=== async_transmitter_flat ===
<file path="config.mk">
export PLATFORM = sky130hd
export DESIGN_NAME = async_transmitter_flat
export DESIGN_NICKNAME = d
export VERILOG_FILES = /design/src/rtl/async_transmitter_if.sv /design/src/rtl/async_transmitter.sv /design/src/flat_wrapper.sv
export SDC_FILE = /design/constraint.sdc
export NUM_CORES = 1
export LEC_CHECK = 0
export CORE_UTILIZATION = 35
export DETAILED_ROUTE_END_ITERATION = 7
export GPL_ROUTABILITY_DRIVEN = 0
export SYNTH_ARGS = -nofsm -noshare
export SYNTH_HDL_FRONTEND = slang
export SYNTH_SLANG_ARGS = --single-unit
</file>
<file path="constraint.sdc">
create_clock -name clk -period 1.8 [get_ports clk]
set_clock_uncertainty 0.05 [all_clocks]
set_input_delay 0.45 -clock clk [delete_from_list [all_inputs] [get_ports clk]]
set_output_delay 0.45 -clock clk [all_outputs]
set_load 0.02 [all_outputs]
</file>
<file path="src/rtl/async_transmitter_if.sv">
// Byte-producer to UART-transmitter handshake bundle.
// The producer (master) drives TxD_start/TxD_data and observes the serial
// line and busy flag; the transmitter (slave) drives TxD and TxD_busy.
interface async_transmitter_if;
   logic       TxD_start;
   logic [7:0] TxD_data;
   logic       TxD;
   logic       TxD_busy;

   modport master (
      output TxD_start,
      output TxD_data,
      input  TxD,
      input  TxD_busy
   );

   modport slave (
      input  TxD_start,
      input  TxD_data,
      output TxD,
      output TxD_busy
   );
endinterface

</file>
<file path="src/rtl/async_transmitter.sv">
// UART transmit serializer: start bit, 8 data bits LSB first, odd parity,
// stop bit. Baud timing comes from an internal divider of CLK_FREQ/BAUD clocks.
// Optional feature macro: ASYNC_TX_TWO_STOP_EN selects two stop bits
// (default build: one stop bit).
module async_transmitter #(
   parameter int CLK_FREQ = 100000000,
   parameter int BAUD     = 38400
) (
   input  logic                clk,
   input  logic                rst,
   async_transmitter_if.slave  bus
);

   localparam int BIT_CYCLES = CLK_FREQ / BAUD;
   localparam int DIV_W      = (BIT_CYCLES > 1) ? $clog2(BIT_CYCLES) : 1;
   localparam logic [DIV_W-1:0] DIV_LAST = DIV_W'(BIT_CYCLES - 1);

`ifdef ASYNC_TX_TWO_STOP_EN
   // Second stop bit reuses the bit counter: STOP completes when it reaches 1.
   localparam logic [2:0] STOP_LAST = 3'd1;
`else
   localparam logic [2:0] STOP_LAST = 3'd0;
`endif

   typedef enum logic [2:0] {
      ST_IDLE   = 3'd0,
      ST_START  = 3'd1,
      ST_DATA   = 3'd2,
      ST_PARITY = 3'd3,
      ST_STOP   = 3'd4
   } state_t;

   // Odd parity: data ones plus the parity bit always sum to an odd count.
   function automatic logic odd_parity(input logic [7:0] d);
      return ~^d;
   endfunction

   state_t           state_r, state_s;
   logic [DIV_W-1:0] div_r, div_s;
   logic [2:0]       bit_r, bit_s;
   logic [7:0]       shift_r, shift_s;
   logic             parity_r, parity_s;
   logic             txd_r, txd_s;
   logic             busy_r, busy_s;
   logic             tick_s;

   assign bus.TxD      = txd_r;
   assign bus.TxD_busy = busy_r;

   // Next-state and next-output logic; TxD/busy are computed one cycle ahead
   // so the registered outputs change exactly at bit boundaries.
   always_comb begin
      state_s  = state_r;
      div_s    = div_r;
      bit_s    = bit_r;
      shift_s  = shift_r;
      parity_s = parity_r;
      txd_s    = txd_r;
      busy_s   = busy_r;
      tick_s   = (div_r == DIV_LAST);

      if (state_r == ST_IDLE) begin
         div_s = {DIV_W{1'b0}};
      end else if (tick_s) begin
         div_s = {DIV_W{1'b0}};
      end else begin
         div_s = div_r + DIV_W'(1);
      end

      case (state_r)
         ST_IDLE: begin
            txd_s  = 1'b1;
            busy_s = 1'b0;
            bit_s  = 3'd0;
            if (bus.TxD_start) begin
               shift_s  = bus.TxD_data;
               parity_s = odd_parity(bus.TxD_data);
               txd_s    = 1'b0;
               busy_s   = 1'b1;
               state_s  = ST_START;
            end else begin
               state_s  = ST_IDLE;
            end
         end
         ST_START: begin
            if (tick_s) begin
               txd_s   = shift_r[0];
               shift_s = {1'b0, shift_r[7:1]};
               bit_s   = 3'd0;
               state_s = ST_DATA;
            end else begin
               state_s = ST_START;
            end
         end
         ST_DATA: begin
            if (tick_s && (bit_r == 3'd7)) begin
               txd_s   = parity_r;
               bit_s   = 3'd0;
               state_s = ST_PARITY;
            end else if (tick_s) begin
               txd_s   = shift_r[0];
               shift_s = {1'b0, shift_r[7:1]};
               bit_s   = bit_r + 3'd1;
            end else begin
               state_s = ST_DATA;
            end
         end
         ST_PARITY: begin
            if (tick_s) begin
               txd_s   = 1'b1;
               state_s = ST_STOP;
            end else begin
               state_s = ST_PARITY;
            end
         end
         ST_STOP: begin
            if (tick_s && (bit_r == STOP_LAST)) begin
               txd_s   = 1'b1;
               busy_s  = 1'b0;
               bit_s   = 3'd0;
               state_s = ST_IDLE;
            end else if (tick_s) begin
               bit_s   = bit_r + 3'd1;
            end else begin
               state_s = ST_STOP;
            end
         end
         default: begin
            txd_s   = 1'b1;
            busy_s  = 1'b0;
            bit_s   = 3'd0;
            state_s = ST_IDLE;
         end
      endcase
   end

   // State and output registers with synchronous reset that aborts any frame.
   always_ff @(posedge clk) begin
      if (rst) begin
         state_r  <= ST_IDLE;
         div_r    <= {DIV_W{1'b0}};
         bit_r    <= 3'd0;
         shift_r  <= 8'd0;
         parity_r <= 1'b0;
         txd_r    <= 1'b1;
         busy_r   <= 1'b0;
      end else begin
         state_r  <= state_s;
         div_r    <= div_s;
         bit_r    <= bit_s;
         shift_r  <= shift_s;
         parity_r <= parity_s;
         txd_r    <= txd_s;
         busy_r   <= busy_s;
      end
   end

endmodule

</file>
<file path="src/flat_wrapper.sv">
// flat-port wrapper written by rule: the top's interface ports become plain ports
module async_transmitter_flat 
#(
   parameter int CLK_FREQ = 100000000,
   parameter int BAUD     = 38400
)
  (clk, rst, bus_TxD_start, bus_TxD_data, bus_TxD, bus_TxD_busy);
  async_transmitter_if bus_i ();
  input  logic clk;
  input  logic rst;
  input wire logic [$bits(bus_i.TxD_start)-1:0] bus_TxD_start;
  input wire logic [$bits(bus_i.TxD_data)-1:0] bus_TxD_data;
  output wire logic [$bits(bus_i.TxD)-1:0] bus_TxD;
  output wire logic [$bits(bus_i.TxD_busy)-1:0] bus_TxD_busy;
  assign bus_i.TxD_start = bus_TxD_start;
  assign bus_i.TxD_data = bus_TxD_data;
  assign bus_TxD = bus_i.TxD;
  assign bus_TxD_busy = bus_i.TxD_busy;
  async_transmitter #(.CLK_FREQ(CLK_FREQ), .BAUD(BAUD)) u_core (.clk(clk), .rst(rst), .bus(bus_i));
endmodule
</file>
=== reg_bank_wb ===
**src/rtl/reg_bank_wb_pkg.sv**
```systemverilog
// Shared processor constants for the register bank: data width, address width
// and the number of architectural registers.
package reg_bank_wb_pkg;

    localparam int PROC_DATA_W    = 32;
    localparam int PROC_ADDR_W    = 5;
    localparam int PROC_REG_COUNT = 32;

endpackage

```
**src/rtl/reg_bank_wb_scoreboard.sv**
```systemverilog
// Busy-bit scoreboard: one bit per register marking an issued producer whose
// result has not yet committed into the array.
module reg_scoreboard
    import reg_bank_wb_pkg::*;
#(
    parameter int ADDR_W    = PROC_ADDR_W,
    parameter int REG_COUNT = PROC_REG_COUNT
) (
    input  logic                 clk,
    input  logic                 reset,
    input  logic                 set_en,
    input  logic [ADDR_W-1:0]    set_dir,
    input  logic                 clr_en,
    input  logic [ADDR_W-1:0]    clr_dir,
    output logic [REG_COUNT-1:0] busy
);

    // The set is applied after the clear so a newer producer issued on the
    // commit edge of an older one keeps the register reserved.
    always_ff @(posedge clk or posedge reset) begin
        if (reset) begin
            busy <= '0;
        end else begin
            if (clr_en) begin
                busy[clr_dir] <= 1'b0;
            end
            if (set_en && (set_dir != '0)) begin
                busy[set_dir] <= 1'b1;
            end
        end
    end

endmodule

```
**src/rtl/reg_bank_wb.sv**
```systemverilog
// Register bank with a one-deep write-back stage, read bypass from that stage
// and a busy-bit scoreboard that raises stall on pending source operands.
module reg_bank_wb
    import reg_bank_wb_pkg::*;
#(
    parameter int DATA_W = PROC_DATA_W,
    parameter int ADDR_W = PROC_ADDR_W
) (
    input  logic              clk,
    input  logic              reset,
    input  logic              issue_en,
    input  logic [ADDR_W-1:0] issue_dir,
    input  logic              wr_en,
    input  logic [ADDR_W-1:0] wr_dir,
    input  logic [DATA_W-1:0] wr_data,
    input  logic [ADDR_W-1:0] rs_dir,
    input  logic [ADDR_W-1:0] rt_dir,
    output logic [DATA_W-1:0] rs_data,
    output logic [DATA_W-1:0] rt_data,
    output logic              stall
);

    logic                      wb_valid;
    logic [ADDR_W-1:0]         wb_dir;
    logic [DATA_W-1:0]         wb_data;
    logic [DATA_W-1:0]         regs [PROC_REG_COUNT];
    logic [PROC_REG_COUNT-1:0] busy;
    logic                      commit;
    logic                      rs_bypass;
    logic                      rt_bypass;

    // Register 0 is never written, so it reads back as zero from reset onward.
    assign commit = wb_valid && (wb_dir != '0);

    always_ff @(posedge clk or posedge reset) begin
        if (reset) begin
            wb_valid <= 1'b0;
            wb_dir   <= '0;
            wb_data  <= '0;
        end else begin
            wb_valid <= wr_en;
            wb_dir   <= wr_dir;
            wb_data  <= wr_data;
        end
    end

    always_ff @(posedge clk or posedge reset) begin
        if (reset) begin
            for (int i = 0; i < PROC_REG_COUNT; i++) begin
                regs[i] <= '0;
            end
        end else if (commit) begin
            regs[wb_dir] <= wb_data;
        end
    end

    reg_scoreboard #(
        .ADDR_W    (ADDR_W),
        .REG_COUNT (PROC_REG_COUNT)
    ) u_scoreboard (
        .clk     (clk),
        .reset   (reset),
        .set_en  (issue_en),
        .set_dir (issue_dir),
        .clr_en  (commit),
        .clr_dir (wb_dir),
        .busy    (busy)
    );

    // A source served by the bypass already has its value, so it never stalls.
    always_comb begin
        rs_bypass = commit && (rs_dir == wb_dir);
        rt_bypass = commit && (rt_dir == wb_dir);
        rs_data   = rs_bypass ? wb_data : regs[rs_dir];
        rt_data   = rt_bypass ? wb_data : regs[rt_dir];
        stall     = (busy[rs_dir] && !rs_bypass) || (busy[rt_dir] && !rt_bypass);
        if (reset) begin
            rs_data = '0;
            rt_data = '0;
            stall   = 1'b0;
        end
    end

endmodule

```
**config.mk**
```make
export PLATFORM = sky130hd
export DESIGN_NAME = reg_bank_wb
export DESIGN_NICKNAME = d
export VERILOG_FILES = /design/src/rtl/reg_bank_wb_pkg.sv /design/src/rtl/reg_bank_wb_scoreboard.sv /design/src/rtl/reg_bank_wb.sv
export SDC_FILE = /design/constraint.sdc
export NUM_CORES = 2
export LEC_CHECK = 0
export CAP_MARGIN = 10
export CORE_AREA = 2 2 346 348
export CTS_CLUSTER_SIZE = 20
export DETAILED_ROUTE_END_ITERATION = 10
export DIE_AREA = 0 0 348 350
export HOLD_SLACK_MARGIN = 0.08
export PLACE_DENSITY = 0.74
export RECOVER_POWER = 50
export SYNTH_ARGS = -nofsm -noshare
export SYNTH_HDL_FRONTEND = slang
export SYNTH_SLANG_ARGS = --single-unit
```
**constraint.sdc**
```tcl
create_clock -name clk -period 105.2 [get_ports clk]
set_clock_uncertainty 0.1 [all_clocks]
set_input_delay 10.52 -clock clk [delete_from_list [all_inputs] [get_ports clk]]
set_output_delay 10.52 -clock clk [all_outputs]
set_load 0.05 [all_outputs]
```
=== xor_cipher_ctrl ===
[config.mk]
export PLATFORM = sky130hd
export DESIGN_NAME = xor_cipher_ctrl
export DESIGN_NICKNAME = d
export VERILOG_FILES = /design/src/rtl/xor_cipher_ctrl.sv
export SDC_FILE = /design/constraint.sdc
export NUM_CORES = 2
export LEC_CHECK = 0
export CAP_MARGIN = 20
export CELL_PAD_IN_SITES_DETAIL_PLACEMENT = 0
export CELL_PAD_IN_SITES_GLOBAL_PLACEMENT = 2
export CORE_AREA = 2 2 612 614
export CTS_BUF_LIST = sky130_fd_sc_hd__clkbuf_4
export CTS_CLUSTER_SIZE = 28
export DETAILED_ROUTE_END_ITERATION = 16
export DIE_AREA = 0 0 614 616
export HOLD_SLACK_MARGIN = 0.12
export PLACE_DENSITY = 0.47
export SKIP_CTS_REPAIR_TIMING = 1
export SYNTH_ARGS = -nofsm -noshare
export SYNTH_HDL_FRONTEND = slang
export SYNTH_SLANG_ARGS = --single-unit
[constraint.sdc]
create_clock -name iClk -period 2.7 [get_ports iClk]
set_clock_uncertainty 0.1 [all_clocks]
set_input_delay 0.27 -clock iClk [delete_from_list [all_inputs] [get_ports iClk]]
set_output_delay 0.27 -clock iClk [all_outputs]
set_load 0.02 [all_outputs]
[src/rtl/xor_cipher_ctrl.sv]
// xor_cipher_ctrl
//   Byte-serial front end and sequencer for the XOR cipher datapath.
//   Assembles key and message words from host bytes (first byte lands in the
//   MSBs), enables the datapath, captures the ciphertext on done and streams
//   it back MSB byte first over a valid/ready handshake. One transaction per
//   reset; the datapath done flag is sticky.
//
// Ports
//   iClk, iRst                 clock, async active-low reset
//   iByte_valid/iByte/iSel_key host byte strobe, data, key(1)/message(0) select
//   oByte_ready                selected buffer can take a byte (LOAD only)
//   oKey, oMessage             assembled words to datapath
//   oKey_assemble_counter      key bits loaded
//   oMessage_counter           message bits loaded
//   oCan_encrypt               datapath enable
//   iEncrypt_done, iCiphertext datapath result
//   oOut_valid/oOut_byte       ciphertext byte stream, iOut_ready from sink
//   oBusy, oDone               status
module xor_cipher_ctrl #(
    parameter int MSG_SIZE = 512
) (
    input  logic                iClk,
    input  logic                iRst,
    input  logic                iByte_valid,
    input  logic [7:0]          iByte,
    input  logic                iSel_key,
    output logic                oByte_ready,
    output logic [MSG_SIZE-1:0] oKey,
    output logic [MSG_SIZE-1:0] oMessage,
    output logic [9:0]          oKey_assemble_counter,
    output logic [9:0]          oMessage_counter,
    output logic                oCan_encrypt,
    input  logic                iEncrypt_done,
    input  logic [MSG_SIZE-1:0] iCiphertext,
    output logic                oOut_valid,
    output logic [7:0]          oOut_byte,
    input  logic                iOut_ready,
    output logic                oBusy,
    output logic                oDone
);

    localparam int NBYTES = MSG_SIZE / 8;
    localparam int IDXW   = $clog2(NBYTES + 1);

    typedef enum logic [2:0] {
        LOAD,
        ENCRYPT,
        WAIT_DONE,
        STREAM,
        DONE
    } state_t;

    state_t              state, nextState;
    logic [MSG_SIZE-1:0] shreg;
    logic [IDXW-1:0]     idx;

    logic keyFull, msgFull, accept, outHs, lastHs;

    assign keyFull   = (oKey_assemble_counter == 10'(MSG_SIZE));
    assign msgFull   = (oMessage_counter == 10'(MSG_SIZE));
    assign accept    = iByte_valid && oByte_ready;
    // oOut_valid is only ever high in STREAM, so it qualifies the handshake
    assign outHs     = oOut_valid && iOut_ready;
    assign lastHs    = outHs && (idx == IDXW'(NBYTES - 1));
    assign oOut_byte = shreg[MSG_SIZE-1 -: 8];

    always_ff @(posedge iClk or negedge iRst) begin
        if (!iRst) state <= LOAD;
        else       state <= nextState;
    end

    always_comb begin
        nextState   = state;
        oByte_ready = 1'b0;
        case (state)
            LOAD: begin
                oByte_ready = iSel_key ? !keyFull : !msgFull;
                // registered counters: leaves LOAD the cycle after the final accept
                if (keyFull && msgFull) nextState = ENCRYPT;
            end
            ENCRYPT:   nextState = WAIT_DONE;
            WAIT_DONE: if (iEncrypt_done) nextState = STREAM;
            STREAM:    if (lastHs) nextState = DONE;
            DONE:      nextState = DONE;
            default:   nextState = LOAD;
        endcase
    end

    // Status outputs are registered from the next state so they line up
    // with the state they describe.
    always_ff @(posedge iClk or negedge iRst) begin
        if (!iRst) begin
            oKey                  <= '0;
            oMessage              <= '0;
            oKey_assemble_counter <= '0;
            oMessage_counter      <= '0;
            shreg                 <= '0;
            idx                   <= '0;
            oCan_encrypt          <= 1'b0;
            oOut_valid            <= 1'b0;
            oBusy                 <= 1'b0;
            oDone                 <= 1'b0;
        end else begin
            if (accept) begin
                if (iSel_key) begin
                    oKey                  <= (oKey << 8) | MSG_SIZE'(iByte);
                    oKey_assemble_counter <= oKey_assemble_counter + 10'd8;
                end else begin
                    oMessage         <= (oMessage << 8) | MSG_SIZE'(iByte);
                    oMessage_counter <= oMessage_counter + 10'd8;
                end
            end

            if (state == WAIT_DONE && iEncrypt_done) begin
                shreg <= iCiphertext;
                idx   <= '0;
            end else if (state == STREAM && outHs) begin
                shreg <= shreg << 8;
                idx   <= idx + IDXW'(1);
            end

            oCan_encrypt <= (nextState == ENCRYPT) || (nextState == WAIT_DONE);
            oOut_valid   <= (nextState == STREAM);
            oBusy        <= (nextState != LOAD) && (nextState != DONE);
            oDone        <= (nextState == DONE);
        end
    end

endmodule

=== memory_request_arbiter ===
`src/rtl/memory_request_arbiter.sv`:
```
// memory_request_arbiter
//   Front end of the byte-serial memory interface. It arbitrates between the
//   instruction-fetch requester (port 0) and the load/store requester (port 1).
//   It issues one transaction at a time to the interface and returns the read
//   word together with a one-cycle ack to the port that won.
//
//   Optional build macro: ARBITER_ROUND_ROBIN_EN
//     defined   : round-robin on simultaneous requests, tracked by lastGrant
//     undefined : fixed priority, load/store (port 1) beats fetch (port 0)
module memory_request_arbiter #(
  parameter int ADDRESS_BUS_WIDTH  = 32,
  parameter int DATA_WIDTH         = 32,
  parameter int CLOCK_COUNT_WIDTH  = 3,
  parameter int MEMORY_CLOCK_COUNT = 2,
  parameter int IO_CLOCK_COUNT     = 5
) (
  input  logic                         clock,
  input  logic                         reset,
  input  logic                         req0,
  input  logic                         req1,
  input  logic [ADDRESS_BUS_WIDTH-1:0] address0,
  input  logic [ADDRESS_BUS_WIDTH-1:0] address1,
  input  logic [DATA_WIDTH-1:0]        dataIn0,
  input  logic [DATA_WIDTH-1:0]        dataIn1,
  input  logic                         readWrite0,
  input  logic                         readWrite1,
  input  logic                         isMemory0,
  input  logic                         isMemory1,
  output logic                         ack0,
  output logic                         ack1,
  output logic [DATA_WIDTH-1:0]        respData,
  output logic                         busy,
  output logic [ADDRESS_BUS_WIDTH-1:0] ifAddress,
  output logic [DATA_WIDTH-1:0]        ifDataIn,
  output logic                         ifReadWrite,
  output logic                         ifIsMemory,
  output logic [CLOCK_COUNT_WIDTH-1:0] ifClockCount,
  output logic                         ifEnable,
  input  logic                         ifReady,
  input  logic [DATA_WIDTH-1:0]        ifDataOut
);

  localparam logic [CLOCK_COUNT_WIDTH-1:0] MEM_COUNT = CLOCK_COUNT_WIDTH'(MEMORY_CLOCK_COUNT);
  localparam logic [CLOCK_COUNT_WIDTH-1:0] IO_COUNT  = CLOCK_COUNT_WIDTH'(IO_CLOCK_COUNT);

  typedef enum logic [1:0] {
    S_IDLE  = 2'd0,
    S_ISSUE = 2'd1,
    S_WAIT  = 2'd2,
    S_DONE  = 2'd3
  } state_t;

  state_t state;
  state_t nextState;

  logic grantSel;   // port chosen this cycle when in IDLE (1 = load/store)
  logic grantPort;  // port owning the transaction in flight
  logic anyReq;

  assign anyReq = req0 | req1;

`ifdef ARBITER_ROUND_ROBIN_EN
  logic lastGrant;

  // Contested requests go to the port that did not win last time
  always_comb begin
    grantSel = req1;
    if (req0 && req1) grantSel = ~lastGrant;
  end

  // Remember the most recent winner, updated only at grant
  always_ff @(posedge clock or negedge reset) begin
    if (!reset)                         lastGrant <= 1'b0;
    else if (state == S_IDLE && anyReq) lastGrant <= grantSel;
  end
`else
  // Load/store always wins over fetch when both are pending
  always_comb begin
    grantSel = req1;
  end
`endif

  // State register
  always_ff @(posedge clock or negedge reset) begin
    if (!reset) state <= S_IDLE;
    else        state <= nextState;
  end

  // Next-state decode and state-derived control outputs
  always_comb begin
    nextState = state;
    ifEnable  = 1'b0;
    ack0      = 1'b0;
    ack1      = 1'b0;
    busy      = 1'b1;
    case (state)
      S_IDLE: begin
        busy = 1'b0;
        if (anyReq) nextState = S_ISSUE;
      end
      S_ISSUE: begin
        // A ready left over from the previous transaction is ignored here
        ifEnable  = 1'b1;
        nextState = S_WAIT;
      end
      S_WAIT: begin
        if (ifReady) nextState = S_DONE;
      end
      S_DONE: begin
        ack0      = ~grantPort;
        ack1      = grantPort;
        nextState = S_IDLE;
      end
      default: nextState = S_IDLE;
    endcase
  end

  // Capture the winner's request fields at grant; held until the next grant
  always_ff @(posedge clock or negedge reset) begin
    if (!reset) begin
      grantPort    <= 1'b0;
      ifAddress    <= '0;
      ifDataIn     <= '0;
      ifReadWrite  <= 1'b0;
      ifIsMemory   <= 1'b0;
      ifClockCount <= '0;
    end else if (state == S_IDLE && anyReq) begin
      grantPort    <= grantSel;
      ifAddress    <= grantSel ? address1   : address0;
      ifDataIn     <= grantSel ? dataIn1    : dataIn0;
      ifReadWrite  <= grantSel ? readWrite1 : readWrite0;
      ifIsMemory   <= grantSel ? isMemory1  : isMemory0;
      if (grantSel ? isMemory1 : isMemory0) ifClockCount <= MEM_COUNT;
      else                                  ifClockCount <= IO_COUNT;
    end
  end

  // Latch the read word when the interface completes a read
  always_ff @(posedge clock or negedge reset) begin
    if (!reset)                                       respData <= '0;
    else if (state == S_WAIT && ifReady && ifReadWrite) respData <= ifDataOut;
  end

endmodule

```
`config.mk`:
```
export PLATFORM = sky130hd
export DESIGN_NAME = memory_request_arbiter
export DESIGN_NICKNAME = d
export VERILOG_FILES = /design/src/rtl/memory_request_arbiter.sv
export SDC_FILE = /design/constraint.sdc
export NUM_CORES = 1
export LEC_CHECK = 0
export CAP_MARGIN = 20
export CORE_ASPECT_RATIO = 1.1
export CORE_MARGIN = 2
export CORE_UTILIZATION = 34
export DETAILED_ROUTE_END_ITERATION = 10
export PLACE_DENSITY = 0.77
export SETUP_SLACK_MARGIN = 0.1
export SLEW_MARGIN = 20
export SYNTH_ARGS = -nofsm -noshare
export SYNTH_HDL_FRONTEND = slang
export SYNTH_SLANG_ARGS = --single-unit
```
`constraint.sdc`:
```
create_clock -name clock -period 1.44 [get_ports clock]
set_input_delay 0.288 -clock clock [delete_from_list [all_inputs] [get_ports clock]]
set_output_delay 0.288 -clock clock [all_outputs]
set_load 0.02 [all_outputs]
```
=== pythag_sqrt_seq ===
--- config.mk ---
export PLATFORM = sky130hd
export DESIGN_NAME = pythag_sqrt_seq
export DESIGN_NICKNAME = d
export VERILOG_FILES = /design/src/rtl/pythag_sqrt_seq.sv
export SDC_FILE = /design/constraint.sdc
export NUM_CORES = 1
export LEC_CHECK = 0
export CAP_MARGIN = 20
export CELL_PAD_IN_SITES_DETAIL_PLACEMENT = 1
export CELL_PAD_IN_SITES_GLOBAL_PLACEMENT = 1
export CORE_ASPECT_RATIO = 0.8
export CORE_MARGIN = 4
export CORE_UTILIZATION = 44
export DETAILED_ROUTE_END_ITERATION = 7
export PLACE_DENSITY = 0.77
export RECOVER_POWER = 25
export SKIP_CTS_REPAIR_TIMING = 1
export SLEW_MARGIN = 40
export SYNTH_ARGS = -nofsm -noshare
export SYNTH_HDL_FRONTEND = slang
export SYNTH_SLANG_ARGS = --single-unit
export TNS_END_PERCENT = 5
--- constraint.sdc ---
create_clock -name clk -period 5.3 [get_ports clk]
set_input_delay 1.325 -clock clk [delete_from_list [all_inputs] [get_ports clk]]
set_output_delay 1.325 -clock clk [all_outputs]
set_load 0.05 [all_outputs]
--- src/rtl/pythag_sqrt_seq.sv ---
// Multi-cycle integer hypotenuse engine: floor(sqrt(x^2 +/- y^2)) via shift-add squaring
// followed by a restoring one-bit-per-cycle square root, with valid/ready on both sides.
module pythag_sqrt_seq #(
  parameter int unsigned W = 8
) (
  input  logic         clk,
  input  logic         rst_n,
  input  logic         in_valid,
  output logic         in_ready,
  input  logic [W-1:0] x,
  input  logic [W-1:0] y,
  input  logic         mode,
  output logic         out_valid,
  input  logic         out_ready,
  output logic [W:0]   root,
  output logic         exact,
  output logic         busy
);

  localparam int unsigned CntW = $clog2(W + 2);
  localparam int unsigned RemW = W + 2;

  typedef enum logic [1:0] {StIdle, StSquare, StSqrt, StDone} state_e;

  state_e              state_q, state_d;
  logic [CntW-1:0]     cnt_q, cnt_d;
  logic                mode_q, mode_d;
  logic [2*W-1:0]      mcand_x_q, mcand_x_d, mcand_y_q, mcand_y_d;
  logic [W-1:0]        mplier_x_q, mplier_x_d, mplier_y_q, mplier_y_d;
  logic [2*W-1:0]      acc_x_q, acc_x_d, acc_y_q, acc_y_d;
  logic [2*W+1:0]      rad_q, rad_d;
  logic [RemW-1:0]     rem_q, rem_d;
  logic [W:0]          racc_q, racc_d;
  logic [W:0]          root_q, root_d;
  logic                exact_q, exact_d;

  logic [2*W-1:0]      acc_x_nxt, acc_y_nxt;
  logic [2*W:0]        rad_sum, rad_diff;
  logic [RemW+1:0]     rem_shift, trial, rem_nxt;
  logic                rem_ge;
  logic [W:0]          racc_nxt;

  always_comb begin
    acc_x_nxt = acc_x_q + (mplier_x_q[0] ? mcand_x_q : '0);
    acc_y_nxt = acc_y_q + (mplier_y_q[0] ? mcand_y_q : '0);
    rad_sum   = {1'b0, acc_x_nxt} + {1'b0, acc_y_nxt};
    rad_diff  = (acc_x_nxt >= acc_y_nxt) ? {1'b0, acc_x_nxt - acc_y_nxt}
                                         : {1'b0, acc_y_nxt - acc_x_nxt};
    // Remainder stays below 2^(W+2) because it never exceeds twice the partial root.
    rem_shift = {rem_q, rad_q[2*W+1:2*W]};
    trial     = {1'b0, racc_q, 2'b01};
    rem_ge    = (rem_shift >= trial);
    rem_nxt   = rem_ge ? (rem_shift - trial) : rem_shift;
    racc_nxt  = {racc_q[W-1:0], rem_ge};

    state_d    = state_q;
    cnt_d      = cnt_q;
    mode_d     = mode_q;
    mcand_x_d  = mcand_x_q;
    mcand_y_d  = mcand_y_q;
    mplier_x_d = mplier_x_q;
    mplier_y_d = mplier_y_q;
    acc_x_d    = acc_x_q;
    acc_y_d    = acc_y_q;
    rad_d      = rad_q;
    rem_d      = rem_q;
    racc_d     = racc_q;
    root_d     = root_q;
    exact_d    = exact_q;

    unique case (state_q)
      StIdle: begin
        if (in_valid) begin
          state_d    = StSquare;
          cnt_d      = '0;
          mode_d     = mode;
          mcand_x_d  = {{W{1'b0}}, x};
          mcand_y_d  = {{W{1'b0}}, y};
          mplier_x_d = x;
          mplier_y_d = y;
          acc_x_d    = '0;
          acc_y_d    = '0;
          rad_d      = '0;
          rem_d      = '0;
          racc_d     = '0;
        end
      end
      StSquare: begin
        acc_x_d    = acc_x_nxt;
        acc_y_d    = acc_y_nxt;
        mcand_x_d  = mcand_x_q << 1;
        mcand_y_d  = mcand_y_q << 1;
        mplier_x_d = mplier_x_q >> 1;
        mplier_y_d = mplier_y_q >> 1;
        cnt_d      = cnt_q + CntW'(1);
        if (cnt_q == CntW'(W - 1)) begin
          state_d = StSqrt;
          cnt_d   = '0;
          rad_d   = {1'b0, (mode_q ? rad_diff : rad_sum)};
          rem_d   = '0;
          racc_d  = '0;
        end
      end
      StSqrt: begin
        rem_d  = RemW'(rem_nxt);
        racc_d = racc_nxt;
        rad_d  = rad_q << 2;
        cnt_d  = cnt_q + CntW'(1);
        if (cnt_q == CntW'(W)) begin
          state_d = StDone;
          root_d  = racc_nxt;
          exact_d = (rem_nxt == '0);
        end
      end
      StDone: begin
        if (out_ready) state_d = StIdle;
      end
      default: state_d = StIdle;
    endcase
  end

  always_ff @(posedge clk or negedge rst_n) begin
    if (!rst_n) begin
      state_q    <= StIdle;
      cnt_q      <= '0;
      mode_q     <= 1'b0;
      mcand_x_q  <= '0;
      mcand_y_q  <= '0;
      mplier_x_q <= '0;
      mplier_y_q <= '0;
      acc_x_q    <= '0;
      acc_y_q    <= '0;
      rad_q      <= '0;
      rem_q      <= '0;
      racc_q     <= '0;
      root_q     <= '0;
      exact_q    <= 1'b0;
    end else begin
      state_q    <= state_d;
      cnt_q      <= cnt_d;
      mode_q     <= mode_d;
      mcand_x_q  <= mcand_x_d;
      mcand_y_q  <= mcand_y_d;
      mplier_x_q <= mplier_x_d;
      mplier_y_q <= mplier_y_d;
      acc_x_q    <= acc_x_d;
      acc_y_q    <= acc_y_d;
      rad_q      <= rad_d;
      rem_q      <= rem_d;
      racc_q     <= racc_d;
      root_q     <= root_d;
      exact_q    <= exact_d;
    end
  end

  assign in_ready  = (state_q == StIdle);
  assign out_valid = (state_q == StDone);
  assign busy      = (state_q == StSquare) || (state_q == StSqrt);
  assign root      = root_q;
  assign exact     = exact_q;

endmodule

Fig. 1: memory_request_arbiter, layout detail
Scale bar: 10 µm. Window x 16 to 41, y 19 to 44 µm. Cells in gray, sequential cells in the stronger gray; small squares are vias.
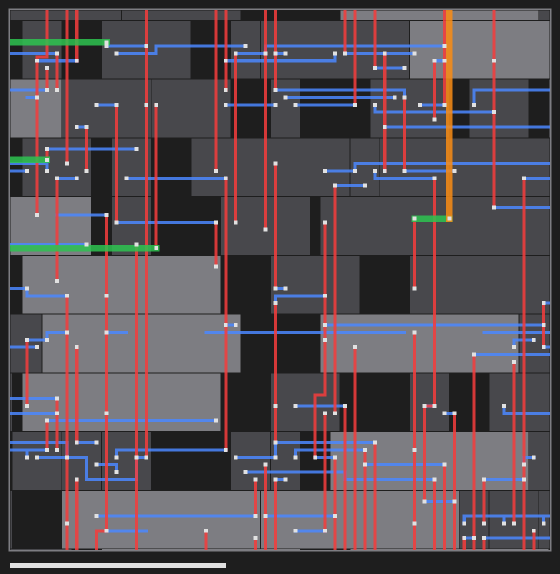
M3: shown in green. M1: shown in blue. M2: shown in red. M4: shown in orange.
Netlist names of flops here include ifAddress (7), grantPort (1). 39 logic cells have their middle in the window. Most frequent: dfrtp_1 (8). Sequential cells in the window: 8.

Fig. 2: memory_request_arbiter, sequential cells grouped by signal name
Scale bar: 20 µm. Other sequential cells in the stronger gray, the rest of the logic in the fainter gray.
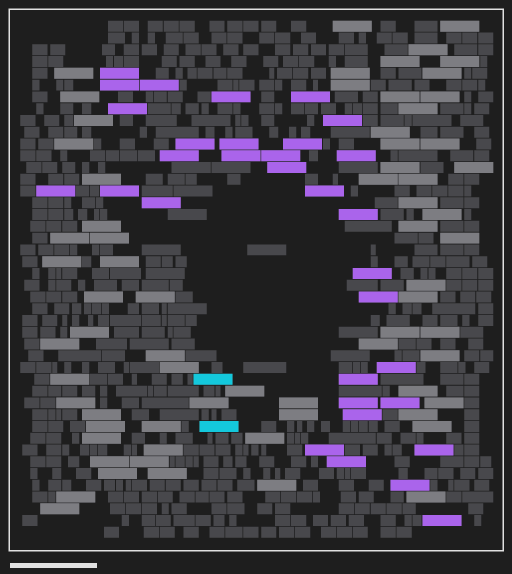
ifClockCount: shown in cyan, sequential cells 2. ifDataIn: shown in purple, sequential cells 32.
Another 68 sequential cells are not colored.
Seq/total area: 30.17%
Final Util: 64.57%

==> results.ini, memory_request_arbiter <==
[status]
status = finished with violations
failed_checks = setup timing

[cts]
cts_tree = yes
clk_latency_ps = 330

[layout]
inv_count = 5
syn2layout_area_growth_pct = 87.57
layout.area.comb_um2 = 2181

[yosys]
netlist.top_cell.by_area = dfrtp_1

[timing]
setup_viol = 65
setup_slack_ps = -112.5

[routing]
via_per_inst = 4.774
wl_met3_um = 1151

[critical_path]
slowest_delay_ps = 420
critPathArrivalTime_ps = 1770
cpMaxStageDelayCell = dfrtp_1

[floorplanning]
die_y_um = 124.8

[grt]
busiest_layer = met2

## memory_request_arbiter: through the flow
step	hold slack (ps)	cell area (µm²)	setup slack, ps	instances
after global placement	387.5	7521	-180.0	808
after detailed placement	400.1	7521	-200.2	808
final	3.014	8461	-112.5	849
after floorplan	-7.591	4557	66.28	381
after global routing	39.31	8461	-166.3	849
after CTS	31.34	8320	-126.0	839
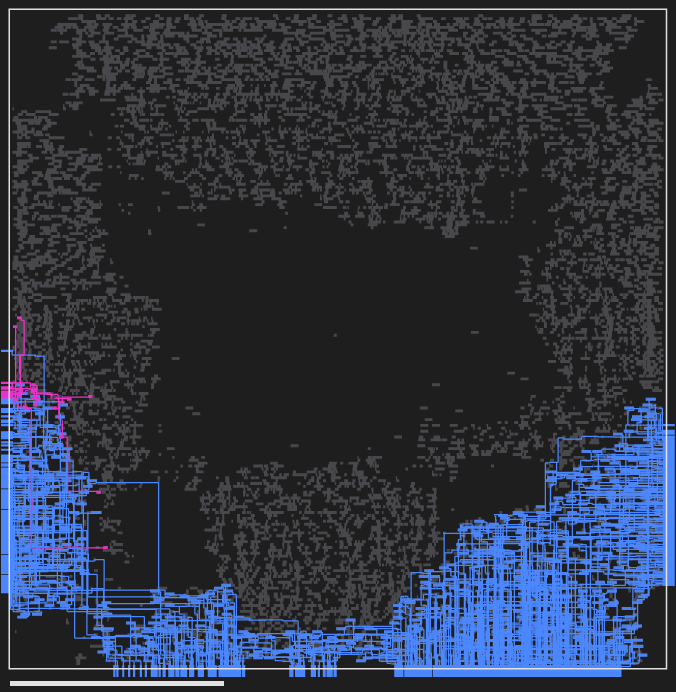
Fig. 3. I/O nets highlighted (xor_cipher_ctrl).
Scale bar: 200 µm.
oKey: shown in blue, bits 512, direction output, edge 296 south, 109 west, 107 east, end cells 512, buffers 512, wire 46.2 mm. iByte: shown in magenta, bits 8, direction input, edge west, end cells 16, buffers 24, wire 870 µm.

==> results.ini, xor_cipher_ctrl <==
[status]
status = finished with violations
failed_checks = setup timing

[yosys]
common_cells = dfrtp_1 (1564), o21ai_0 (516), a21oi_1 (509), nor2_1 (509), a31oi_1 (504)
simple_gate_area_share_pct = 3.500
ys_seq_share_pct = 59.47
yosysTopAreaCellShare_pct = 59.47
top_cells_by_area = dfrtp_1 (59%), mux2_4 (10%), mux2_2 (7.8%)

[critical_path]
worst_r2r_endpoint = oKey[300]
critical_path_class = reg2out
crit_fanout = 3

[place]
placed_area_um2 = 88610
port_buffers = 1576
numPlacedInstances = 11551

[routing]
top_layer = met5
drt-total-wl_um = 318400

[timing]
setup_viol = 163
setup_slack_ps = -642.1

[grt]
busiest_layer = met2
grt_util_all_layers_pct = 15.71

[layout]
lay_top_count = dfrtp_1

[job]
log.warning_count = 39

==> xor_cipher_ctrl: layout make-up <==
cell class	instances	area, µm²
repair buffers	3136	33770
flip-flops and latches	1564	39180
fillers	38940	261600
clock inverters	122	679.4
multi-input cells	3168	24330
well taps	4972	6221
diodes	73	182.7
inverters	7	26.28
clock buffers	713	5353
==> xor_cipher_ctrl: worst max-delay path, stage by stage, from the launching register on <==
cell and delay, ps:
dfrtp_1 390, inv_1 70, ha_2 150, or4b_4 470, buf_6 140, nor3_2 90, nor3_1 60, buf_4 190
Fig. 4: reg_bank_wb, I/O nets highlighted
Scale bar: 100 µm.
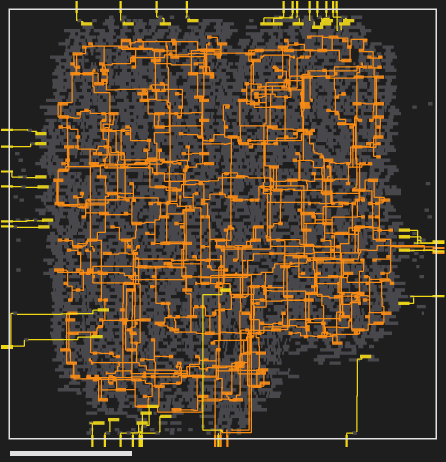
rt_dir: shown in orange, bits 5, direction input, edge 3 south, 2 east, end cells 539, buffers 16, wire 13800 µm. wr_data: shown in yellow, bits 32, direction input, edge 12 north, 8 south, 8 west, 4 east, end cells 32, buffers 32, wire 1000 µm.

Fig. 5: reg_bank_wb, layout detail
Scale bar: 10 µm. Window x 74 to 99, y 75 to 100 µm. Cells in gray, sequential cells in the stronger gray; small squares are vias.
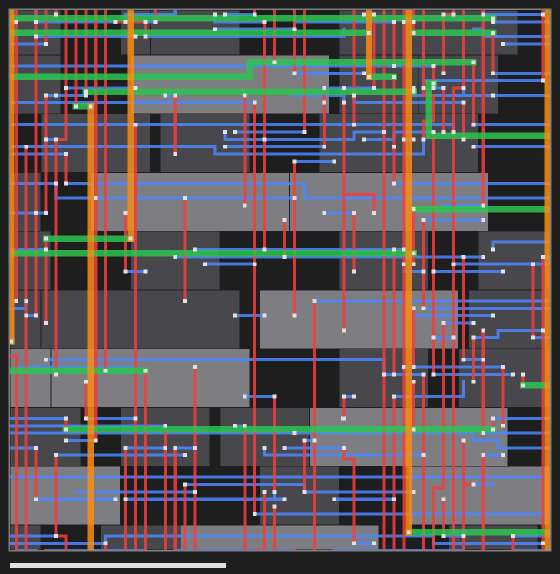
M4: shown in orange. M3: shown in green. M1: shown in blue. M2: shown in red.
Netlist names of flops here include regs (8). Sequential cells in the window: 8. Most frequent: mux2_2 (9), dfrtp_1 (8), mux2i_1 (7). 32 logic cells have their middle in the window.

==> results.ini, reg_bank_wb <==
[critical_path]
endpoint = rs_data[15]
worst_r2r_endpoint = regs[516]
cpMaxStageDelayCell = clkinvlp_2
ff2ff_path_depth = 4

[timing]
slew_headroom_pct = -245.2
slew_violations = 1105
post-route-period-util_pct = 28.25

[cts]
post_cts_resized = 0
numCtsBuffers = 114
postCtsSetupRepairBufs = 0
cts-root-buf = clkbuf_16
clock_sinks = 1094

[place]
place_congestion = 0.8221
port_buffers = 120

[job]
maxCapViolCount = 37
log.warning_count = 36

[floorplanning]
io_pins = 121
taps = 1536

[status]
status = finished with violations
failed_checks = capacitance limit, slew limit

[yosys]
ys_cells = 4304
ff_type = dfrtp_1
synth_area_per_cell_um2 = 13.66

[layout]
largestRegisters = regs (1024), u_scoreboard.busy (32), wb_data (32)
register_area_um2 = 27380

[routing]
drc = 0

[hold_path]
hold_depth = 0

==> reg_bank_wb: per-layer routing <==
metal | up-vias | GRT usage (%)
met5 | - | 0
met4 | 2 | 16.79
met3 | 640 | 6.565
met2 | 2530 | 48.69
met1 | 21268 | 40.60
li1 | 16270 | -
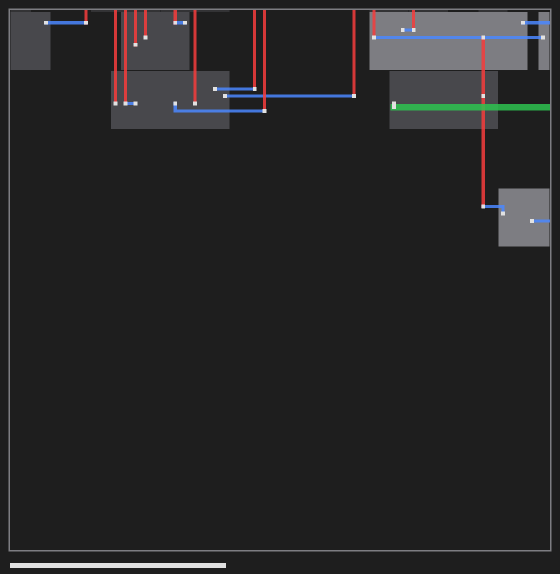
Fig. 6. Layout detail (async_transmitter_flat).
Scale bar: 10 µm. Window x 5 to 30, y 5 to 30 µm. Cells in gray, sequential cells in the stronger gray; small squares are vias.
M2: shown in red. M1: shown in blue. M3: shown in green.
Sequential cells in the window: 1. 5 logic cells have their middle in the window. Netlist names of flops here include u_core.parity_r (1).

Fig. 7: async_transmitter_flat, sequential cells grouped by signal name
Scale bar: 20 µm. Other sequential cells in the stronger gray, the rest of the logic in the fainter gray.
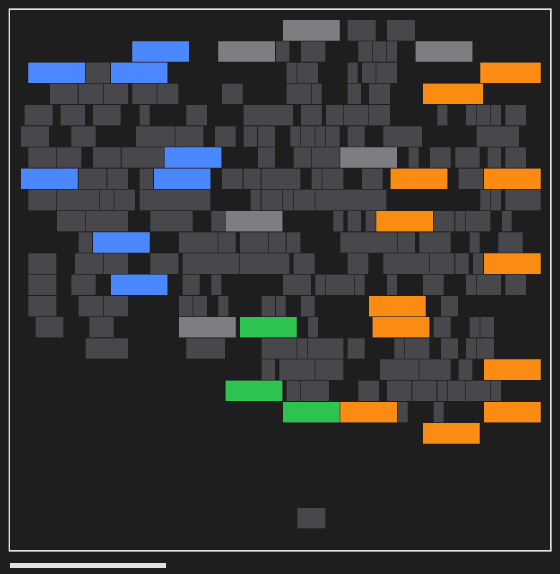
u_core.div_r: shown in orange, sequential cells 12. u_core.shift_r: shown in blue, sequential cells 8. u_core.bit_r: shown in green, sequential cells 3.

==> results.ini, async_transmitter_flat <==
[cts]
clk_path_buf_depth = 2
cts_tree = yes

[layout]
lay_top_count = dfxtp_1
final-clk-cell-share_pct = 4.192

[yosys]
synthMuxAreaShare_pct = 6.957
syn-cell-area_um2 = 1583
top_cells_by_area = dfxtp_1 (37%), mux2i_1 (7.0%), xnor2_1 (5.5%)

[place]
place_ws_ps = -12.03
port_buffers = 12
placed_area_um2 = 1892

[floorplanning]
taps = 52

[routing]
vias = 1295

[grt]
antenna_found_initial = 0
grt_use_met3_pct = 4.797

[status]
status = finished, final reports clean

[critical_path]
cp_top_family = simple AND/OR/NAND/NOR gates

==> async_transmitter_flat: sequential cells by signal, indices dropped and copies added (netlist names) <==
register             flops
u_core.parity_r          1
u_core.bit_r             3
u_core.state_r           3
u_core.shift_r           8
u_core.bus.TxD_busy      1
u_core.bus.TxD           1
u_core.div_r            12
==> async_transmitter_flat: layer usage <==
| metal | vias to the layer above | part of all wire (%) |
|---|---|---|
| met2 | 24 | 49 |
| met5 | - | 0 |
| li1 | 684 | - |
| met4 | 0 | 1.1 |
| met3 | 4 | 4.0 |
| met1 | 583 | 46 |
Fig. 8: pythag_sqrt_seq, sequential cells grouped by signal name
Scale bar: 50 µm. Other sequential cells in the stronger gray, the rest of the logic in the fainter gray.
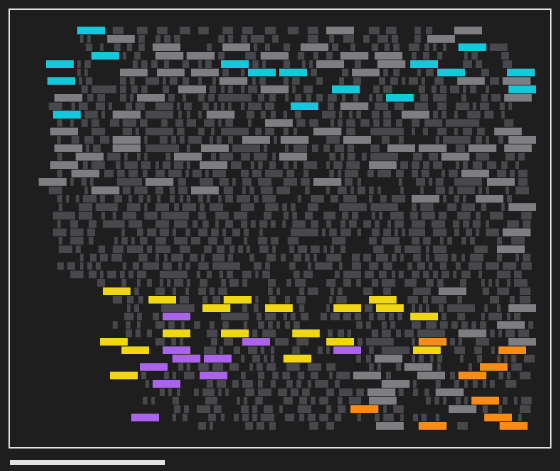
rad_q: shown in yellow, sequential cells 18. rem_q: shown in purple, sequential cells 10. root: shown in orange, sequential cells 9, where south-east. mcand_y_q: shown in cyan, sequential cells 16.
Final Util: 52.61%
Flop area: 3353 µm²

Fig. 9: pythag_sqrt_seq, routing congestion
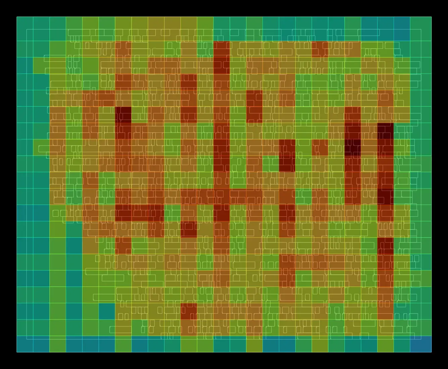
busiest grt layer: met1
Tot GR Track Use: 25.09%
met2 global-route usage: 37.20%

==> results.ini, pythag_sqrt_seq <==
[layout]
finish.instance_area_um2 = 11410

[status]
failed_checks = capacitance limit, slew limit
status = finished with violations

[grt]
antenna_found_initial = 0
grt.overflow.total = 0

[timing]
rsz0062_at_grt = yes
slew_violations = 66

[yosys]
yosysTopAreaCellShare_pct = 34.33
fp_nets = 1246

[job]
maxCapViolCount = 1

[routing]
via_per_inst = 5.947
top_layer = met4
firstDrtPassIters = 5

[floorplanning]
num_rows = 48
fp-utilization_pct = 45.05

[critical_path]
startpoint = mplier_x_q[0]
worstPathCellList = and2_1 > ha_1 > fa_2 > a21o_1 > a21oi_4 > o21bai_1 > a21oi_2 > o21ai_2 > buf_4 > xor2_2 > ha_1 > or3_4 > or4_4 > a21oi_4 > o21ai_4 > a21oi_4 > buf_6 > mux2i_1 > o221ai_2 > xnor2_1 > a31o_1

[cts]
clk_pin_slew_worst_paths_ps = 70
clk_latency_ps = 430

pythag_sqrt_seq: final cells by class:
cell class | instances | area share, %
multi-input cells | 859 | 53.20
flip-flops and latches | 134 | 29.40
clock inverters | 13 | 1.909
well taps | 300 | 3.291
inverters | 83 | 2.731
clock buffers | 19 | 3.883
repair buffers | 74 | 5.584

==> layout pictures side by side <==
Selected gate families.
panel A
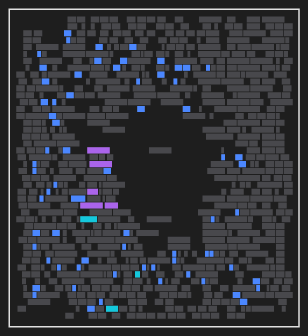
panel B
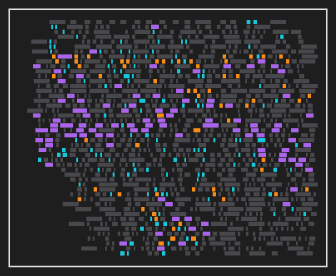
panel C
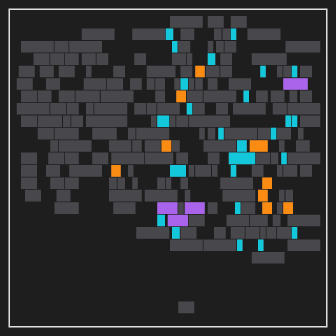
Of these, most cells: panel B
- panel A = memory_request_arbiter
- panel B = pythag_sqrt_seq
- panel C = async_transmitter_flat


=== latch_mem_read_port ===
Fig. 10: latch_mem_read_port, layout detail
Scale bar: 10 µm. Window x 0 to 25, y 0 to 25 µm. Cells in gray, sequential cells in the stronger gray; small squares are vias.
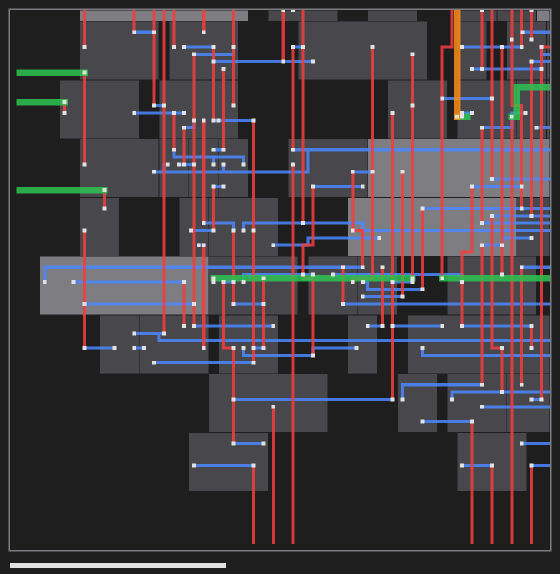

## config.mk

```make
export PLATFORM = sky130hd
export DESIGN_NAME = latch_mem_read_port
export DESIGN_NICKNAME = d
export VERILOG_FILES = /design/src/rtl/latch_mem_read_port.sv
export SDC_FILE = /design/constraint.sdc
export NUM_CORES = 1
export LEC_CHECK = 0
export CAP_MARGIN = 20
export CORE_UTILIZATION = 33
export CTS_CLUSTER_DIAMETER = 60
export DETAILED_ROUTE_END_ITERATION = 16
export GPL_TIMING_DRIVEN = 0
export PLACE_DENSITY_LB_ADDON = 0.08
export SLEW_MARGIN = 20
export SYNTH_ARGS = -nofsm -noshare
export SYNTH_HDL_FRONTEND = slang
export SYNTH_SLANG_ARGS = --single-unit
```

## constraint.sdc

```tcl
create_clock -name CLK -period 1.4 [get_ports CLK]
set_clock_uncertainty 0.2 [all_clocks]
set_input_delay 0.28 -clock CLK [delete_from_list [all_inputs] [get_ports CLK]]
set_output_delay 0.28 -clock CLK [all_outputs]
set_load 0.05 [all_outputs]
```

## src/rtl/latch_mem_read_port.sv

```systemverilog
// Pipelined read port for the standard-cell latch memory array: binary decode,
// registered word-line select, registered data, valid/ready flow control.
module latch_mem_read_port #(
   parameter  int WIDTH = 8,
   parameter  int DEPTH = 4,
   localparam int AW    = $clog2(DEPTH)
) (
   input  logic                   CLK,
   input  logic                   RST,
   input  logic [DEPTH*WIDTH-1:0] MEM_Q,
   input  logic                   RD_VALID,
   output logic                   RD_READY,
   input  logic [AW-1:0]          RD_ADDR,
   output logic [DEPTH-1:0]       RWL,
   output logic [WIDTH-1:0]       DOUT,
   output logic                   DOUT_VALID,
   input  logic                   DOUT_READY,
   output logic                   DOUT_ERR
);

   logic             v1;
   logic             err1;
   logic             s2_free;
   logic             s1_adv;
   logic             accept;
   logic [DEPTH-1:0] addr_dec;
   logic             addr_oob;
   logic [WIDTH-1:0] rd_word;

   assign s2_free  = !DOUT_VALID || DOUT_READY;
   assign s1_adv   = v1 && s2_free;
   assign RD_READY = !v1 || s1_adv;
   assign accept   = RD_VALID && RD_READY;

   // An address matching no word leaves the decode all-zero and flags out-of-range.
   always_comb begin
      // NOTE: every always_comb output gets a default first, so no path can infer a latch.
      addr_dec = '0;
      addr_oob = 1'b1;
      for (int i = 0; i < DEPTH; i++) begin
         if (int'(RD_ADDR) == i) begin
            addr_dec[i] = 1'b1;
            addr_oob    = 1'b0;
         end
      end
   end

   always_comb begin
      rd_word = '0;
      for (int i = 0; i < DEPTH; i++) begin
         rd_word = rd_word | (MEM_Q[i*WIDTH +: WIDTH] & {WIDTH{RWL[i]}});
      end
   end

   // NOTE: state uses non-blocking assignments so every register samples pre-edge values.
   always_ff @(posedge CLK) begin
      if (RST) begin
         v1         <= 1'b0;
         err1       <= 1'b0;
         RWL        <= '0;
         DOUT       <= '0;
         DOUT_VALID <= 1'b0;
         DOUT_ERR   <= 1'b0;
      end else begin
         // Stage 1: load on accept, otherwise drop the word-line once the entry moves on.
         if (accept) begin
            v1   <= 1'b1;
            err1 <= addr_oob;
            RWL  <= addr_dec;
         end else if (s1_adv) begin
            v1   <= 1'b0;
            err1 <= 1'b0;
            RWL  <= '0;
         end

         // Stage 2: MEM_Q is sampled only on the load edge; DOUT keeps its value afterwards.
         if (s1_adv) begin
            DOUT       <= rd_word;
            DOUT_ERR   <= err1;
            DOUT_VALID <= 1'b1;
         end else if (DOUT_READY) begin
            DOUT_VALID <= 1'b0;
            DOUT_ERR   <= 1'b0;
         end
      end
   end

endmodule

```

=== cpu_run_monitor_flat ===
**src/rtl/cpu_mon_pkg.sv**
```systemverilog
// rtl/cpu_mon_pkg.sv - shared types and constants for the cpu run monitor
package cpu_mon_pkg;

  typedef enum logic [2:0] {
    ST_RUN,
    ST_HDR_PC,
    ST_HDR_INSTR,
    ST_DUMP,
    ST_STAMP,
    ST_DONE
  } mon_state_t;

  localparam logic [1:0] HR_NONE = 2'b00;
  localparam logic [1:0] HR_BP   = 2'b01;
  localparam logic [1:0] HR_TO   = 2'b10;
  localparam logic [1:0] HR_BOTH = 2'b11;

  localparam logic [5:0] TAG_PC    = 6'd0;
  localparam logic [5:0] TAG_INSTR = 6'd1;
  localparam logic [5:0] TAG_REG0  = 6'd2;

endpackage

```
**src/rtl/cpu_run_monitor_if.sv**
```systemverilog
// rtl/cpu_run_monitor_if.sv - valid/ready dump port carrying tagged state words
interface cpu_run_monitor_if #(
  parameter int DW = 32
);
  logic          dump_valid;
  logic          dump_ready;
  logic [DW-1:0] dump_data;
  logic [5:0]    dump_tag;

  modport master (output dump_valid, output dump_data, output dump_tag, input dump_ready);
  modport slave  (input dump_valid, input dump_data, input dump_tag, output dump_ready);
endinterface

```
**src/rtl/cpu_mon_bp_table.sv**
```systemverilog
// rtl/cpu_mon_bp_table.sv - breakpoint address/enable table with parallel compare
module cpu_mon_bp_table #(
  parameter int AW     = 32,
  parameter int NUM_BP = 4,
  parameter int IW     = 2
) (
  input  logic          clk,
  input  logic          rstn,
  input  logic          wr,
  input  logic [IW-1:0] idx,
  input  logic [AW-1:0] addr,
  input  logic          en,
  input  logic [AW-1:0] pc,
  output logic          match
);
  logic [AW-1:0]     bp_addr [NUM_BP];
  logic [NUM_BP-1:0] bp_en;

  // entry write lands at the clock edge, so a same-cycle compare sees the old contents
  always_ff @(posedge clk or negedge rstn) begin
    if (!rstn) begin
      bp_en <= '0;
      for (int i = 0; i < NUM_BP; i++) bp_addr[i] <= '0;
    end else begin
      for (int i = 0; i < NUM_BP; i++) begin
        if (wr && idx == IW'(i)) begin
          bp_addr[i] <= addr;
          bp_en[i]   <= en;
        end
      end
    end
  end

  // any enabled entry equal to the retiring pc
  always_comb begin
    match = 1'b0;
    for (int i = 0; i < NUM_BP; i++) begin
      if (bp_en[i] && bp_addr[i] == pc) match = 1'b1;
    end
  end
endmodule

```
**src/rtl/cpu_run_monitor.sv**
```systemverilog
// rtl/cpu_run_monitor.sv - run control and state dump monitor; MON_CYCLE_STAMP_EN adds a cycle stamp word
module cpu_run_monitor
  import cpu_mon_pkg::*;
#(
  parameter int AW         = 32,
  parameter int DW         = 32,
  parameter int NUM_BP     = 4,
  parameter int NREG       = 32,
  parameter int MAX_CYCLES = 1000,
  localparam int BIW       = (NUM_BP > 1) ? $clog2(NUM_BP) : 1
) (
  input  logic                     clk,
  input  logic                     rstn,
  input  logic [AW-1:0]            pc,
  input  logic [DW-1:0]            instr,
  input  logic                     pc_valid,
  input  logic                     bp_wr,
  input  logic [BIW-1:0]           bp_idx,
  input  logic [AW-1:0]            bp_addr,
  input  logic                     bp_en,
  input  logic                     restart,
  output logic                     halt,
  output logic [4:0]               reg_sel,
  input  logic [DW-1:0]            reg_data,
  cpu_run_monitor_if.master        dump,
  output logic [1:0]               halt_reason,
  output logic                     done
);
  localparam int CW   = (MAX_CYCLES > 0) ? $clog2(MAX_CYCLES + 1) : 1;
  localparam int LAST = (MAX_CYCLES > 0) ? MAX_CYCLES - 1 : 0;
  localparam logic [CW-1:0] CNT_LAST = LAST[CW-1:0];
  localparam logic [4:0]    IDX_LAST = 5'(NREG - 1);
  localparam int PW = (AW < DW) ? AW : DW;

  mon_state_t    state, state_nxt;
  logic [CW-1:0] ret_cnt;
  logic [AW-1:0] cap_pc;
  logic [DW-1:0] cap_instr;
  logic [DW-1:0] pc_ext;
  logic [4:0]    idx;
  logic [1:0]    reason;
  logic          bp_match, bp_hit, to_hit, trig, xfer, last_reg;

  cpu_mon_bp_table #(.AW(AW), .NUM_BP(NUM_BP), .IW(BIW)) u_bp (
    .clk   (clk),
    .rstn  (rstn),
    .wr    (bp_wr),
    .idx   (bp_idx),
    .addr  (bp_addr),
    .en    (bp_en),
    .pc    (pc),
    .match (bp_match)
  );

  assign bp_hit      = pc_valid & bp_match;
  assign to_hit      = pc_valid && (MAX_CYCLES != 0) && (ret_cnt == CNT_LAST);
  assign trig        = (state == ST_RUN) && (bp_hit || to_hit);
  assign xfer        = dump.dump_valid & dump.dump_ready;
  assign last_reg    = (idx == IDX_LAST);
  assign halt_reason = reason;

`ifdef MON_CYCLE_STAMP_EN
  localparam int SW = (DW < 32) ? DW : 32;
  logic [31:0]   cyc_cnt;
  logic [DW-1:0] stamp_ext;

  // free-running cycle count, restarted together with the run
  always_ff @(posedge clk or negedge rstn) begin
    if (!rstn) cyc_cnt <= '0;
    else if (state == ST_DONE && restart) cyc_cnt <= '0;
    else cyc_cnt <= cyc_cnt + 32'd1;
  end

  // zero-extend the cycle count into a dump word
  always_comb begin
    stamp_ext = '0;
    stamp_ext[SW-1:0] = cyc_cnt[SW-1:0];
  end
`endif

  // state register
  always_ff @(posedge clk or negedge rstn) begin
    if (!rstn) state <= ST_RUN;
    else state <= state_nxt;
  end

  // next-state: stop on trigger, walk header words and registers, wait for restart
  always_comb begin
    state_nxt = state;
    case (state)
      ST_RUN:       if (trig) state_nxt = ST_HDR_PC;
      ST_HDR_PC:    if (xfer) state_nxt = ST_HDR_INSTR;
      ST_HDR_INSTR: if (xfer) state_nxt = ST_DUMP;
`ifdef MON_CYCLE_STAMP_EN
      ST_DUMP:      if (xfer && last_reg) state_nxt = ST_STAMP;
`else
      ST_DUMP:      if (xfer && last_reg) state_nxt = ST_DONE;
`endif
      ST_STAMP:     if (xfer) state_nxt = ST_DONE;
      ST_DONE:      if (restart) state_nxt = ST_RUN;
      default:      state_nxt = ST_RUN;
    endcase
  end

  // zero-extend the captured pc into a dump word
  always_comb begin
    pc_ext = '0;
    pc_ext[PW-1:0] = cap_pc[PW-1:0];
  end

  // outputs decoded from state; words only change when the state or index advances
  always_comb begin
    halt            = (state != ST_RUN);
    done            = 1'b0;
    reg_sel         = '0;
    dump.dump_valid = 1'b0;
    dump.dump_data  = '0;
    dump.dump_tag   = TAG_PC;
    case (state)
      ST_HDR_PC: begin
        dump.dump_valid = 1'b1;
        dump.dump_data  = pc_ext;
      end
      ST_HDR_INSTR: begin
        dump.dump_valid = 1'b1;
        dump.dump_tag   = TAG_INSTR;
        dump.dump_data  = cap_instr;
      end
      ST_DUMP: begin
        dump.dump_valid = 1'b1;
        reg_sel         = idx;
        dump.dump_tag   = TAG_REG0 + {1'b0, idx};
        dump.dump_data  = (idx == 5'd0) ? '0 : reg_data;
      end
`ifdef MON_CYCLE_STAMP_EN
      ST_STAMP: begin
        dump.dump_valid = 1'b1;
        dump.dump_tag   = 6'(NREG + 2);
        dump.dump_data  = stamp_ext;
      end
`endif
      ST_DONE: done = 1'b1;
      default: ;
    endcase
  end

  // retire counter, trigger capture and stop reason; restart clears count and reason
  always_ff @(posedge clk or negedge rstn) begin
    if (!rstn) begin
      ret_cnt   <= '0;
      cap_pc    <= '0;
      cap_instr <= '0;
      reason    <= HR_NONE;
    end else begin
      if (state == ST_RUN && pc_valid && ret_cnt != '1) ret_cnt <= ret_cnt + CW'(1);
      if (trig) begin
        cap_pc    <= pc;
        cap_instr <= instr;
        reason    <= {to_hit, bp_hit};
      end
      if (state == ST_DONE && restart) begin
        ret_cnt <= '0;
        reason  <= HR_NONE;
      end
    end
  end

  // register index walked by the dump
  always_ff @(posedge clk or negedge rstn) begin
    if (!rstn) idx <= '0;
    else if (state == ST_HDR_INSTR && xfer) idx <= '0;
    else if (state == ST_DUMP && xfer && !last_reg) idx <= idx + 5'd1;
  end
endmodule

```
**src/flat_wrapper.sv**
```systemverilog
// flat-port wrapper written by rule: the top's interface ports become plain ports
module cpu_run_monitor_flat import cpu_mon_pkg::*;
#(
  parameter int AW         = 32,
  parameter int DW         = 32,
  parameter int NUM_BP     = 4,
  parameter int NREG       = 32,
  parameter int MAX_CYCLES = 1000,
  localparam int BIW       = (NUM_BP > 1) ? $clog2(NUM_BP) : 1
)
  (clk, rstn, pc, instr, pc_valid, bp_wr, bp_idx, bp_addr, bp_en, restart, halt, reg_sel, reg_data, halt_reason, done, dump_dump_valid, dump_dump_data, dump_dump_tag, dump_dump_ready);
  cpu_run_monitor_if #(.DW(DW)) dump_i ();
  input  logic clk;
  input  logic rstn;
  input  logic [AW-1:0] pc;
  input  logic [DW-1:0] instr;
  input  logic pc_valid;
  input  logic bp_wr;
  input  logic [BIW-1:0] bp_idx;
  input  logic [AW-1:0] bp_addr;
  input  logic bp_en;
  input  logic restart;
  output logic halt;
  output logic [4:0] reg_sel;
  input  logic [DW-1:0] reg_data;
  output logic [1:0] halt_reason;
  output logic done;
  output wire logic [$bits(dump_i.dump_valid)-1:0] dump_dump_valid;
  output wire logic [$bits(dump_i.dump_data)-1:0] dump_dump_data;
  output wire logic [$bits(dump_i.dump_tag)-1:0] dump_dump_tag;
  input wire logic [$bits(dump_i.dump_ready)-1:0] dump_dump_ready;
  assign dump_dump_valid = dump_i.dump_valid;
  assign dump_dump_data = dump_i.dump_data;
  assign dump_dump_tag = dump_i.dump_tag;
  assign dump_i.dump_ready = dump_dump_ready;
  cpu_run_monitor #(.AW(AW), .DW(DW), .NUM_BP(NUM_BP), .NREG(NREG), .MAX_CYCLES(MAX_CYCLES)) u_core (.clk(clk), .rstn(rstn), .pc(pc), .instr(instr), .pc_valid(pc_valid), .bp_wr(bp_wr), .bp_idx(bp_idx), .bp_addr(bp_addr), .bp_en(bp_en), .restart(restart), .halt(halt), .reg_sel(reg_sel), .reg_data(reg_data), .dump(dump_i), .halt_reason(halt_reason), .done(done));
endmodule
```
**config.mk**
```make
export PLATFORM = sky130hd
export DESIGN_NAME = cpu_run_monitor_flat
export DESIGN_NICKNAME = d
export VERILOG_FILES = /design/src/rtl/cpu_mon_pkg.sv /design/src/rtl/cpu_run_monitor_if.sv /design/src/rtl/cpu_mon_bp_table.sv /design/src/rtl/cpu_run_monitor.sv /design/src/flat_wrapper.sv
export SDC_FILE = /design/constraint.sdc
export NUM_CORES = 1
export LEC_CHECK = 0
export CORE_MARGIN = 2
export CORE_UTILIZATION = 35
export DETAILED_ROUTE_END_ITERATION = 6
export PLACE_DENSITY = 0.62
export SYNTH_ARGS = -nofsm -noshare
export SYNTH_HDL_FRONTEND = slang
export SYNTH_SLANG_ARGS = --single-unit
export TNS_END_PERCENT = 30
```
**constraint.sdc**
```tcl
create_clock -name clk -period 5.57 [get_ports clk]
set_clock_uncertainty 0.05 [all_clocks]
set_input_delay 0.557 -clock clk [delete_from_list [all_inputs] [get_ports clk]]
set_output_delay 0.557 -clock clk [all_outputs]
set_load 0.02 [all_outputs]
```
Fig. 11: cpu_run_monitor_flat, layout detail
Scale bar: 10 µm. Window x 33 to 58, y 33 to 58 µm. Cells in gray, sequential cells in the stronger gray; small squares are vias.
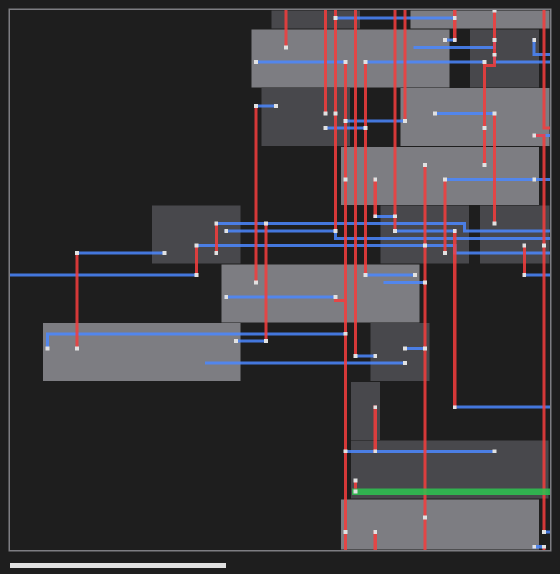
M3: shown in green. M2: shown in red. M1: shown in blue.
14 logic cells have their middle in the window. Sequential cells in the window: 6. Netlist names of flops here include u_core.u_bp.bp_addr (6). Most frequent: dfrtp_1 (6), mux2_2 (4).

Fig. 12: cpu_run_monitor_flat, selected gate families
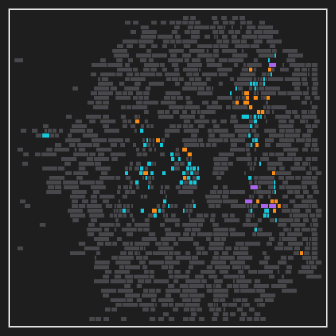
and/or cells: shown in orange, cells 26, most used and2_1. fa/ha/maj cells: shown in purple, cells 5, most used ha_1. nor cells: shown in cyan, cells 70, most used nor2_1.
most instantiated logic cell after routing: dfrtp_1
logic share of the area: 37.80%
non-filler cells, final: 1498

==> results.ini, cpu_run_monitor_flat <==
[floorplanning]
fp.dieW_um = 182.8
fp-utilization_pct = 35.53

[place]
port_buffers = 184
placed_area_um2 = 13340
place_ws_ps = 1923

[yosys]
synth_cell_type_count = 49
simple_gate_area_share_pct = 9.823
synthMuxAreaShare_pct = 21.94
adder_share_pct = 0.5594
ys_seq_share_pct = 48.33

[timing]
post-route-period-util_pct = 73.78

[layout]
drive_above_1_share_pct = 23.08
flop-count = 216

[grt]
met1_usage_pct = 26.79

[critical_path]
critical_path_class = reg2out
cp-end-kind = output port

[cts]
cts_tree = yes
postCtsSetupRepairBufs = 0

[routing]
wl_met3_um = 1972
top_layer = met4
via_per_inst = 5.291

[power_and_ir_drop]
power.total_uw = 4208
power_frac_clock_pct = 36.2
seqPwrFrac_pct = 45.1

[status]
status = finished, final reports clean

[job]
maxCapViolCount = 0

-- cpu_run_monitor_flat: path summary, 6_finish.rpt --
check / slack, ps / end / start / cells after the start
setup / recovery: 1460 / dump_dump_data[28] / u_core.state[0] / 6
hold / removal: 90 / u_core.u_bp.bp_addr[92] / rstn / 1
setup reg to reg: 2780 / u_core.cap_pc[6] / u_core.u_bp.bp_addr[119] / 8
hold reg to reg: 460 / u_core.cap_instr[2] / u_core.cap_instr[2] / 1
max in group asynchronous: 4140 / u_core.u_bp.bp_addr[2] / rstn / 2
min in group clk: 460 / u_core.cap_instr[2] / u_core.cap_instr[2] / 1
Fig. 13: latch_mem_read_port, sequential cells grouped by signal name
Scale bar: 10 µm. Other sequential cells in the stronger gray, the rest of the logic in the fainter gray.
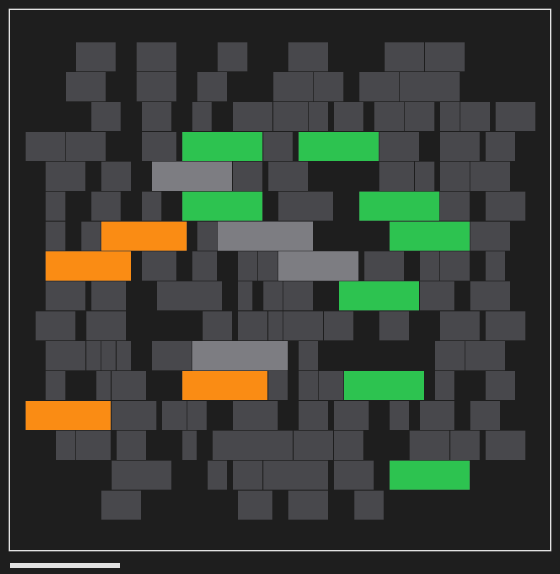
DOUT: shown in green, sequential cells 8. RWL: shown in orange, sequential cells 4, where west.
Another 4 sequential cells are not colored.
Flop area: 332.8 µm²
seq pwr: 495 µW
Final Util: 66.52%

About Fig. 10:
M2: shown in red. M1: shown in blue. M4: shown in orange. M3: shown in green.
36 logic cells have their middle in the window. Most frequent: clkdlybuf4s50_1 (5), inv_1 (4). Sequential cells in the window: 3. Netlist names of flops here include RWL (2), v1 (1).

==> results.ini, latch_mem_read_port <==
[floorplanning]
fp-utilization_pct = 36.26

[status]
status = finished with violations
failed_checks = setup timing

[power_and_ir_drop]
power_switching_uw = 336.0
pwr-share-comb_pct = 28.7
power.total_uw = 1130
leakage_uw = 0.0005281

[critical_path]
worst_r2r_endpoint = DOUT[4]
critPathArrivalTime_ps = 940

[timing]
setup_slack_ps = -23.95
hold_violations = 0
setup_viol = 1

[layout]
largestRegisters = DOUT (8), RWL (4)
antennaDiodeCount = 0
syn2layout_area_growth_pct = 83.45

[routing]
drc = 0

[hold_path]
hold_start = err1

[yosys]
synth_area_per_cell_um2 = 9.281

[place]
placed_area_um2 = 1313

[cts]
numCtsBuffers = 3

## latch_mem_read_port: worst register-to-register path: cells and delay by family (launching register included)
family | cells | cell delay [ps]
buf+inv | 2 | 210
compound gates | 2 | 420
flops | 1 | 380
## latch_mem_read_port: stage by stage
stage / std cells / util [%] / TNS, ps / hold slack (ps)
final: 163 / 66.52 / -23.95 / 274.2
after global routing: 163 / 66.52 / -68.42 / 279.6
after CTS: 163 / 65.22 / -21.97 / 271.5
after detailed placement: 158 / 64.91 / -8921 / 263.0
after global placement: 158 / 64.91 / -8312 / 244.4
after floorplan: 79 / - / -10.52 / 152.1

=== oled_spi_rx ===
Fig. 14: oled_spi_rx, sequential cells grouped by signal name
Scale bar: 20 µm. Other sequential cells in the stronger gray, the rest of the logic in the fainter gray.
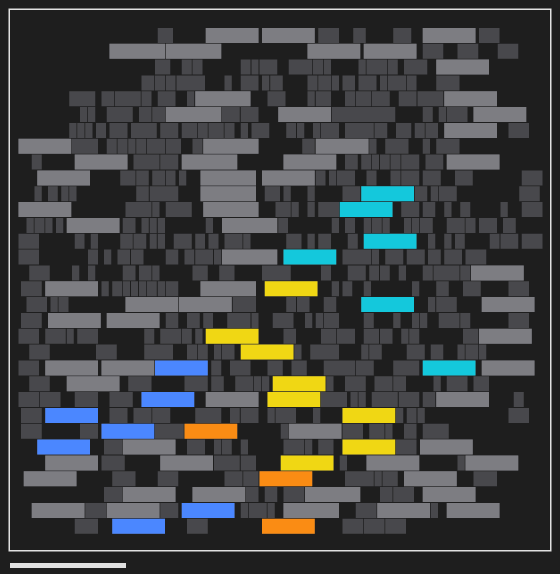

## src/rtl/oled_pkg.sv

```systemverilog
// Shared definitions for the OLED SPI receiver.
// Contents: opcode constants, decoder state enum, argument-count lookup, clamp helper.
package oled_pkg;

  localparam logic [7:0] CMD_COL_ADDR = 8'h15;
  localparam logic [7:0] CMD_ROW_ADDR = 8'h75;
  localparam logic [7:0] CMD_DISP_OFF = 8'hAE;
  localparam logic [7:0] CMD_DISP_ON  = 8'hAF;

  typedef enum logic [0:0] {IDLE, ARG} dec_state_e;

  // Number of argument bytes that follow a command opcode.
  function automatic logic [1:0] arg_count(input logic [7:0] op);
    if (op == CMD_COL_ADDR || op == CMD_ROW_ADDR) begin
      return 2'd2;
    end else if ((op >= 8'hA4 && op <= 8'hA7) || op == CMD_DISP_OFF || op == CMD_DISP_ON ||
                 op == 8'hE3) begin
      return 2'd0;
    end else begin
      return 2'd1;
    end
  endfunction

  function automatic logic [7:0] clamp8(input logic [7:0] v, input logic [7:0] max);
    return (v > max) ? max : v;
  endfunction

endpackage

```

## src/rtl/oled_spi_shifter.sv

```systemverilog
// Serial front end of the OLED SPI receiver.
// Synchronizes oled_clk/din/cs/dc/res_n into the clk domain, detects oled_clk rising edges,
// assembles MSB-first bytes and presents each one with a single-cycle byte_valid.
// Ports:
//   clk, rst            system clock, async active-high reset
//   oled_clk, din, cs, dc, res_n   raw serial inputs
//   res_act             synchronized display reset (active high)
//   byte_valid          one-cycle pulse per completed byte
//   byte_data, byte_dc  received byte and the DC level captured with its last bit
module oled_spi_shifter #(
  parameter int unsigned SYNC_STAGES = 2
) (
  input  logic       clk,
  input  logic       rst,
  input  logic       oled_clk,
  input  logic       din,
  input  logic       cs,
  input  logic       dc,
  input  logic       res_n,
  output logic       res_act,
  output logic       byte_valid,
  output logic [7:0] byte_data,
  output logic       byte_dc
);

  logic [SYNC_STAGES-1:0] clk_sync_q, din_sync_q, cs_sync_q, dc_sync_q, res_sync_q;
  logic       clk_prev_q;
  logic [7:0] shift_q, shift_d;
  logic [2:0] cnt_q, cnt_d;
  logic       valid_q, valid_d;
  logic [7:0] data_q, data_d;
  logic       dc_q, dc_d;

  logic clk_s, din_s, cs_s, dc_s, rise;

  assign clk_s   = clk_sync_q[SYNC_STAGES-1];
  assign din_s   = din_sync_q[SYNC_STAGES-1];
  assign cs_s    = cs_sync_q[SYNC_STAGES-1];
  assign dc_s    = dc_sync_q[SYNC_STAGES-1];
  assign res_act = ~res_sync_q[SYNC_STAGES-1];
  assign rise    = clk_s & ~clk_prev_q;

  // cs idles deasserted; res_n sync resets asserted so the decoder stays held until it clears.
  always_ff @(posedge clk or posedge rst) begin
    if (rst) begin
      clk_sync_q <= '0;
      din_sync_q <= '0;
      cs_sync_q  <= '1;
      dc_sync_q  <= '0;
      res_sync_q <= '0;
      clk_prev_q <= 1'b0;
    end else begin
      clk_sync_q <= {clk_sync_q[SYNC_STAGES-2:0], oled_clk};
      din_sync_q <= {din_sync_q[SYNC_STAGES-2:0], din};
      cs_sync_q  <= {cs_sync_q[SYNC_STAGES-2:0], cs};
      dc_sync_q  <= {dc_sync_q[SYNC_STAGES-2:0], dc};
      res_sync_q <= {res_sync_q[SYNC_STAGES-2:0], res_n};
      clk_prev_q <= clk_s;
    end
  end

  always_comb begin
    shift_d = shift_q;
    cnt_d   = cnt_q;
    valid_d = 1'b0;
    data_d  = data_q;
    dc_d    = dc_q;
    if (res_act || cs_s) begin
      // Partial bits never survive a deselect or display reset.
      shift_d = '0;
      cnt_d   = '0;
    end else if (rise) begin
      shift_d = {shift_q[6:0], din_s};
      cnt_d   = cnt_q + 3'd1;
      if (cnt_q == 3'd7) begin
        data_d  = shift_d;
        dc_d    = dc_s;
        valid_d = 1'b1;
      end
    end
  end

  always_ff @(posedge clk or posedge rst) begin
    if (rst) begin
      shift_q <= '0;
      cnt_q   <= '0;
      valid_q <= 1'b0;
      data_q  <= '0;
      dc_q    <= 1'b0;
    end else begin
      shift_q <= shift_d;
      cnt_q   <= cnt_d;
      valid_q <= valid_d;
      data_q  <= data_d;
      dc_q    <= dc_d;
    end
  end

  assign byte_valid = valid_q;
  assign byte_data  = data_q;
  assign byte_dc    = dc_q;

endmodule

```

## src/rtl/oled_spi_rx.sv

```systemverilog
// OLED 4-wire SPI receiver / display emulator front end.
// Receives bytes via oled_spi_shifter, decodes window/display commands and turns data bytes
// into auto-incrementing frame-buffer writes (one byte = two 4-bit pixels).
// Ports:
//   clk, rst                       system clock, async active-high reset
//   oled_clk, din, cs, dc, res_n   serial target inputs
//   byte_valid, byte_data, byte_dc received byte stream
//   pix_we, pix_addr, pix_data     frame-buffer write port (row*COL_BYTES+col)
//   display_on                     display enable state
//   cmd_err                        pulse when a data byte interrupts a pending command
module oled_spi_rx
  import oled_pkg::*;
#(
  parameter int unsigned COL_BYTES   = 64,
  parameter int unsigned ROWS        = 64,
  parameter int unsigned ADDR_W      = 12,
  parameter int unsigned SYNC_STAGES = 2
) (
  input  logic              clk,
  input  logic              rst,
  input  logic              oled_clk,
  input  logic              din,
  input  logic              cs,
  input  logic              dc,
  input  logic              res_n,
  output logic              byte_valid,
  output logic [7:0]        byte_data,
  output logic              byte_dc,
  output logic              pix_we,
  output logic [ADDR_W-1:0] pix_addr,
  output logic [7:0]        pix_data,
  output logic              display_on,
  output logic              cmd_err
);

  localparam int unsigned COL_W = (COL_BYTES > 1) ? $clog2(COL_BYTES) : 1;
  localparam int unsigned ROW_W = (ROWS > 1) ? $clog2(ROWS) : 1;
  localparam logic [7:0] COL_MAX = 8'(COL_BYTES - 1);
  localparam logic [7:0] ROW_MAX = 8'(ROWS - 1);

  logic res_act, is_cmd, is_data;

  oled_spi_shifter #(
    .SYNC_STAGES(SYNC_STAGES)
  ) u_shifter (
    .clk       (clk),
    .rst       (rst),
    .oled_clk  (oled_clk),
    .din       (din),
    .cs        (cs),
    .dc        (dc),
    .res_n     (res_n),
    .res_act   (res_act),
    .byte_valid(byte_valid),
    .byte_data (byte_data),
    .byte_dc   (byte_dc)
  );

  dec_state_e       state_q, state_d;
  logic [7:0]       op_q, op_d;
  logic [1:0]       remain_q, remain_d;
  logic [7:0]       arg0_q, arg0_d;
  logic [COL_W-1:0] col_start_q, col_start_d, col_end_q, col_end_d, col_q, col_d;
  logic [ROW_W-1:0] row_start_q, row_start_d, row_end_q, row_end_d, row_q, row_d;
  logic             disp_q, disp_d;

  logic [7:0] s_col8, e_col8, s_row8, e_row8;

  assign is_cmd  = byte_valid & ~byte_dc & ~res_act;
  assign is_data = byte_valid & byte_dc & ~res_act;

  assign pix_we     = is_data;
  assign cmd_err    = is_data & (state_q == ARG);
  assign pix_data   = byte_data;
  assign pix_addr   = ADDR_W'(row_q) * ADDR_W'(COL_BYTES) + ADDR_W'(col_q);
  assign display_on = disp_q;

  // Window bounds: first argument held in arg0_q, second is the byte now arriving.
  always_comb begin
    s_col8 = clamp8(arg0_q, COL_MAX);
    e_col8 = clamp8(byte_data, COL_MAX);
    if (s_col8 > e_col8) e_col8 = s_col8;
    s_row8 = clamp8(arg0_q, ROW_MAX);
    e_row8 = clamp8(byte_data, ROW_MAX);
    if (s_row8 > e_row8) e_row8 = s_row8;
  end

  always_comb begin
    state_d     = state_q;
    op_d        = op_q;
    remain_d    = remain_q;
    arg0_d      = arg0_q;
    col_start_d = col_start_q;
    col_end_d   = col_end_q;
    col_d       = col_q;
    row_start_d = row_start_q;
    row_end_d   = row_end_q;
    row_d       = row_q;
    disp_d      = disp_q;

    if (is_cmd) begin
      if (state_q == IDLE) begin
        if (byte_data == CMD_DISP_OFF) begin
          disp_d = 1'b0;
        end else if (byte_data == CMD_DISP_ON) begin
          disp_d = 1'b1;
        end else if (arg_count(byte_data) != 2'd0) begin
          state_d  = ARG;
          op_d     = byte_data;
          remain_d = arg_count(byte_data);
        end
      end else begin
        remain_d = remain_q - 2'd1;
        if (remain_q == 2'd2) arg0_d = byte_data;
        if (remain_q == 2'd1) begin
          state_d = IDLE;
          if (op_q == CMD_COL_ADDR) begin
            col_start_d = COL_W'(s_col8);
            col_end_d   = COL_W'(e_col8);
            col_d       = COL_W'(s_col8);
          end else if (op_q == CMD_ROW_ADDR) begin
            row_start_d = ROW_W'(s_row8);
            row_end_d   = ROW_W'(e_row8);
            row_d       = ROW_W'(s_row8);
          end
        end
      end
    end else if (is_data) begin
      // A data byte abandons any pending command; the write itself still happens.
      state_d  = IDLE;
      remain_d = 2'd0;
      if (col_q == col_end_q) begin
        col_d = col_start_q;
        row_d = (row_q == row_end_q) ? row_start_q : row_q + ROW_W'(1);
      end else begin
        col_d = col_q + COL_W'(1);
      end
    end

    if (res_act) begin
      state_d     = IDLE;
      op_d        = '0;
      remain_d    = '0;
      arg0_d      = '0;
      col_start_d = '0;
      col_end_d   = COL_W'(COL_BYTES - 1);
      col_d       = '0;
      row_start_d = '0;
      row_end_d   = ROW_W'(ROWS - 1);
      row_d       = '0;
      disp_d      = 1'b0;
    end
  end

  always_ff @(posedge clk or posedge rst) begin
    if (rst) begin
      state_q     <= IDLE;
      op_q        <= '0;
      remain_q    <= '0;
      arg0_q      <= '0;
      col_start_q <= '0;
      col_end_q   <= COL_W'(COL_BYTES - 1);
      col_q       <= '0;
      row_start_q <= '0;
      row_end_q   <= ROW_W'(ROWS - 1);
      row_q       <= '0;
      disp_q      <= 1'b0;
    end else begin
      state_q     <= state_d;
      op_q        <= op_d;
      remain_q    <= remain_d;
      arg0_q      <= arg0_d;
      col_start_q <= col_start_d;
      col_end_q   <= col_end_d;
      col_q       <= col_d;
      row_start_q <= row_start_d;
      row_end_q   <= row_end_d;
      row_q       <= row_d;
      disp_q      <= disp_d;
    end
  end

endmodule

```

## config.mk

```make
export PLATFORM = sky130hd
export DESIGN_NAME = oled_spi_rx
export DESIGN_NICKNAME = d
export VERILOG_FILES = /design/src/rtl/oled_pkg.sv /design/src/rtl/oled_spi_shifter.sv /design/src/rtl/oled_spi_rx.sv
export SDC_FILE = /design/constraint.sdc
export NUM_CORES = 1
export LEC_CHECK = 0
export CORE_UTILIZATION = 55
export CTS_CLUSTER_DIAMETER = 30
export DETAILED_ROUTE_END_ITERATION = 6
export PLACE_DENSITY = 0.75
export SYNTH_ARGS = -nofsm -noshare
export SYNTH_HDL_FRONTEND = slang
export SYNTH_SLANG_ARGS = --single-unit
export TNS_END_PERCENT = 30
```

## constraint.sdc

```tcl
create_clock -name clk -period 5.85 [get_ports clk]
set_input_delay 0.8775 -clock clk [delete_from_list [all_inputs] [get_ports clk]]
set_output_delay 0.8775 -clock clk [all_outputs]
set_load 0.02 [all_outputs]
```

=== spi_snapshot_ctrl_flat ===
### src/rtl/spi_snapshot_ctrl_if.sv
// rtl/spi_snapshot_ctrl_if.sv - SPI byte-read bus and snapshot RAM port bundle
// slave = snapshot controller, master = SPI byte engine plus RAM side.
interface spi_snapshot_ctrl_if #(
  parameter int ADDR_W = 9
);
  logic              rd_req_i;
  logic [7:0]        rd_addr_i;
  logic [7:0]        rd_data_o;
  logic              rd_valid_o;
  logic              ram_we_o;
  logic [ADDR_W-1:0] ram_addr_o;
  logic [7:0]        ram_wdata_o;
  logic [7:0]        ram_rdata_i;

  modport slave (
    input  rd_req_i, rd_addr_i, ram_rdata_i,
    output rd_data_o, rd_valid_o, ram_we_o, ram_addr_o, ram_wdata_o
  );

  modport master (
    output rd_req_i, rd_addr_i, ram_rdata_i,
    input  rd_data_o, rd_valid_o, ram_we_o, ram_addr_o, ram_wdata_o
  );
endinterface

### src/rtl/spi_snapshot_ctrl.sv
// rtl/spi_snapshot_ctrl.sv - double-banked key snapshot sequencer with SPI read arbitration
// Captures keys, writes them into the back bank, swaps banks only while SPI CS is idle.
module spi_snapshot_ctrl #(
  parameter int NUM_KEYS = 61,
  parameter int ADDR_W   = 9
) (
  input  logic                clk_g_i,
  input  logic                rst_g_i,
  input  logic [NUM_KEYS-1:0] keys_i,
  input  logic                spi_cs_g_i,
  spi_snapshot_ctrl_if.slave  bus,
  output logic                bank_o,
  output logic [7:0]          snap_id_o,
  output logic                swap_o
);

  localparam int         GROUPS   = (NUM_KEYS + 7) / 8;
  localparam int         CAP_W    = GROUPS * 8;
  localparam logic [7:0] LAST_G   = 8'(GROUPS - 1);
  localparam logic [8:0] GROUPS_9 = 9'(GROUPS);

  typedef enum logic [1:0] {CAPTURE, SCAN, WAIT_SWAP} state_t;

  state_t             state_q, state_d;
  logic [7:0]         g_q, g_d;
  logic [CAP_W-1:0]   cap_q, cap_d;
  logic               bank_q, bank_d;
  logic               fv_q, fv_d;
  logic [7:0]         snap_q, snap_d;
  logic               rv_q, rv_d;
  logic               rsrc_q, rsrc_d;
  logic [7:0]         rimm_q, rimm_d;
  logic [7:0]         rhold_q, rhold_d;

  logic               rd_hit;
  logic               wr_en;
  logic               do_swap;
  logic [7:0]         wr_byte;
  logic [7:0]         rd_data;

  // A read only owns the RAM port when it targets a valid front-bank group.
  always_comb begin
    rd_hit  = bus.rd_req_i && ({1'b0, bus.rd_addr_i} < GROUPS_9) && fv_q;
    wr_en   = (state_q == SCAN) && !rd_hit;
    do_swap = (state_q == WAIT_SWAP) && spi_cs_g_i;
    wr_byte = 8'(cap_q >> {g_q, 3'b000});
    rd_data = rv_q ? (rsrc_q ? bus.ram_rdata_i : rimm_q) : rhold_q;
  end

  always_comb begin
    state_d = state_q;
    g_d     = g_q;
    cap_d   = cap_q;
    bank_d  = bank_q;
    fv_d    = fv_q;
    snap_d  = snap_q;
    case (state_q)
      CAPTURE: begin
        cap_d   = CAP_W'(keys_i);
        g_d     = 8'h00;
        state_d = SCAN;
      end
      SCAN: begin
        if (wr_en) begin
          g_d = g_q + 8'h01;
          if (g_q == LAST_G) state_d = WAIT_SWAP;
        end
      end
      WAIT_SWAP: begin
        if (do_swap) begin
          bank_d  = ~bank_q;
          fv_d    = 1'b1;
          snap_d  = snap_q + 8'h01;
          state_d = CAPTURE;
        end
      end
      default: state_d = CAPTURE;
    endcase
    // Non-RAM responses are decided at request time, so 0xFF reports the pre-swap id.
    rv_d    = bus.rd_req_i;
    rsrc_d  = rd_hit;
    rimm_d  = (bus.rd_addr_i == 8'hFF) ? snap_q : 8'h00;
    rhold_d = rd_data;
  end

  always_ff @(posedge clk_g_i or posedge rst_g_i) begin
    if (rst_g_i) begin
      state_q <= CAPTURE;
      g_q     <= 8'h00;
      cap_q   <= '0;
      bank_q  <= 1'b0;
      fv_q    <= 1'b0;
      snap_q  <= 8'h00;
      rv_q    <= 1'b0;
      rsrc_q  <= 1'b0;
      rimm_q  <= 8'h00;
      rhold_q <= 8'h00;
    end else begin
      state_q <= state_d;
      g_q     <= g_d;
      cap_q   <= cap_d;
      bank_q  <= bank_d;
      fv_q    <= fv_d;
      snap_q  <= snap_d;
      rv_q    <= rv_d;
      rsrc_q  <= rsrc_d;
      rimm_q  <= rimm_d;
      rhold_q <= rhold_d;
    end
  end

  assign bus.ram_we_o    = wr_en;
  assign bus.ram_addr_o  = rd_hit ? ADDR_W'({bank_q, bus.rd_addr_i}) :
                           wr_en  ? ADDR_W'({~bank_q, g_q}) : '0;
  assign bus.ram_wdata_o = wr_en ? wr_byte : 8'h00;
  assign bus.rd_valid_o  = rv_q;
  assign bus.rd_data_o   = rd_data;
  assign bank_o          = bank_q;
  assign snap_id_o       = snap_q;
  assign swap_o          = do_swap;

endmodule

### src/flat_wrapper.sv
// flat-port wrapper written by rule: the top's interface ports become plain ports
module spi_snapshot_ctrl_flat 
#(
  parameter int NUM_KEYS = 61,
  parameter int ADDR_W   = 9
)
  (clk_g_i, rst_g_i, keys_i, spi_cs_g_i, bank_o, snap_id_o, swap_o, bus_rd_req_i, bus_rd_addr_i, bus_ram_rdata_i, bus_rd_data_o, bus_rd_valid_o, bus_ram_we_o, bus_ram_addr_o, bus_ram_wdata_o);
  spi_snapshot_ctrl_if #(.ADDR_W(ADDR_W)) bus_i ();
  input  logic clk_g_i;
  input  logic rst_g_i;
  input  logic [NUM_KEYS-1:0] keys_i;
  input  logic spi_cs_g_i;
  output logic bank_o;
  output logic [7:0] snap_id_o;
  output logic swap_o;
  input wire logic [$bits(bus_i.rd_req_i)-1:0] bus_rd_req_i;
  input wire logic [$bits(bus_i.rd_addr_i)-1:0] bus_rd_addr_i;
  input wire logic [$bits(bus_i.ram_rdata_i)-1:0] bus_ram_rdata_i;
  output wire logic [$bits(bus_i.rd_data_o)-1:0] bus_rd_data_o;
  output wire logic [$bits(bus_i.rd_valid_o)-1:0] bus_rd_valid_o;
  output wire logic [$bits(bus_i.ram_we_o)-1:0] bus_ram_we_o;
  output wire logic [$bits(bus_i.ram_addr_o)-1:0] bus_ram_addr_o;
  output wire logic [$bits(bus_i.ram_wdata_o)-1:0] bus_ram_wdata_o;
  assign bus_i.rd_req_i = bus_rd_req_i;
  assign bus_i.rd_addr_i = bus_rd_addr_i;
  assign bus_i.ram_rdata_i = bus_ram_rdata_i;
  assign bus_rd_data_o = bus_i.rd_data_o;
  assign bus_rd_valid_o = bus_i.rd_valid_o;
  assign bus_ram_we_o = bus_i.ram_we_o;
  assign bus_ram_addr_o = bus_i.ram_addr_o;
  assign bus_ram_wdata_o = bus_i.ram_wdata_o;
  spi_snapshot_ctrl #(.NUM_KEYS(NUM_KEYS), .ADDR_W(ADDR_W)) u_core (.clk_g_i(clk_g_i), .rst_g_i(rst_g_i), .keys_i(keys_i), .spi_cs_g_i(spi_cs_g_i), .bus(bus_i), .bank_o(bank_o), .snap_id_o(snap_id_o), .swap_o(swap_o));
endmodule
### config.mk
export PLATFORM = sky130hd
export DESIGN_NAME = spi_snapshot_ctrl_flat
export DESIGN_NICKNAME = d
export VERILOG_FILES = /design/src/rtl/spi_snapshot_ctrl_if.sv /design/src/rtl/spi_snapshot_ctrl.sv /design/src/flat_wrapper.sv
export SDC_FILE = /design/constraint.sdc
export NUM_CORES = 1
export LEC_CHECK = 0
export CAP_MARGIN = 10
export CELL_PAD_IN_SITES_DETAIL_PLACEMENT = 1
export CELL_PAD_IN_SITES_GLOBAL_PLACEMENT = 1
export CORE_MARGIN = 2
export CORE_UTILIZATION = 42
export DETAILED_ROUTE_END_ITERATION = 8
export HOLD_SLACK_MARGIN = 0.03
export PLACE_DENSITY = 0.86
export SLEW_MARGIN = 20
export SYNTH_ARGS = -nofsm -noshare
export SYNTH_HDL_FRONTEND = slang
export SYNTH_SLANG_ARGS = --single-unit
### constraint.sdc
create_clock -name clk_g_i -period 7.7 [get_ports clk_g_i]
set_clock_uncertainty 0.15 [all_clocks]
set_input_delay 2.31 -clock clk_g_i [delete_from_list [all_inputs] [get_ports clk_g_i]]
set_output_delay 2.31 -clock clk_g_i [all_outputs]
set_load 0.05 [all_outputs]
=== serial_add_ctrl ===
==> src/rtl/serial_add_ctrl.sv <==
// ---------------------------------------------------------------------------
// serial_add_ctrl: bit-serial adder sequencer.
//   Adds two WIDTH-bit operands LSB first, one bit per clock, through a single
//   fulladder cell and a carry flop. The requester sees a start/busy/done
//   handshake.
//
// Optional feature macro: SERIAL_ADD_SUB_EN
//   When defined, adds input `sub`. sub=1 selects op_a - op_b: B is captured
//   inverted, the carry flop is preset to 1 and cin is ignored.
//   cout=1 then means no borrow.
//
// Ports
//   clk    in   1      clock, rising edge
//   rst    in   1      asynchronous active-high reset
//   start  in   1      request, sampled only in IDLE
//   op_a   in   WIDTH  operand A, captured on accepted start
//   op_b   in   WIDTH  operand B, captured on accepted start
//   cin    in   1      carry-in, captured on accepted start
//   sub    in   1      subtract select (SERIAL_ADD_SUB_EN only)
//   busy   out  1      high while operating
//   done   out  1      one-cycle pulse; sum/cout valid
//   sum    out  WIDTH  result, held until the next accepted start
//   cout   out  1      final carry, held like sum
// ---------------------------------------------------------------------------

// One-bit full adder cell: x is the sum bit, y is the carry out.
module fulladder (
    input  logic a,
    input  logic b,
    input  logic c,
    output logic x,
    output logic y
);
    assign x = a ^ b ^ c;
    assign y = (a & b) | (c & (a ^ b));
endmodule

module serial_add_ctrl #(
    parameter int unsigned WIDTH = 8
) (
    input  logic             clk,
    input  logic             rst,
    input  logic             start,
    input  logic [WIDTH-1:0] op_a,
    input  logic [WIDTH-1:0] op_b,
    input  logic             cin,
`ifdef SERIAL_ADD_SUB_EN
    input  logic             sub,
`endif
    output logic             busy,
    output logic             done,
    output logic [WIDTH-1:0] sum,
    output logic             cout
);
    localparam int unsigned CNT_W = $clog2(WIDTH + 1);

    localparam logic [1:0] ST_IDLE = 2'd0;
    localparam logic [1:0] ST_RUN  = 2'd1;
    localparam logic [1:0] ST_DONE = 2'd2;

    logic [1:0]       state_q, state_d;
    logic [WIDTH-1:0] a_q, a_d;
    logic [WIDTH-1:0] b_q, b_d;
    logic [WIDTH-1:0] sum_q, sum_d;
    logic             carry_q, carry_d;
    logic [CNT_W-1:0] cnt_q, cnt_d;
    logic             cout_q, cout_d;
    logic             busy_q, busy_d;
    logic             done_q, done_d;

    logic             fa_x;
    logic             fa_y;

    // Capture values for B and the carry flop; subtract inverts B and forces carry-in.
    logic [WIDTH-1:0] b_cap;
    logic             carry_cap;
`ifdef SERIAL_ADD_SUB_EN
    assign b_cap     = sub ? ~op_b : op_b;
    assign carry_cap = sub ? 1'b1  : cin;
`else
    assign b_cap     = op_b;
    assign carry_cap = cin;
`endif

    fulladder u_fa (
        .a (a_q[0]),
        .b (b_q[0]),
        .c (carry_q),
        .x (fa_x),
        .y (fa_y)
    );

    // Next-state and datapath update.
    always_comb begin
        state_d = state_q;
        a_d     = a_q;
        b_d     = b_q;
        sum_d   = sum_q;
        carry_d = carry_q;
        cnt_d   = cnt_q;
        cout_d  = cout_q;

        case (state_q)
            ST_IDLE: begin
                if (start) begin
                    a_d     = op_a;
                    b_d     = b_cap;
                    carry_d = carry_cap;
                    cnt_d   = '0;
                    state_d = ST_RUN;
                end
            end
            ST_RUN: begin
                // Concatenate-then-shift keeps the WIDTH=1 case free of empty slices.
                sum_d   = WIDTH'({fa_x, sum_q} >> 1);
                a_d     = a_q >> 1;
                b_d     = b_q >> 1;
                carry_d = fa_y;
                cnt_d   = cnt_q + CNT_W'(1);
                if (cnt_q == CNT_W'(WIDTH - 1)) begin
                    cout_d  = fa_y;
                    state_d = ST_DONE;
                end
            end
            ST_DONE: begin
                state_d = ST_IDLE;
            end
            default: begin
                state_d = ST_IDLE;
            end
        endcase

        busy_d = (state_d == ST_RUN);
        done_d = (state_d == ST_DONE);
    end

    // State and datapath registers.
    always_ff @(posedge clk or posedge rst) begin
        if (rst) begin
            state_q <= ST_IDLE;
            a_q     <= '0;
            b_q     <= '0;
            sum_q   <= '0;
            carry_q <= 1'b0;
            cnt_q   <= '0;
            cout_q  <= 1'b0;
            busy_q  <= 1'b0;
            done_q  <= 1'b0;
        end else begin
            state_q <= state_d;
            a_q     <= a_d;
            b_q     <= b_d;
            sum_q   <= sum_d;
            carry_q <= carry_d;
            cnt_q   <= cnt_d;
            cout_q  <= cout_d;
            busy_q  <= busy_d;
            done_q  <= done_d;
        end
    end

    assign busy = busy_q;
    assign done = done_q;
    assign sum  = sum_q;
    assign cout = cout_q;
endmodule
==> config.mk <==
export PLATFORM = sky130hd
export DESIGN_NAME = serial_add_ctrl
export DESIGN_NICKNAME = d
export VERILOG_FILES = /design/src/rtl/serial_add_ctrl.sv
export SDC_FILE = /design/constraint.sdc
export NUM_CORES = 1
export LEC_CHECK = 0
export CAP_MARGIN = 20
export CORE_MARGIN = 2
export CORE_UTILIZATION = 47
export CTS_BUF_LIST = sky130_fd_sc_hd__clkbuf_2 sky130_fd_sc_hd__clkbuf_4 sky130_fd_sc_hd__clkbuf_8
export DETAILED_ROUTE_END_ITERATION = 8
export GPL_TIMING_DRIVEN = 0
export PLACE_DENSITY = 0.76
export SLEW_MARGIN = 20
export SYNTH_ARGS = -nofsm -noshare
export SYNTH_HDL_FRONTEND = slang
export SYNTH_SLANG_ARGS = --single-unit
==> constraint.sdc <==
create_clock -name clk -period 1.15 [get_ports clk]
set_clock_uncertainty 0.05 [all_clocks]
set_input_delay 0.115 -clock clk [delete_from_list [all_inputs] [get_ports clk]]
set_output_delay 0.115 -clock clk [all_outputs]
set_load 0.01 [all_outputs]
=== wave_dac ===
File: config.mk
export PLATFORM = sky130hd
export DESIGN_NAME = wave_dac
export DESIGN_NICKNAME = d
export VERILOG_FILES = /design/src/rtl/wave_dac_pkg.sv /design/src/rtl/wave_dac_fifo.sv /design/src/rtl/wave_dac.sv
export SDC_FILE = /design/constraint.sdc
export NUM_CORES = 1
export LEC_CHECK = 0
export CAP_MARGIN = 25
export CELL_PAD_IN_SITES_DETAIL_PLACEMENT = 1
export CELL_PAD_IN_SITES_GLOBAL_PLACEMENT = 2
export CORE_MARGIN = 4
export CORE_UTILIZATION = 27
export CTS_CLUSTER_DIAMETER = 60
export DETAILED_ROUTE_END_ITERATION = 6
export GPL_ROUTABILITY_DRIVEN = 0
export GPL_TIMING_DRIVEN = 0
export PLACE_DENSITY = 0.87
export REMOVE_ABC_BUFFERS = 1
export SLEW_MARGIN = 20
export SYNTH_ARGS = -nofsm -noshare
export SYNTH_HDL_FRONTEND = slang
export SYNTH_SLANG_ARGS = --single-unit
File: constraint.sdc
create_clock -name clk -period 2.8 [get_ports clk]
set_input_delay 0.56 -clock clk [delete_from_list [all_inputs] [get_ports clk]]
set_output_delay 0.56 -clock clk [all_outputs]
set_load 0.01 [all_outputs]
File: src/rtl/wave_dac_pkg.sv
// Shared constants, register indices and mode codes for the wave_dac output stage.
// Saturation helper lives here so the top and any future users agree on sample width.
package wave_dac_pkg;

   localparam logic [7:0] BLOCK_SEL = 8'h05;

   localparam logic [1:0] REG_CTRL  = 2'd0;
   localparam logic [1:0] REG_DIV   = 2'd1;
   localparam logic [1:0] REG_SHIFT = 2'd2;
   localparam logic [1:0] REG_FIFO  = 2'd3;

   typedef enum logic [1:0] {
      MODE_OFF = 2'd0,
      MODE_SD  = 2'd1,
      MODE_PWM = 2'd2
   } mode_t;

   localparam int                  SAMPLE_W = 12;
   localparam logic [SAMPLE_W-1:0] SAT_MAX  = 12'd4095;

   // Right-shift the raw generator sample and clamp anything that no longer fits 12 bits.
   function automatic logic [SAMPLE_W-1:0] sat12(input logic [31:0] value, input logic [4:0] amount);
      logic [31:0] shifted;
      shifted = value >> amount;
      if (shifted > 32'(SAT_MAX))
         return SAT_MAX;
      return shifted[SAMPLE_W-1:0];
   endfunction

endpackage

File: src/rtl/wave_dac_fifo.sv
// Synchronous FIFO for captured samples; a pop frees a slot for a push in the same cycle.
// DEPTH must be a power of two, at least 2.
module wave_dac_fifo #(
   parameter int DEPTH = 8,
   parameter int WIDTH = 12
) (
   input  logic                     clk,
   input  logic                     rst,
   input  logic                     push,
   input  logic                     pop,
   input  logic [WIDTH-1:0]         din,
   output logic [WIDTH-1:0]         dout,
   output logic                     full,
   output logic                     empty,
   output logic [$clog2(DEPTH):0]   count
);

   localparam int AW = $clog2(DEPTH);

   logic [WIDTH-1:0] mem [DEPTH];
   logic [AW-1:0]    wr_ptr;
   logic [AW-1:0]    rd_ptr;
   logic             do_push;
   logic             do_pop;

   assign empty   = (count == '0);
   assign full    = (count == (AW+1)'(DEPTH));
   assign do_pop  = pop && !empty;
   assign do_push = push && (!full || do_pop);
   assign dout    = mem[rd_ptr];

   always_ff @(posedge clk) begin
      if (do_push)
         mem[wr_ptr] <= din;
   end

   always_ff @(posedge clk) begin
      if (rst) begin
         wr_ptr <= '0;
         rd_ptr <= '0;
         count  <= '0;
      end else begin
         if (do_push)
            wr_ptr <= wr_ptr + AW'(1);
         if (do_pop)
            rd_ptr <= rd_ptr + AW'(1);
         case ({do_push, do_pop})
            2'b10:   count <= count + (AW+1)'(1);
            2'b01:   count <= count - (AW+1)'(1);
            default: count <= count;
         endcase
      end
   end

endmodule

File: src/rtl/wave_dac.sv
// Decimating, scaling DAC output stage with sigma-delta or PWM modulation on one pin.
// Define WAVE_DAC_CAPTURE_EN to build the sample capture FIFO behind register 3.
module wave_dac
   import wave_dac_pkg::*;
#(
   parameter int FIFO_DEPTH = 8
) (
   input  logic        clk,
   input  logic        rst,
   input  logic [3:0]  wstrb,
   input  logic [31:0] addr,
   input  logic [31:0] wdata,
   output logic [31:0] rdata,
   input  logic [31:0] wave_in,
   output logic        dac_out,
   output logic        sample_strobe
);

   logic                sel;
   logic                wr;
   logic [1:0]          reg_idx;
   logic                ctrl_wr;
   logic                div_wr;
   logic                shift_wr;
   logic                enable;
   logic [1:0]          mode;
   logic                capture;
   logic [15:0]         div;
   logic [15:0]         divider;
   logic [4:0]          shift;
   logic [SAMPLE_W-1:0] sample;
   logic [SAMPLE_W-1:0] acc;
   logic [SAMPLE_W-1:0] ramp;
   logic [SAMPLE_W:0]   sum;
   logic                active;
   logic                tick;
   logic [31:0]         fifo_word;

   assign sel      = (addr[31:24] == BLOCK_SEL);
   assign wr       = sel && (wstrb != 4'b0000);
   assign reg_idx  = addr[3:2];
   assign ctrl_wr  = wr && (reg_idx == REG_CTRL);
   assign div_wr   = wr && (reg_idx == REG_DIV);
   assign shift_wr = wr && (reg_idx == REG_SHIFT);

   assign active = enable && (mode == MODE_SD || mode == MODE_PWM);
   assign tick   = active && (divider == div - 16'd1);
   assign sum    = {1'b0, acc} + {1'b0, sample};

   always_ff @(posedge clk) begin
      if (rst) begin
         enable <= 1'b0;
         mode   <= MODE_OFF;
         div    <= 16'd1;
         shift  <= 5'd0;
      end else begin
         if (ctrl_wr) begin
            enable <= wdata[0];
            mode   <= wdata[2:1];
         end
         if (div_wr)
            div <= (wdata[15:0] == 16'd0) ? 16'd1 : wdata[15:0];
         if (shift_wr)
            shift <= wdata[4:0];
      end
   end

   // A CTRL write restarts the whole sample path so re-enabling always begins at divider 0.
   always_ff @(posedge clk) begin
      if (rst) begin
         divider       <= 16'd0;
         acc           <= '0;
         ramp          <= '0;
         sample        <= '0;
         dac_out       <= 1'b0;
         sample_strobe <= 1'b0;
      end else if (ctrl_wr || !active) begin
         divider       <= 16'd0;
         acc           <= '0;
         ramp          <= '0;
         dac_out       <= 1'b0;
         sample_strobe <= 1'b0;
      end else begin
         divider       <= tick ? 16'd0 : divider + 16'd1;
         sample_strobe <= tick;
         if (tick)
            sample <= sat12(wave_in, shift);
         if (mode == MODE_SD) begin
            acc     <= sum[SAMPLE_W-1:0];
            dac_out <= sum[SAMPLE_W];
         end else begin
            ramp    <= ramp + 12'd1;
            dac_out <= (ramp < sample);
         end
      end
   end

`ifdef WAVE_DAC_CAPTURE_EN
   localparam int CW = $clog2(FIFO_DEPTH) + 1;

   logic                fifo_wr;
   logic                push;
   logic                full;
   logic                empty;
   logic                overflow;
   logic [SAMPLE_W-1:0] head;
   logic [CW-1:0]       count;
   logic                unused_bits;

   assign fifo_wr = wr && (reg_idx == REG_FIFO);
   assign push    = sample_strobe && capture;

   always_ff @(posedge clk) begin
      if (rst)
         capture <= 1'b0;
      else if (ctrl_wr)
         capture <= wdata[3];
   end

   wave_dac_fifo #(
      .DEPTH (FIFO_DEPTH),
      .WIDTH (SAMPLE_W)
   ) u_fifo (
      .clk   (clk),
      .rst   (rst),
      .push  (push),
      .pop   (fifo_wr),
      .din   (sample),
      .dout  (head),
      .full  (full),
      .empty (empty),
      .count (count)
   );

   // A pop always frees room, so it wins over a simultaneous dropped push.
   always_ff @(posedge clk) begin
      if (rst)
         overflow <= 1'b0;
      else if (fifo_wr && !empty)
         overflow <= 1'b0;
      else if (push && full)
         overflow <= 1'b1;
   end

   assign fifo_word   = {!empty, overflow, 10'd0, 4'(count), 4'd0, empty ? 12'd0 : head};
   assign unused_bits = ^{wdata[31:16], addr[23:4], addr[1:0]};
`else
   localparam int unused_depth = FIFO_DEPTH;
   logic          unused_bits;

   assign capture     = 1'b0;
   assign fifo_word   = 32'd0;
   assign unused_bits = ^{wdata[31:16], wdata[3], addr[23:4], addr[1:0]};
`endif

   always_comb begin
      rdata = 32'd0;
      if (sel) begin
         case (reg_idx)
            REG_CTRL:  rdata = {28'd0, capture, mode, enable};
            REG_DIV:   rdata = {16'd0, div};
            REG_SHIFT: rdata = {27'd0, shift};
            default:   rdata = fifo_word;
         endcase
      end
   end

endmodule

Fig. 15: wave_dac, I/O nets highlighted
Scale bar: 50 µm.
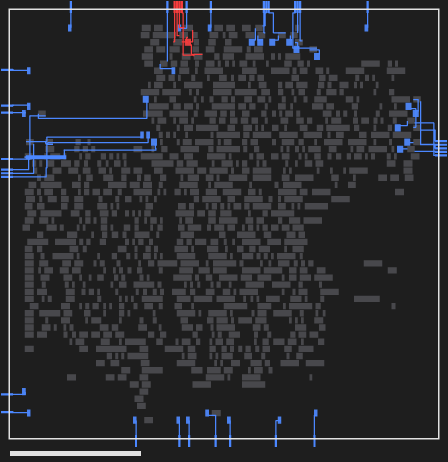
wstrb: shown in red, bits 4, direction input, edge north, end cells 1, buffers 4, wire 71.5 µm. rdata: shown in blue, bits 32, direction output, edge 11 north, 9 west, 7 south, 5 east, end cells 32, buffers 16, wire 616 µm.

Fig. 16: wave_dac, selected gate families
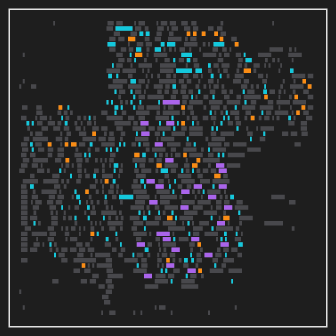
fa/ha/maj cells: shown in purple, cells 28, most used ha_1. and/or cells: shown in orange, cells 39, most used and2_1, where widely spread. nor cells: shown in cyan, cells 157, most used nor2_1.

==> results.ini, wave_dac <==
[timing]
rsz0062_at_grt = yes
setup_viol = 12
hold_violations = 0
setup_slack_ps = -126.4

[power_and_ir_drop]
vdd_ir_drop_max_mv = 0.2487
p_int_uw = 1905
clk-power_uw = 1170

[grt]
grt_max_degree = 42
grt_use_met2_pct = 26.89

[critical_path]
startpoint = wave_in[19]

[cts]
numCtsBuffers = 9

[layout]
nonClkBufAreaFrac_pct = 14.14
seq_share_pct = 19.10
final.fill_count = 2855
comb_area_share_pct = 56.92

[routing]
vias = 6224

[status]
status = finished with violations
failed_checks = setup timing

[yosys]
top_cells_by_area = dfxtp_1 (24%), mux2i_1 (10%), nor2_1 (6.6%)

-- wave_dac: worst max-delay path, cell delays in order --
cell and delay [ps]:
clkdlybuf4s50_1 460, mux4_2 480, and2_1 190, a2111oi_1 330, a21oi_1 70, nor3_1 200, a41oi_2 180, nor4_4 280
buf_4 180, clkbuf_16 150, a2bb2oi_2 60
-- wave_dac: repair_timing --
action	in CTS	in global routing
endpoints found under the setup margin	70	44
cloned	4	1
pin swaps	13	3
hold endpoints to repair	0	0
gates resized	59	12
buffers inserted	22	6
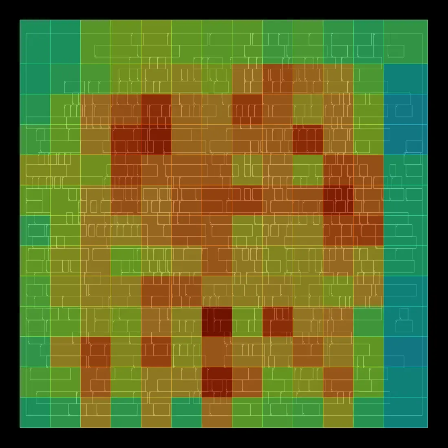
Fig. 17. Routing congestion (oled_spi_rx).
Tot GR Track Use: 27.85%
busiest grt layer: met2
Final Util: 65.04%

## Picture notes: Fig. 14
u_shifter.shift_q: shown in blue, sequential cells 7, where south-west. op_q: shown in yellow, sequential cells 8. u_shifter.cnt_q: shown in orange, sequential cells 3. col_start_q: shown in cyan, sequential cells 6.
Another 63 sequential cells are not colored.

==> results.ini, oled_spi_rx <==
[status]
status = finished, final reports clean

[critical_path]
slowest_delay_ps = 1030
startpoint = u_shifter.res_sync_q[1]
ff2ff_path_depth = 8

[cts]
clk_latency_ps = 360
cts-root-buf = clkbuf_8
post_cts_resized = 0

[yosys]
xor_share_pct = 4.059
adder_share_pct = 3.865
common_cells = dfrtp_1 (73), nand2_1 (67), a21oi_1 (35), nor2_1 (23), clkbuf_1 (19)

[grt]
grt_pass1_vias = 3552

[layout]
drive_above_1_share_pct = 11.36
seq_share_pct = 43.00
register_area_um2 = 2195

[place]
place_congestion = 0.9052

[timing]
hold_violations = 0

[routing]
drt-total-wl_um = 10760

-- oled_spi_rx: layer usage --
| metal | global-route usage (%) | wire [µm] | part of all wire (%) | vias to the layer above |
|---|---|---|---|---|
| met4 | 8.718 | 119 | 1.1 | 0 |
| met3 | 6.404 | 597 | 5.5 | 10 |
| met2 | 42.34 | 5026 | 47 | 112 |
| met1 | 39.64 | 5017 | 47 | 1798 |
| li1 | - | - | - | 1669 |
| met5 | 0 | 0 | 0 | - |
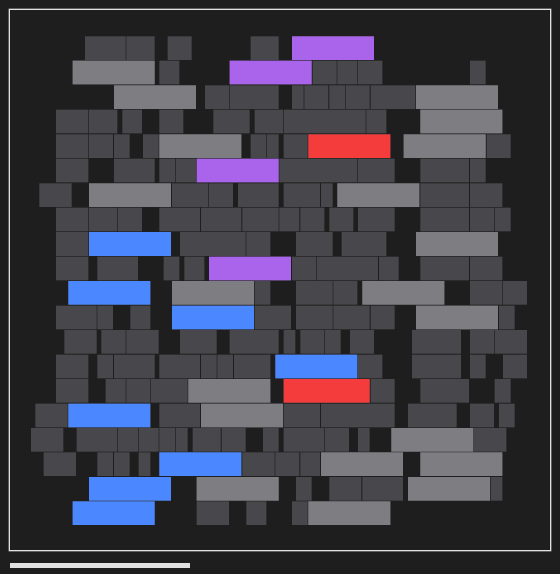
Fig. 18. Sequential cells grouped by signal name (serial_add_ctrl).
Scale bar: 20 µm. Other sequential cells in the stronger gray, the rest of the logic in the fainter gray.
b_q: shown in blue, sequential cells 8. state_q: shown in red, sequential cells 2. cnt_q: shown in purple, sequential cells 4, where north.
Another 20 sequential cells are not colored.

Fig. 19: serial_add_ctrl, I/O nets highlighted
Scale bar: 20 µm.
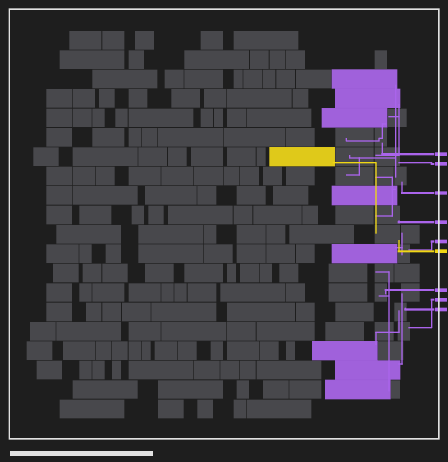
done: shown in yellow, bits 1, direction output, edge east, end cells 1, buffers 1, wire 22.2 µm. sum: shown in purple, bits 8, direction output, edge east, end cells 8, buffers 8, wire 144 µm.
# IOs: 31
Buffers on Ports: 30

==> results.ini, serial_add_ctrl <==
[power_and_ir_drop]
power.density_nw_per_um2 = 2672
vdd_ir_drop_max_mv = 1.382

[timing]
setup_slack_ps = -148.3
setup_viol = 32
slew_headroom_pct = 53.94
worst_pin_slew_ps = 689.9

[grt]
grt_max_degree = 35

[layout]
drive_above_1_share_pct = 52.15
seq_share_pct = 37.34
register_area_um2 = 852.1
layout.area.comb_um2 = 721.9

[status]
failed_checks = setup timing
status = finished with violations

[routing]
ant_nets = 0
firstDrtPassIters = 4
via_per_inst = 5.470

[critical_path]
ff2ff_path_depth = 4

[cts]
clock_sinks = 34
clk_latency_ps = 350

[serial_add_ctrl: report_power, final]
group | switching [µW] | internal [µW]
clock network | 403 | 319
registers | 388 | 1680
logic | 1360 | 1940
[serial_add_ctrl: sequential cells by signal (all words and copies together), names as in the netlist]
signal	cells
a_q	8
b_q	8
sum	8
cnt_q	4
state_q	2
busy	1
carry_q	1
cout	1
done	1
[serial_add_ctrl: routing by layer]
metal  GRT usage (%)  part of all wire, %  vias to the layer above
met4           11.75                  3.9                        0
met3           4.762                  6.2                       19
met1           28.53                   37                      615
li1                -                    -                      556
met2           43.48                   53                       68
met5               0                    0                        -
Fig. 20: spi_snapshot_ctrl_flat, layout detail
Scale bar: 10 µm. Window x 15 to 40, y 15 to 40 µm. Cells in gray, sequential cells in the stronger gray; small squares are vias.
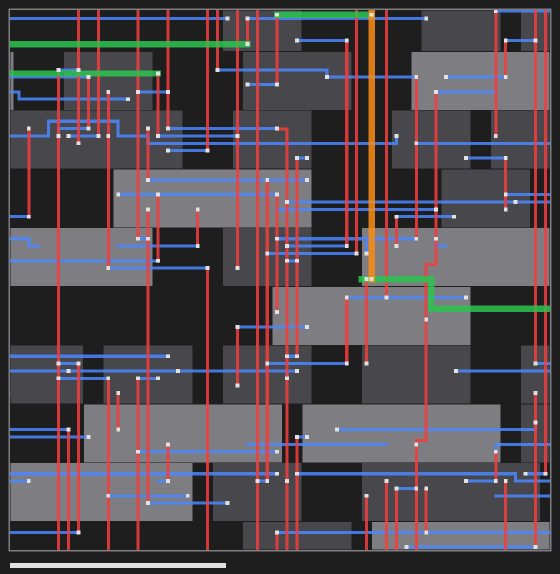
M3: shown in green. M4: shown in orange. M2: shown in red. M1: shown in blue.
Sequential cells in the window: 8. Netlist names of flops here include u_core.cap_q (8). 24 logic cells have their middle in the window. Most frequent: dfrtp_1 (8), mux2_2 (7), clkdlybuf4s50_1 (5).

==> results.ini, spi_snapshot_ctrl_flat <==
[status]
status = finished, final reports clean

[timing]
finalSetupTns_ps = 0

[layout]
layout.area.comb_um2 = 2024
nClkBuffers = 12
logic_gate_count = 219

[critical_path]
worst-path-buf-inv = 2
startpoint_type = input pin
worstPathRequired_ps = 5240

[grt]
grt_pass1_wl_um = 18570

[floorplanning]
num_rows = 38

[yosys]
adder_share_pct = 0.5407
async_flop_share_pct = 100.0
synth_flops = 99
top_cells_by_area = dfrtp_1 (54%), mux2_2 (16%), mux4_2 (5.4%)
ys_cells = 339

[place]
dp_hpwl_um = 8387
placed_area_um2 = 5884

[power_and_ir_drop]
vdd_ir_drop_max_mv = 0.1759
clk-power_uw = 326

[spi_snapshot_ctrl_flat: registers in the layout, summed over array words and instances, names as in the netlist]
name,flops
u_core.state_q,2
u_core.rhold_q,8
u_core.bank_o,1
u_core.bus.rd_valid_o,1
u_core.rimm_q,8
u_core.fv_q,1
u_core.cap_q,61
u_core.g_q,8
u_core.rsrc_q,1
u_core.snap_id_o,8
[spi_snapshot_ctrl_flat: per-layer routing]
metal  vias up  wire length [µm]  GRT usage [%]
li1       1442                 -              -
met1      1608              4716          25.52
met2       117              5732          34.65
met3        13               930          7.412
met4         0               135          5.678
met5         -                 0              0

=== next_pc_unit ===
===== src/rtl/next_pc_unit.sv =====
// Next-PC generator: owns the architectural PC and issues epoch-tagged fetch requests.
// Optional macro RV32_MISALIGN_TRAP_EN sends misaligned jump/branch targets to TRAP_VECTOR.
module next_pc_unit #(
    parameter logic [31:0] RESET_PC    = 32'h0000_0000,
    parameter logic [31:0] TRAP_VECTOR = 32'h0000_0100
) (
    input  logic        i_Clk_1,
    input  logic        i_Rst_1,
    input  logic        i_JumpBranch_1,
    input  logic [31:0] i_Target_32,
    input  logic        i_Stall_1,
    input  logic        i_FetchReady_1,
    output logic        o_FetchValid_1,
    output logic [31:0] o_FetchAddr_32,
    output logic [1:0]  o_FetchEpoch_2,
    output logic [1:0]  o_Epoch_2,
    output logic        o_Flush_1,
    output logic        o_Misaligned_1
);

    typedef enum logic [1:0] {BOOT, RUN, PEND} pcStateT;

    pcStateT     state, nextState;
    logic [31:0] pc, nextPc;
    logic [31:0] pendTarget, nextPendTarget;
    logic [1:0]  epoch, nextEpoch;
    logic [1:0]  reqEpoch, nextReqEpoch;
    logic        validFlag, nextValid;
    logic        flushReg, nextFlush;
    logic        misReg, nextMis;
    logic        accept;
    logic        targetMis;
    logic [31:0] effTarget;

`ifdef RV32_MISALIGN_TRAP_EN
    assign targetMis = (i_Target_32[1:0] != 2'b00);
    assign effTarget = targetMis ? TRAP_VECTOR : i_Target_32;
`else
    logic [33:0] unusedBits;
    assign unusedBits = {i_Target_32[1:0], TRAP_VECTOR};
    assign targetMis  = 1'b0;
    assign effTarget  = {i_Target_32[31:2], 2'b00};
`endif

    assign accept = validFlag & i_FetchReady_1;

    always_ff @(posedge i_Clk_1) begin
        if (i_Rst_1) begin
            state      <= BOOT;
            pc         <= RESET_PC;
            pendTarget <= '0;
            epoch      <= '0;
            reqEpoch   <= '0;
            validFlag  <= 1'b0;
            flushReg   <= 1'b0;
            misReg     <= 1'b0;
        end else begin
            state      <= nextState;
            pc         <= nextPc;
            pendTarget <= nextPendTarget;
            epoch      <= nextEpoch;
            reqEpoch   <= nextReqEpoch;
            validFlag  <= nextValid;
            flushReg   <= nextFlush;
            misReg     <= nextMis;
        end
    end

    // pc holds the outstanding request address, or the next one to raise when idle
    always_comb begin
        nextState      = state;
        nextPc         = pc;
        nextPendTarget = pendTarget;
        nextEpoch      = epoch;
        nextReqEpoch   = reqEpoch;
        nextValid      = validFlag;
        nextFlush      = 1'b0;
        nextMis        = 1'b0;

        if (i_JumpBranch_1) begin
            nextEpoch = epoch + 2'd1;
            nextMis   = targetMis;
        end

        case (state)
            BOOT: begin
                nextState    = RUN;
                nextValid    = ~i_Stall_1;
                nextReqEpoch = nextEpoch;
                if (i_JumpBranch_1) begin
                    nextPc = effTarget;
                end
            end
            RUN: begin
                if (i_JumpBranch_1) begin
                    nextFlush = 1'b1;
                    if (!validFlag || accept) begin
                        nextPc       = effTarget;
                        nextValid    = ~i_Stall_1;
                        nextReqEpoch = nextEpoch;
                    end else begin
                        nextPendTarget = effTarget;
                        nextState      = PEND;
                    end
                end else if (accept) begin
                    nextPc       = pc + 32'd4;
                    nextValid    = ~i_Stall_1;
                    nextReqEpoch = epoch;
                end else if (!validFlag) begin
                    nextValid    = ~i_Stall_1;
                    nextReqEpoch = epoch;
                end
            end
            PEND: begin
                // the stale request drains untouched; the latest redirect wins
                if (i_JumpBranch_1) begin
                    nextFlush      = 1'b1;
                    nextPendTarget = effTarget;
                end
                if (accept) begin
                    nextPc       = i_JumpBranch_1 ? effTarget : pendTarget;
                    nextState    = RUN;
                    nextValid    = ~i_Stall_1;
                    nextReqEpoch = nextEpoch;
                end
            end
            default: begin
                nextState = BOOT;
                nextValid = 1'b0;
            end
        endcase
    end

    assign o_FetchValid_1 = validFlag;
    assign o_FetchAddr_32 = pc;
    assign o_FetchEpoch_2 = reqEpoch;
    assign o_Epoch_2      = epoch;
    assign o_Flush_1      = flushReg;
    assign o_Misaligned_1 = misReg;

endmodule

===== config.mk =====
export PLATFORM = sky130hd
export DESIGN_NAME = next_pc_unit
export DESIGN_NICKNAME = d
export VERILOG_FILES = /design/src/rtl/next_pc_unit.sv
export SDC_FILE = /design/constraint.sdc
export NUM_CORES = 1
export LEC_CHECK = 0
export CAP_MARGIN = 10
export CELL_PAD_IN_SITES_DETAIL_PLACEMENT = 0
export CELL_PAD_IN_SITES_GLOBAL_PLACEMENT = 2
export CORE_ASPECT_RATIO = 0.9
export CORE_UTILIZATION = 32
export CTS_CLUSTER_SIZE = 24
export DETAILED_ROUTE_END_ITERATION = 10
export PLACE_DENSITY_LB_ADDON = 0.1
export SYNTH_ARGS = -nofsm -noshare
export SYNTH_HDL_FRONTEND = slang
export SYNTH_SLANG_ARGS = --single-unit

===== constraint.sdc =====
create_clock -name i_Clk_1 -period 6.2 [get_ports i_Clk_1]
set_input_delay 0.93 -clock i_Clk_1 [delete_from_list [all_inputs] [get_ports i_Clk_1]]
set_output_delay 0.93 -clock i_Clk_1 [all_outputs]
set_load 0.005 [all_outputs]

Fig. 21: next_pc_unit, sequential cells grouped by signal name
Scale bar: 20 µm. Other sequential cells in the stronger gray, the rest of the logic in the fainter gray.
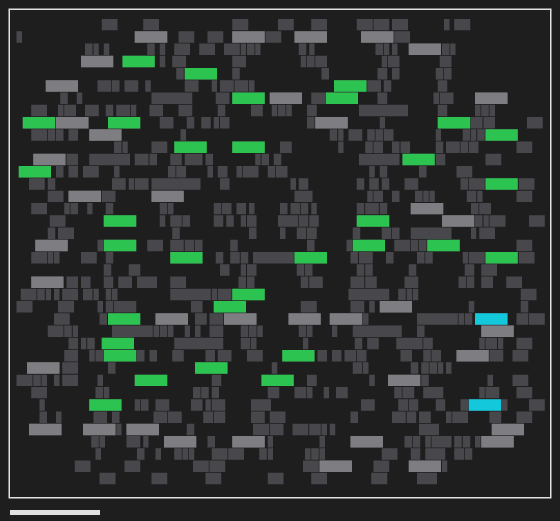
o_Epoch_2: shown in cyan, sequential cells 2. o_FetchAddr_32: shown in green, sequential cells 32.
Another 38 sequential cells are not colored.
Final Util: 42.56%
seq pwr: 590 µW
Seq/total area: 27.93%
Flop area: 1441 µm²

Fig. 22: next_pc_unit, layout detail
Scale bar: 10 µm. Window x 17 to 42, y 14 to 39 µm. Cells in gray, sequential cells in the stronger gray; small squares are vias.
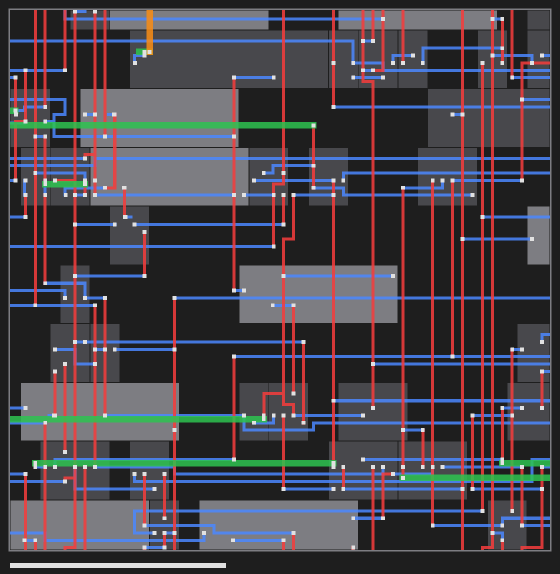
M3: shown in green. M2: shown in red. M1: shown in blue. M4: shown in orange.
Most frequent: nand2_1 (7), dfxtp_1 (6). Netlist names of flops here include o_FetchAddr_32 (4), pendTarget (2). Sequential cells in the window: 6. 34 logic cells have their middle in the window.

Fig. 23: next_pc_unit, I/O nets highlighted
Scale bar: 20 µm.
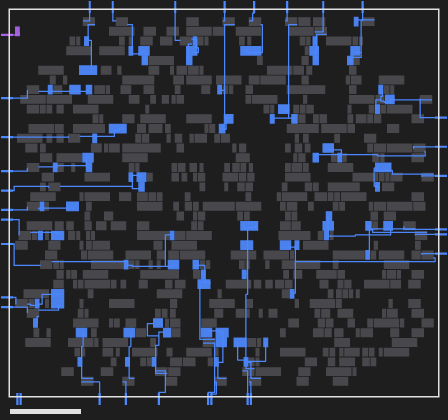
i_Target_32: shown in blue, bits 32, direction input, edge 9 south, 9 west, 8 north, 6 east, end cells 86, buffers 30, wire 938 µm. o_Misaligned_1: shown in purple, bits 1, direction output, edge west, end cells 1, buffers 0, wire 2.90 µm.

==> sequential cells by signal, summed over array words and instances (netlist names) <==
signal          count
o_Epoch_2           2
o_FetchAddr_32     32
o_FetchEpoch_2      2
o_FetchValid_1      1
o_Flush_1           1
pendTarget         32
state               2
==> tightest hold or removal path, cell delays in order, from the launching register on <==
cell	delay (ps)
dfxtp_1	310
nand2_1	50
a21oi_1	50
==> layer usage <==
metal,global-route usage (%),up-vias,wire [µm]
li1,-,2051,-
met1,29.65,2002,6683
met2,34.89,130,6227
met3,4.061,11,740
met4,5.714,0,119
met5,0,-,0
==> results.ini <==
[floorplanning]
fp.coreArea_um2 = 12120
fp.dieW_um = 119.7
die_y_um = 108.0

[critical_path]
rrSetupSlack_ps = 3010
worstPathRequired_ps = 6430
worst_r2r_endpoint = o_FetchAddr_32[9]
cp_top_family = buffers and inverters
cp-end-kind = register
cpMaxStageDelayCell = clkdlybuf4s50_1

[power_and_ir_drop]
pg_comb_uw = 389
leakage_uw = 0.001736
power.total_uw = 1631

[yosys]
fp_nets = 572
ff_type = dfxtp_1
ys_cells = 529

[grt]
grt.overflow.total = 0

[layout]
flop-count = 72
lay_top_count = nand2_1
lay_top_cells = nand2_1 (82), dfxtp_1 (72), clkdlybuf4s50_1 (71)

[cts]
clk_latency_ps = 340
cts-root-buf = clkbuf_16
hold_buffers = 0

[routing]
firstDrtPassIters = 5
drc = 0
drt-initial-drc-count = 352

[status]
status = finished, final reports clean

[timing]
rsz0062_at_grt = no
hold_violations = 0
slew_violations = 0



==> notes/layouts.md <==
Pictures saved along the way, in no particular order.

Selected gate families.
Plate I
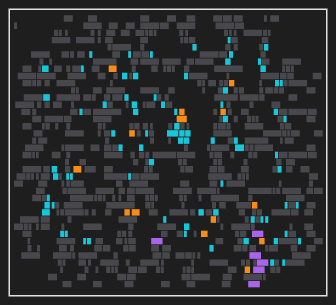
Plate II
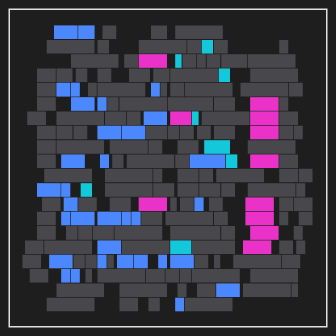
Plate III
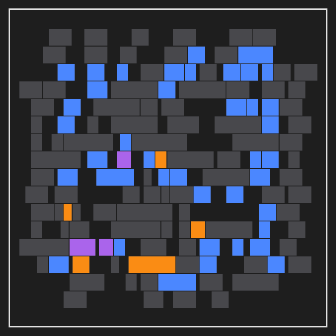
Plate IV
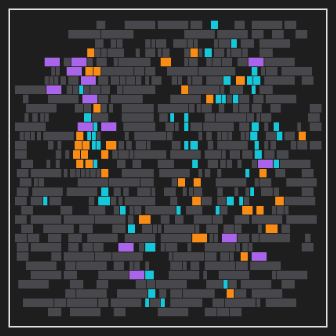
Plate V
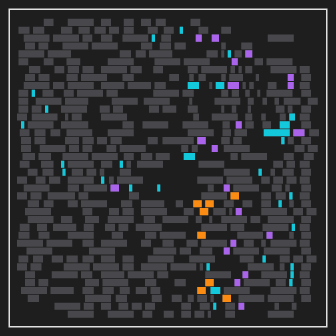
For serial_add_ctrl, see Plate II.
For spi_snapshot_ctrl_flat, see Plate V.
For latch_mem_read_port, see Plate III.
For oled_spi_rx, see Plate IV.
For next_pc_unit, see Plate I.


## Gallery

Routing congestion.
picture 1
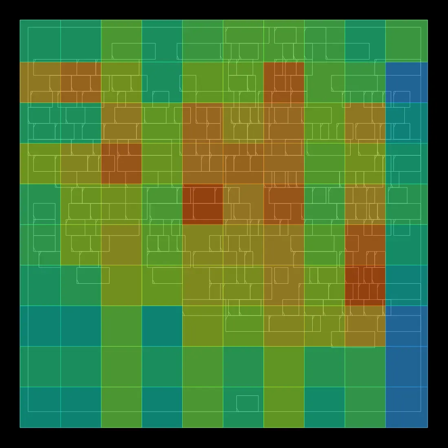
picture 2
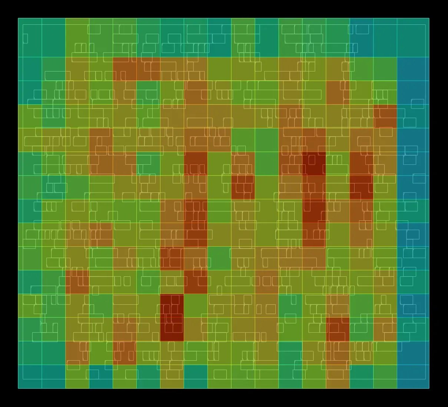
picture 3
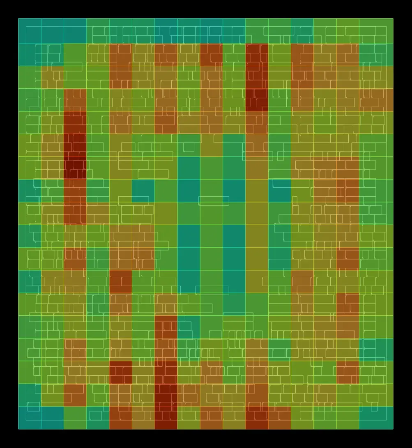
picture 4
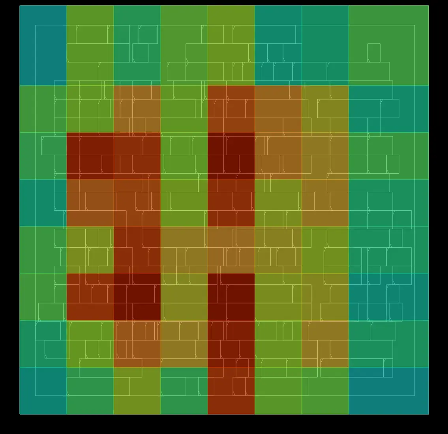
picture 5
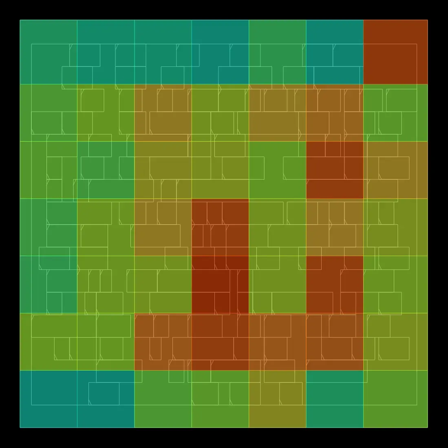
picture 6
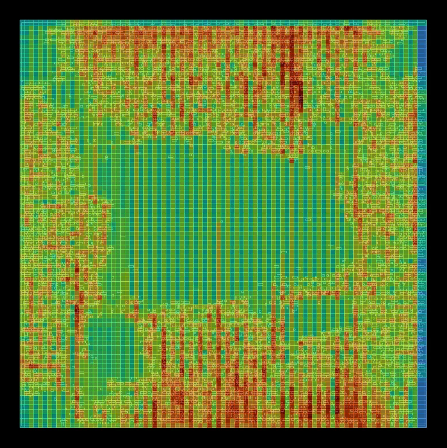
picture 4 -> serial_add_ctrl
picture 5 -> latch_mem_read_port
picture 2 -> next_pc_unit
picture 1 -> async_transmitter_flat
picture 3 -> memory_request_arbiter
picture 6 -> xor_cipher_ctrl

Power and IR drop assume default switching activity.
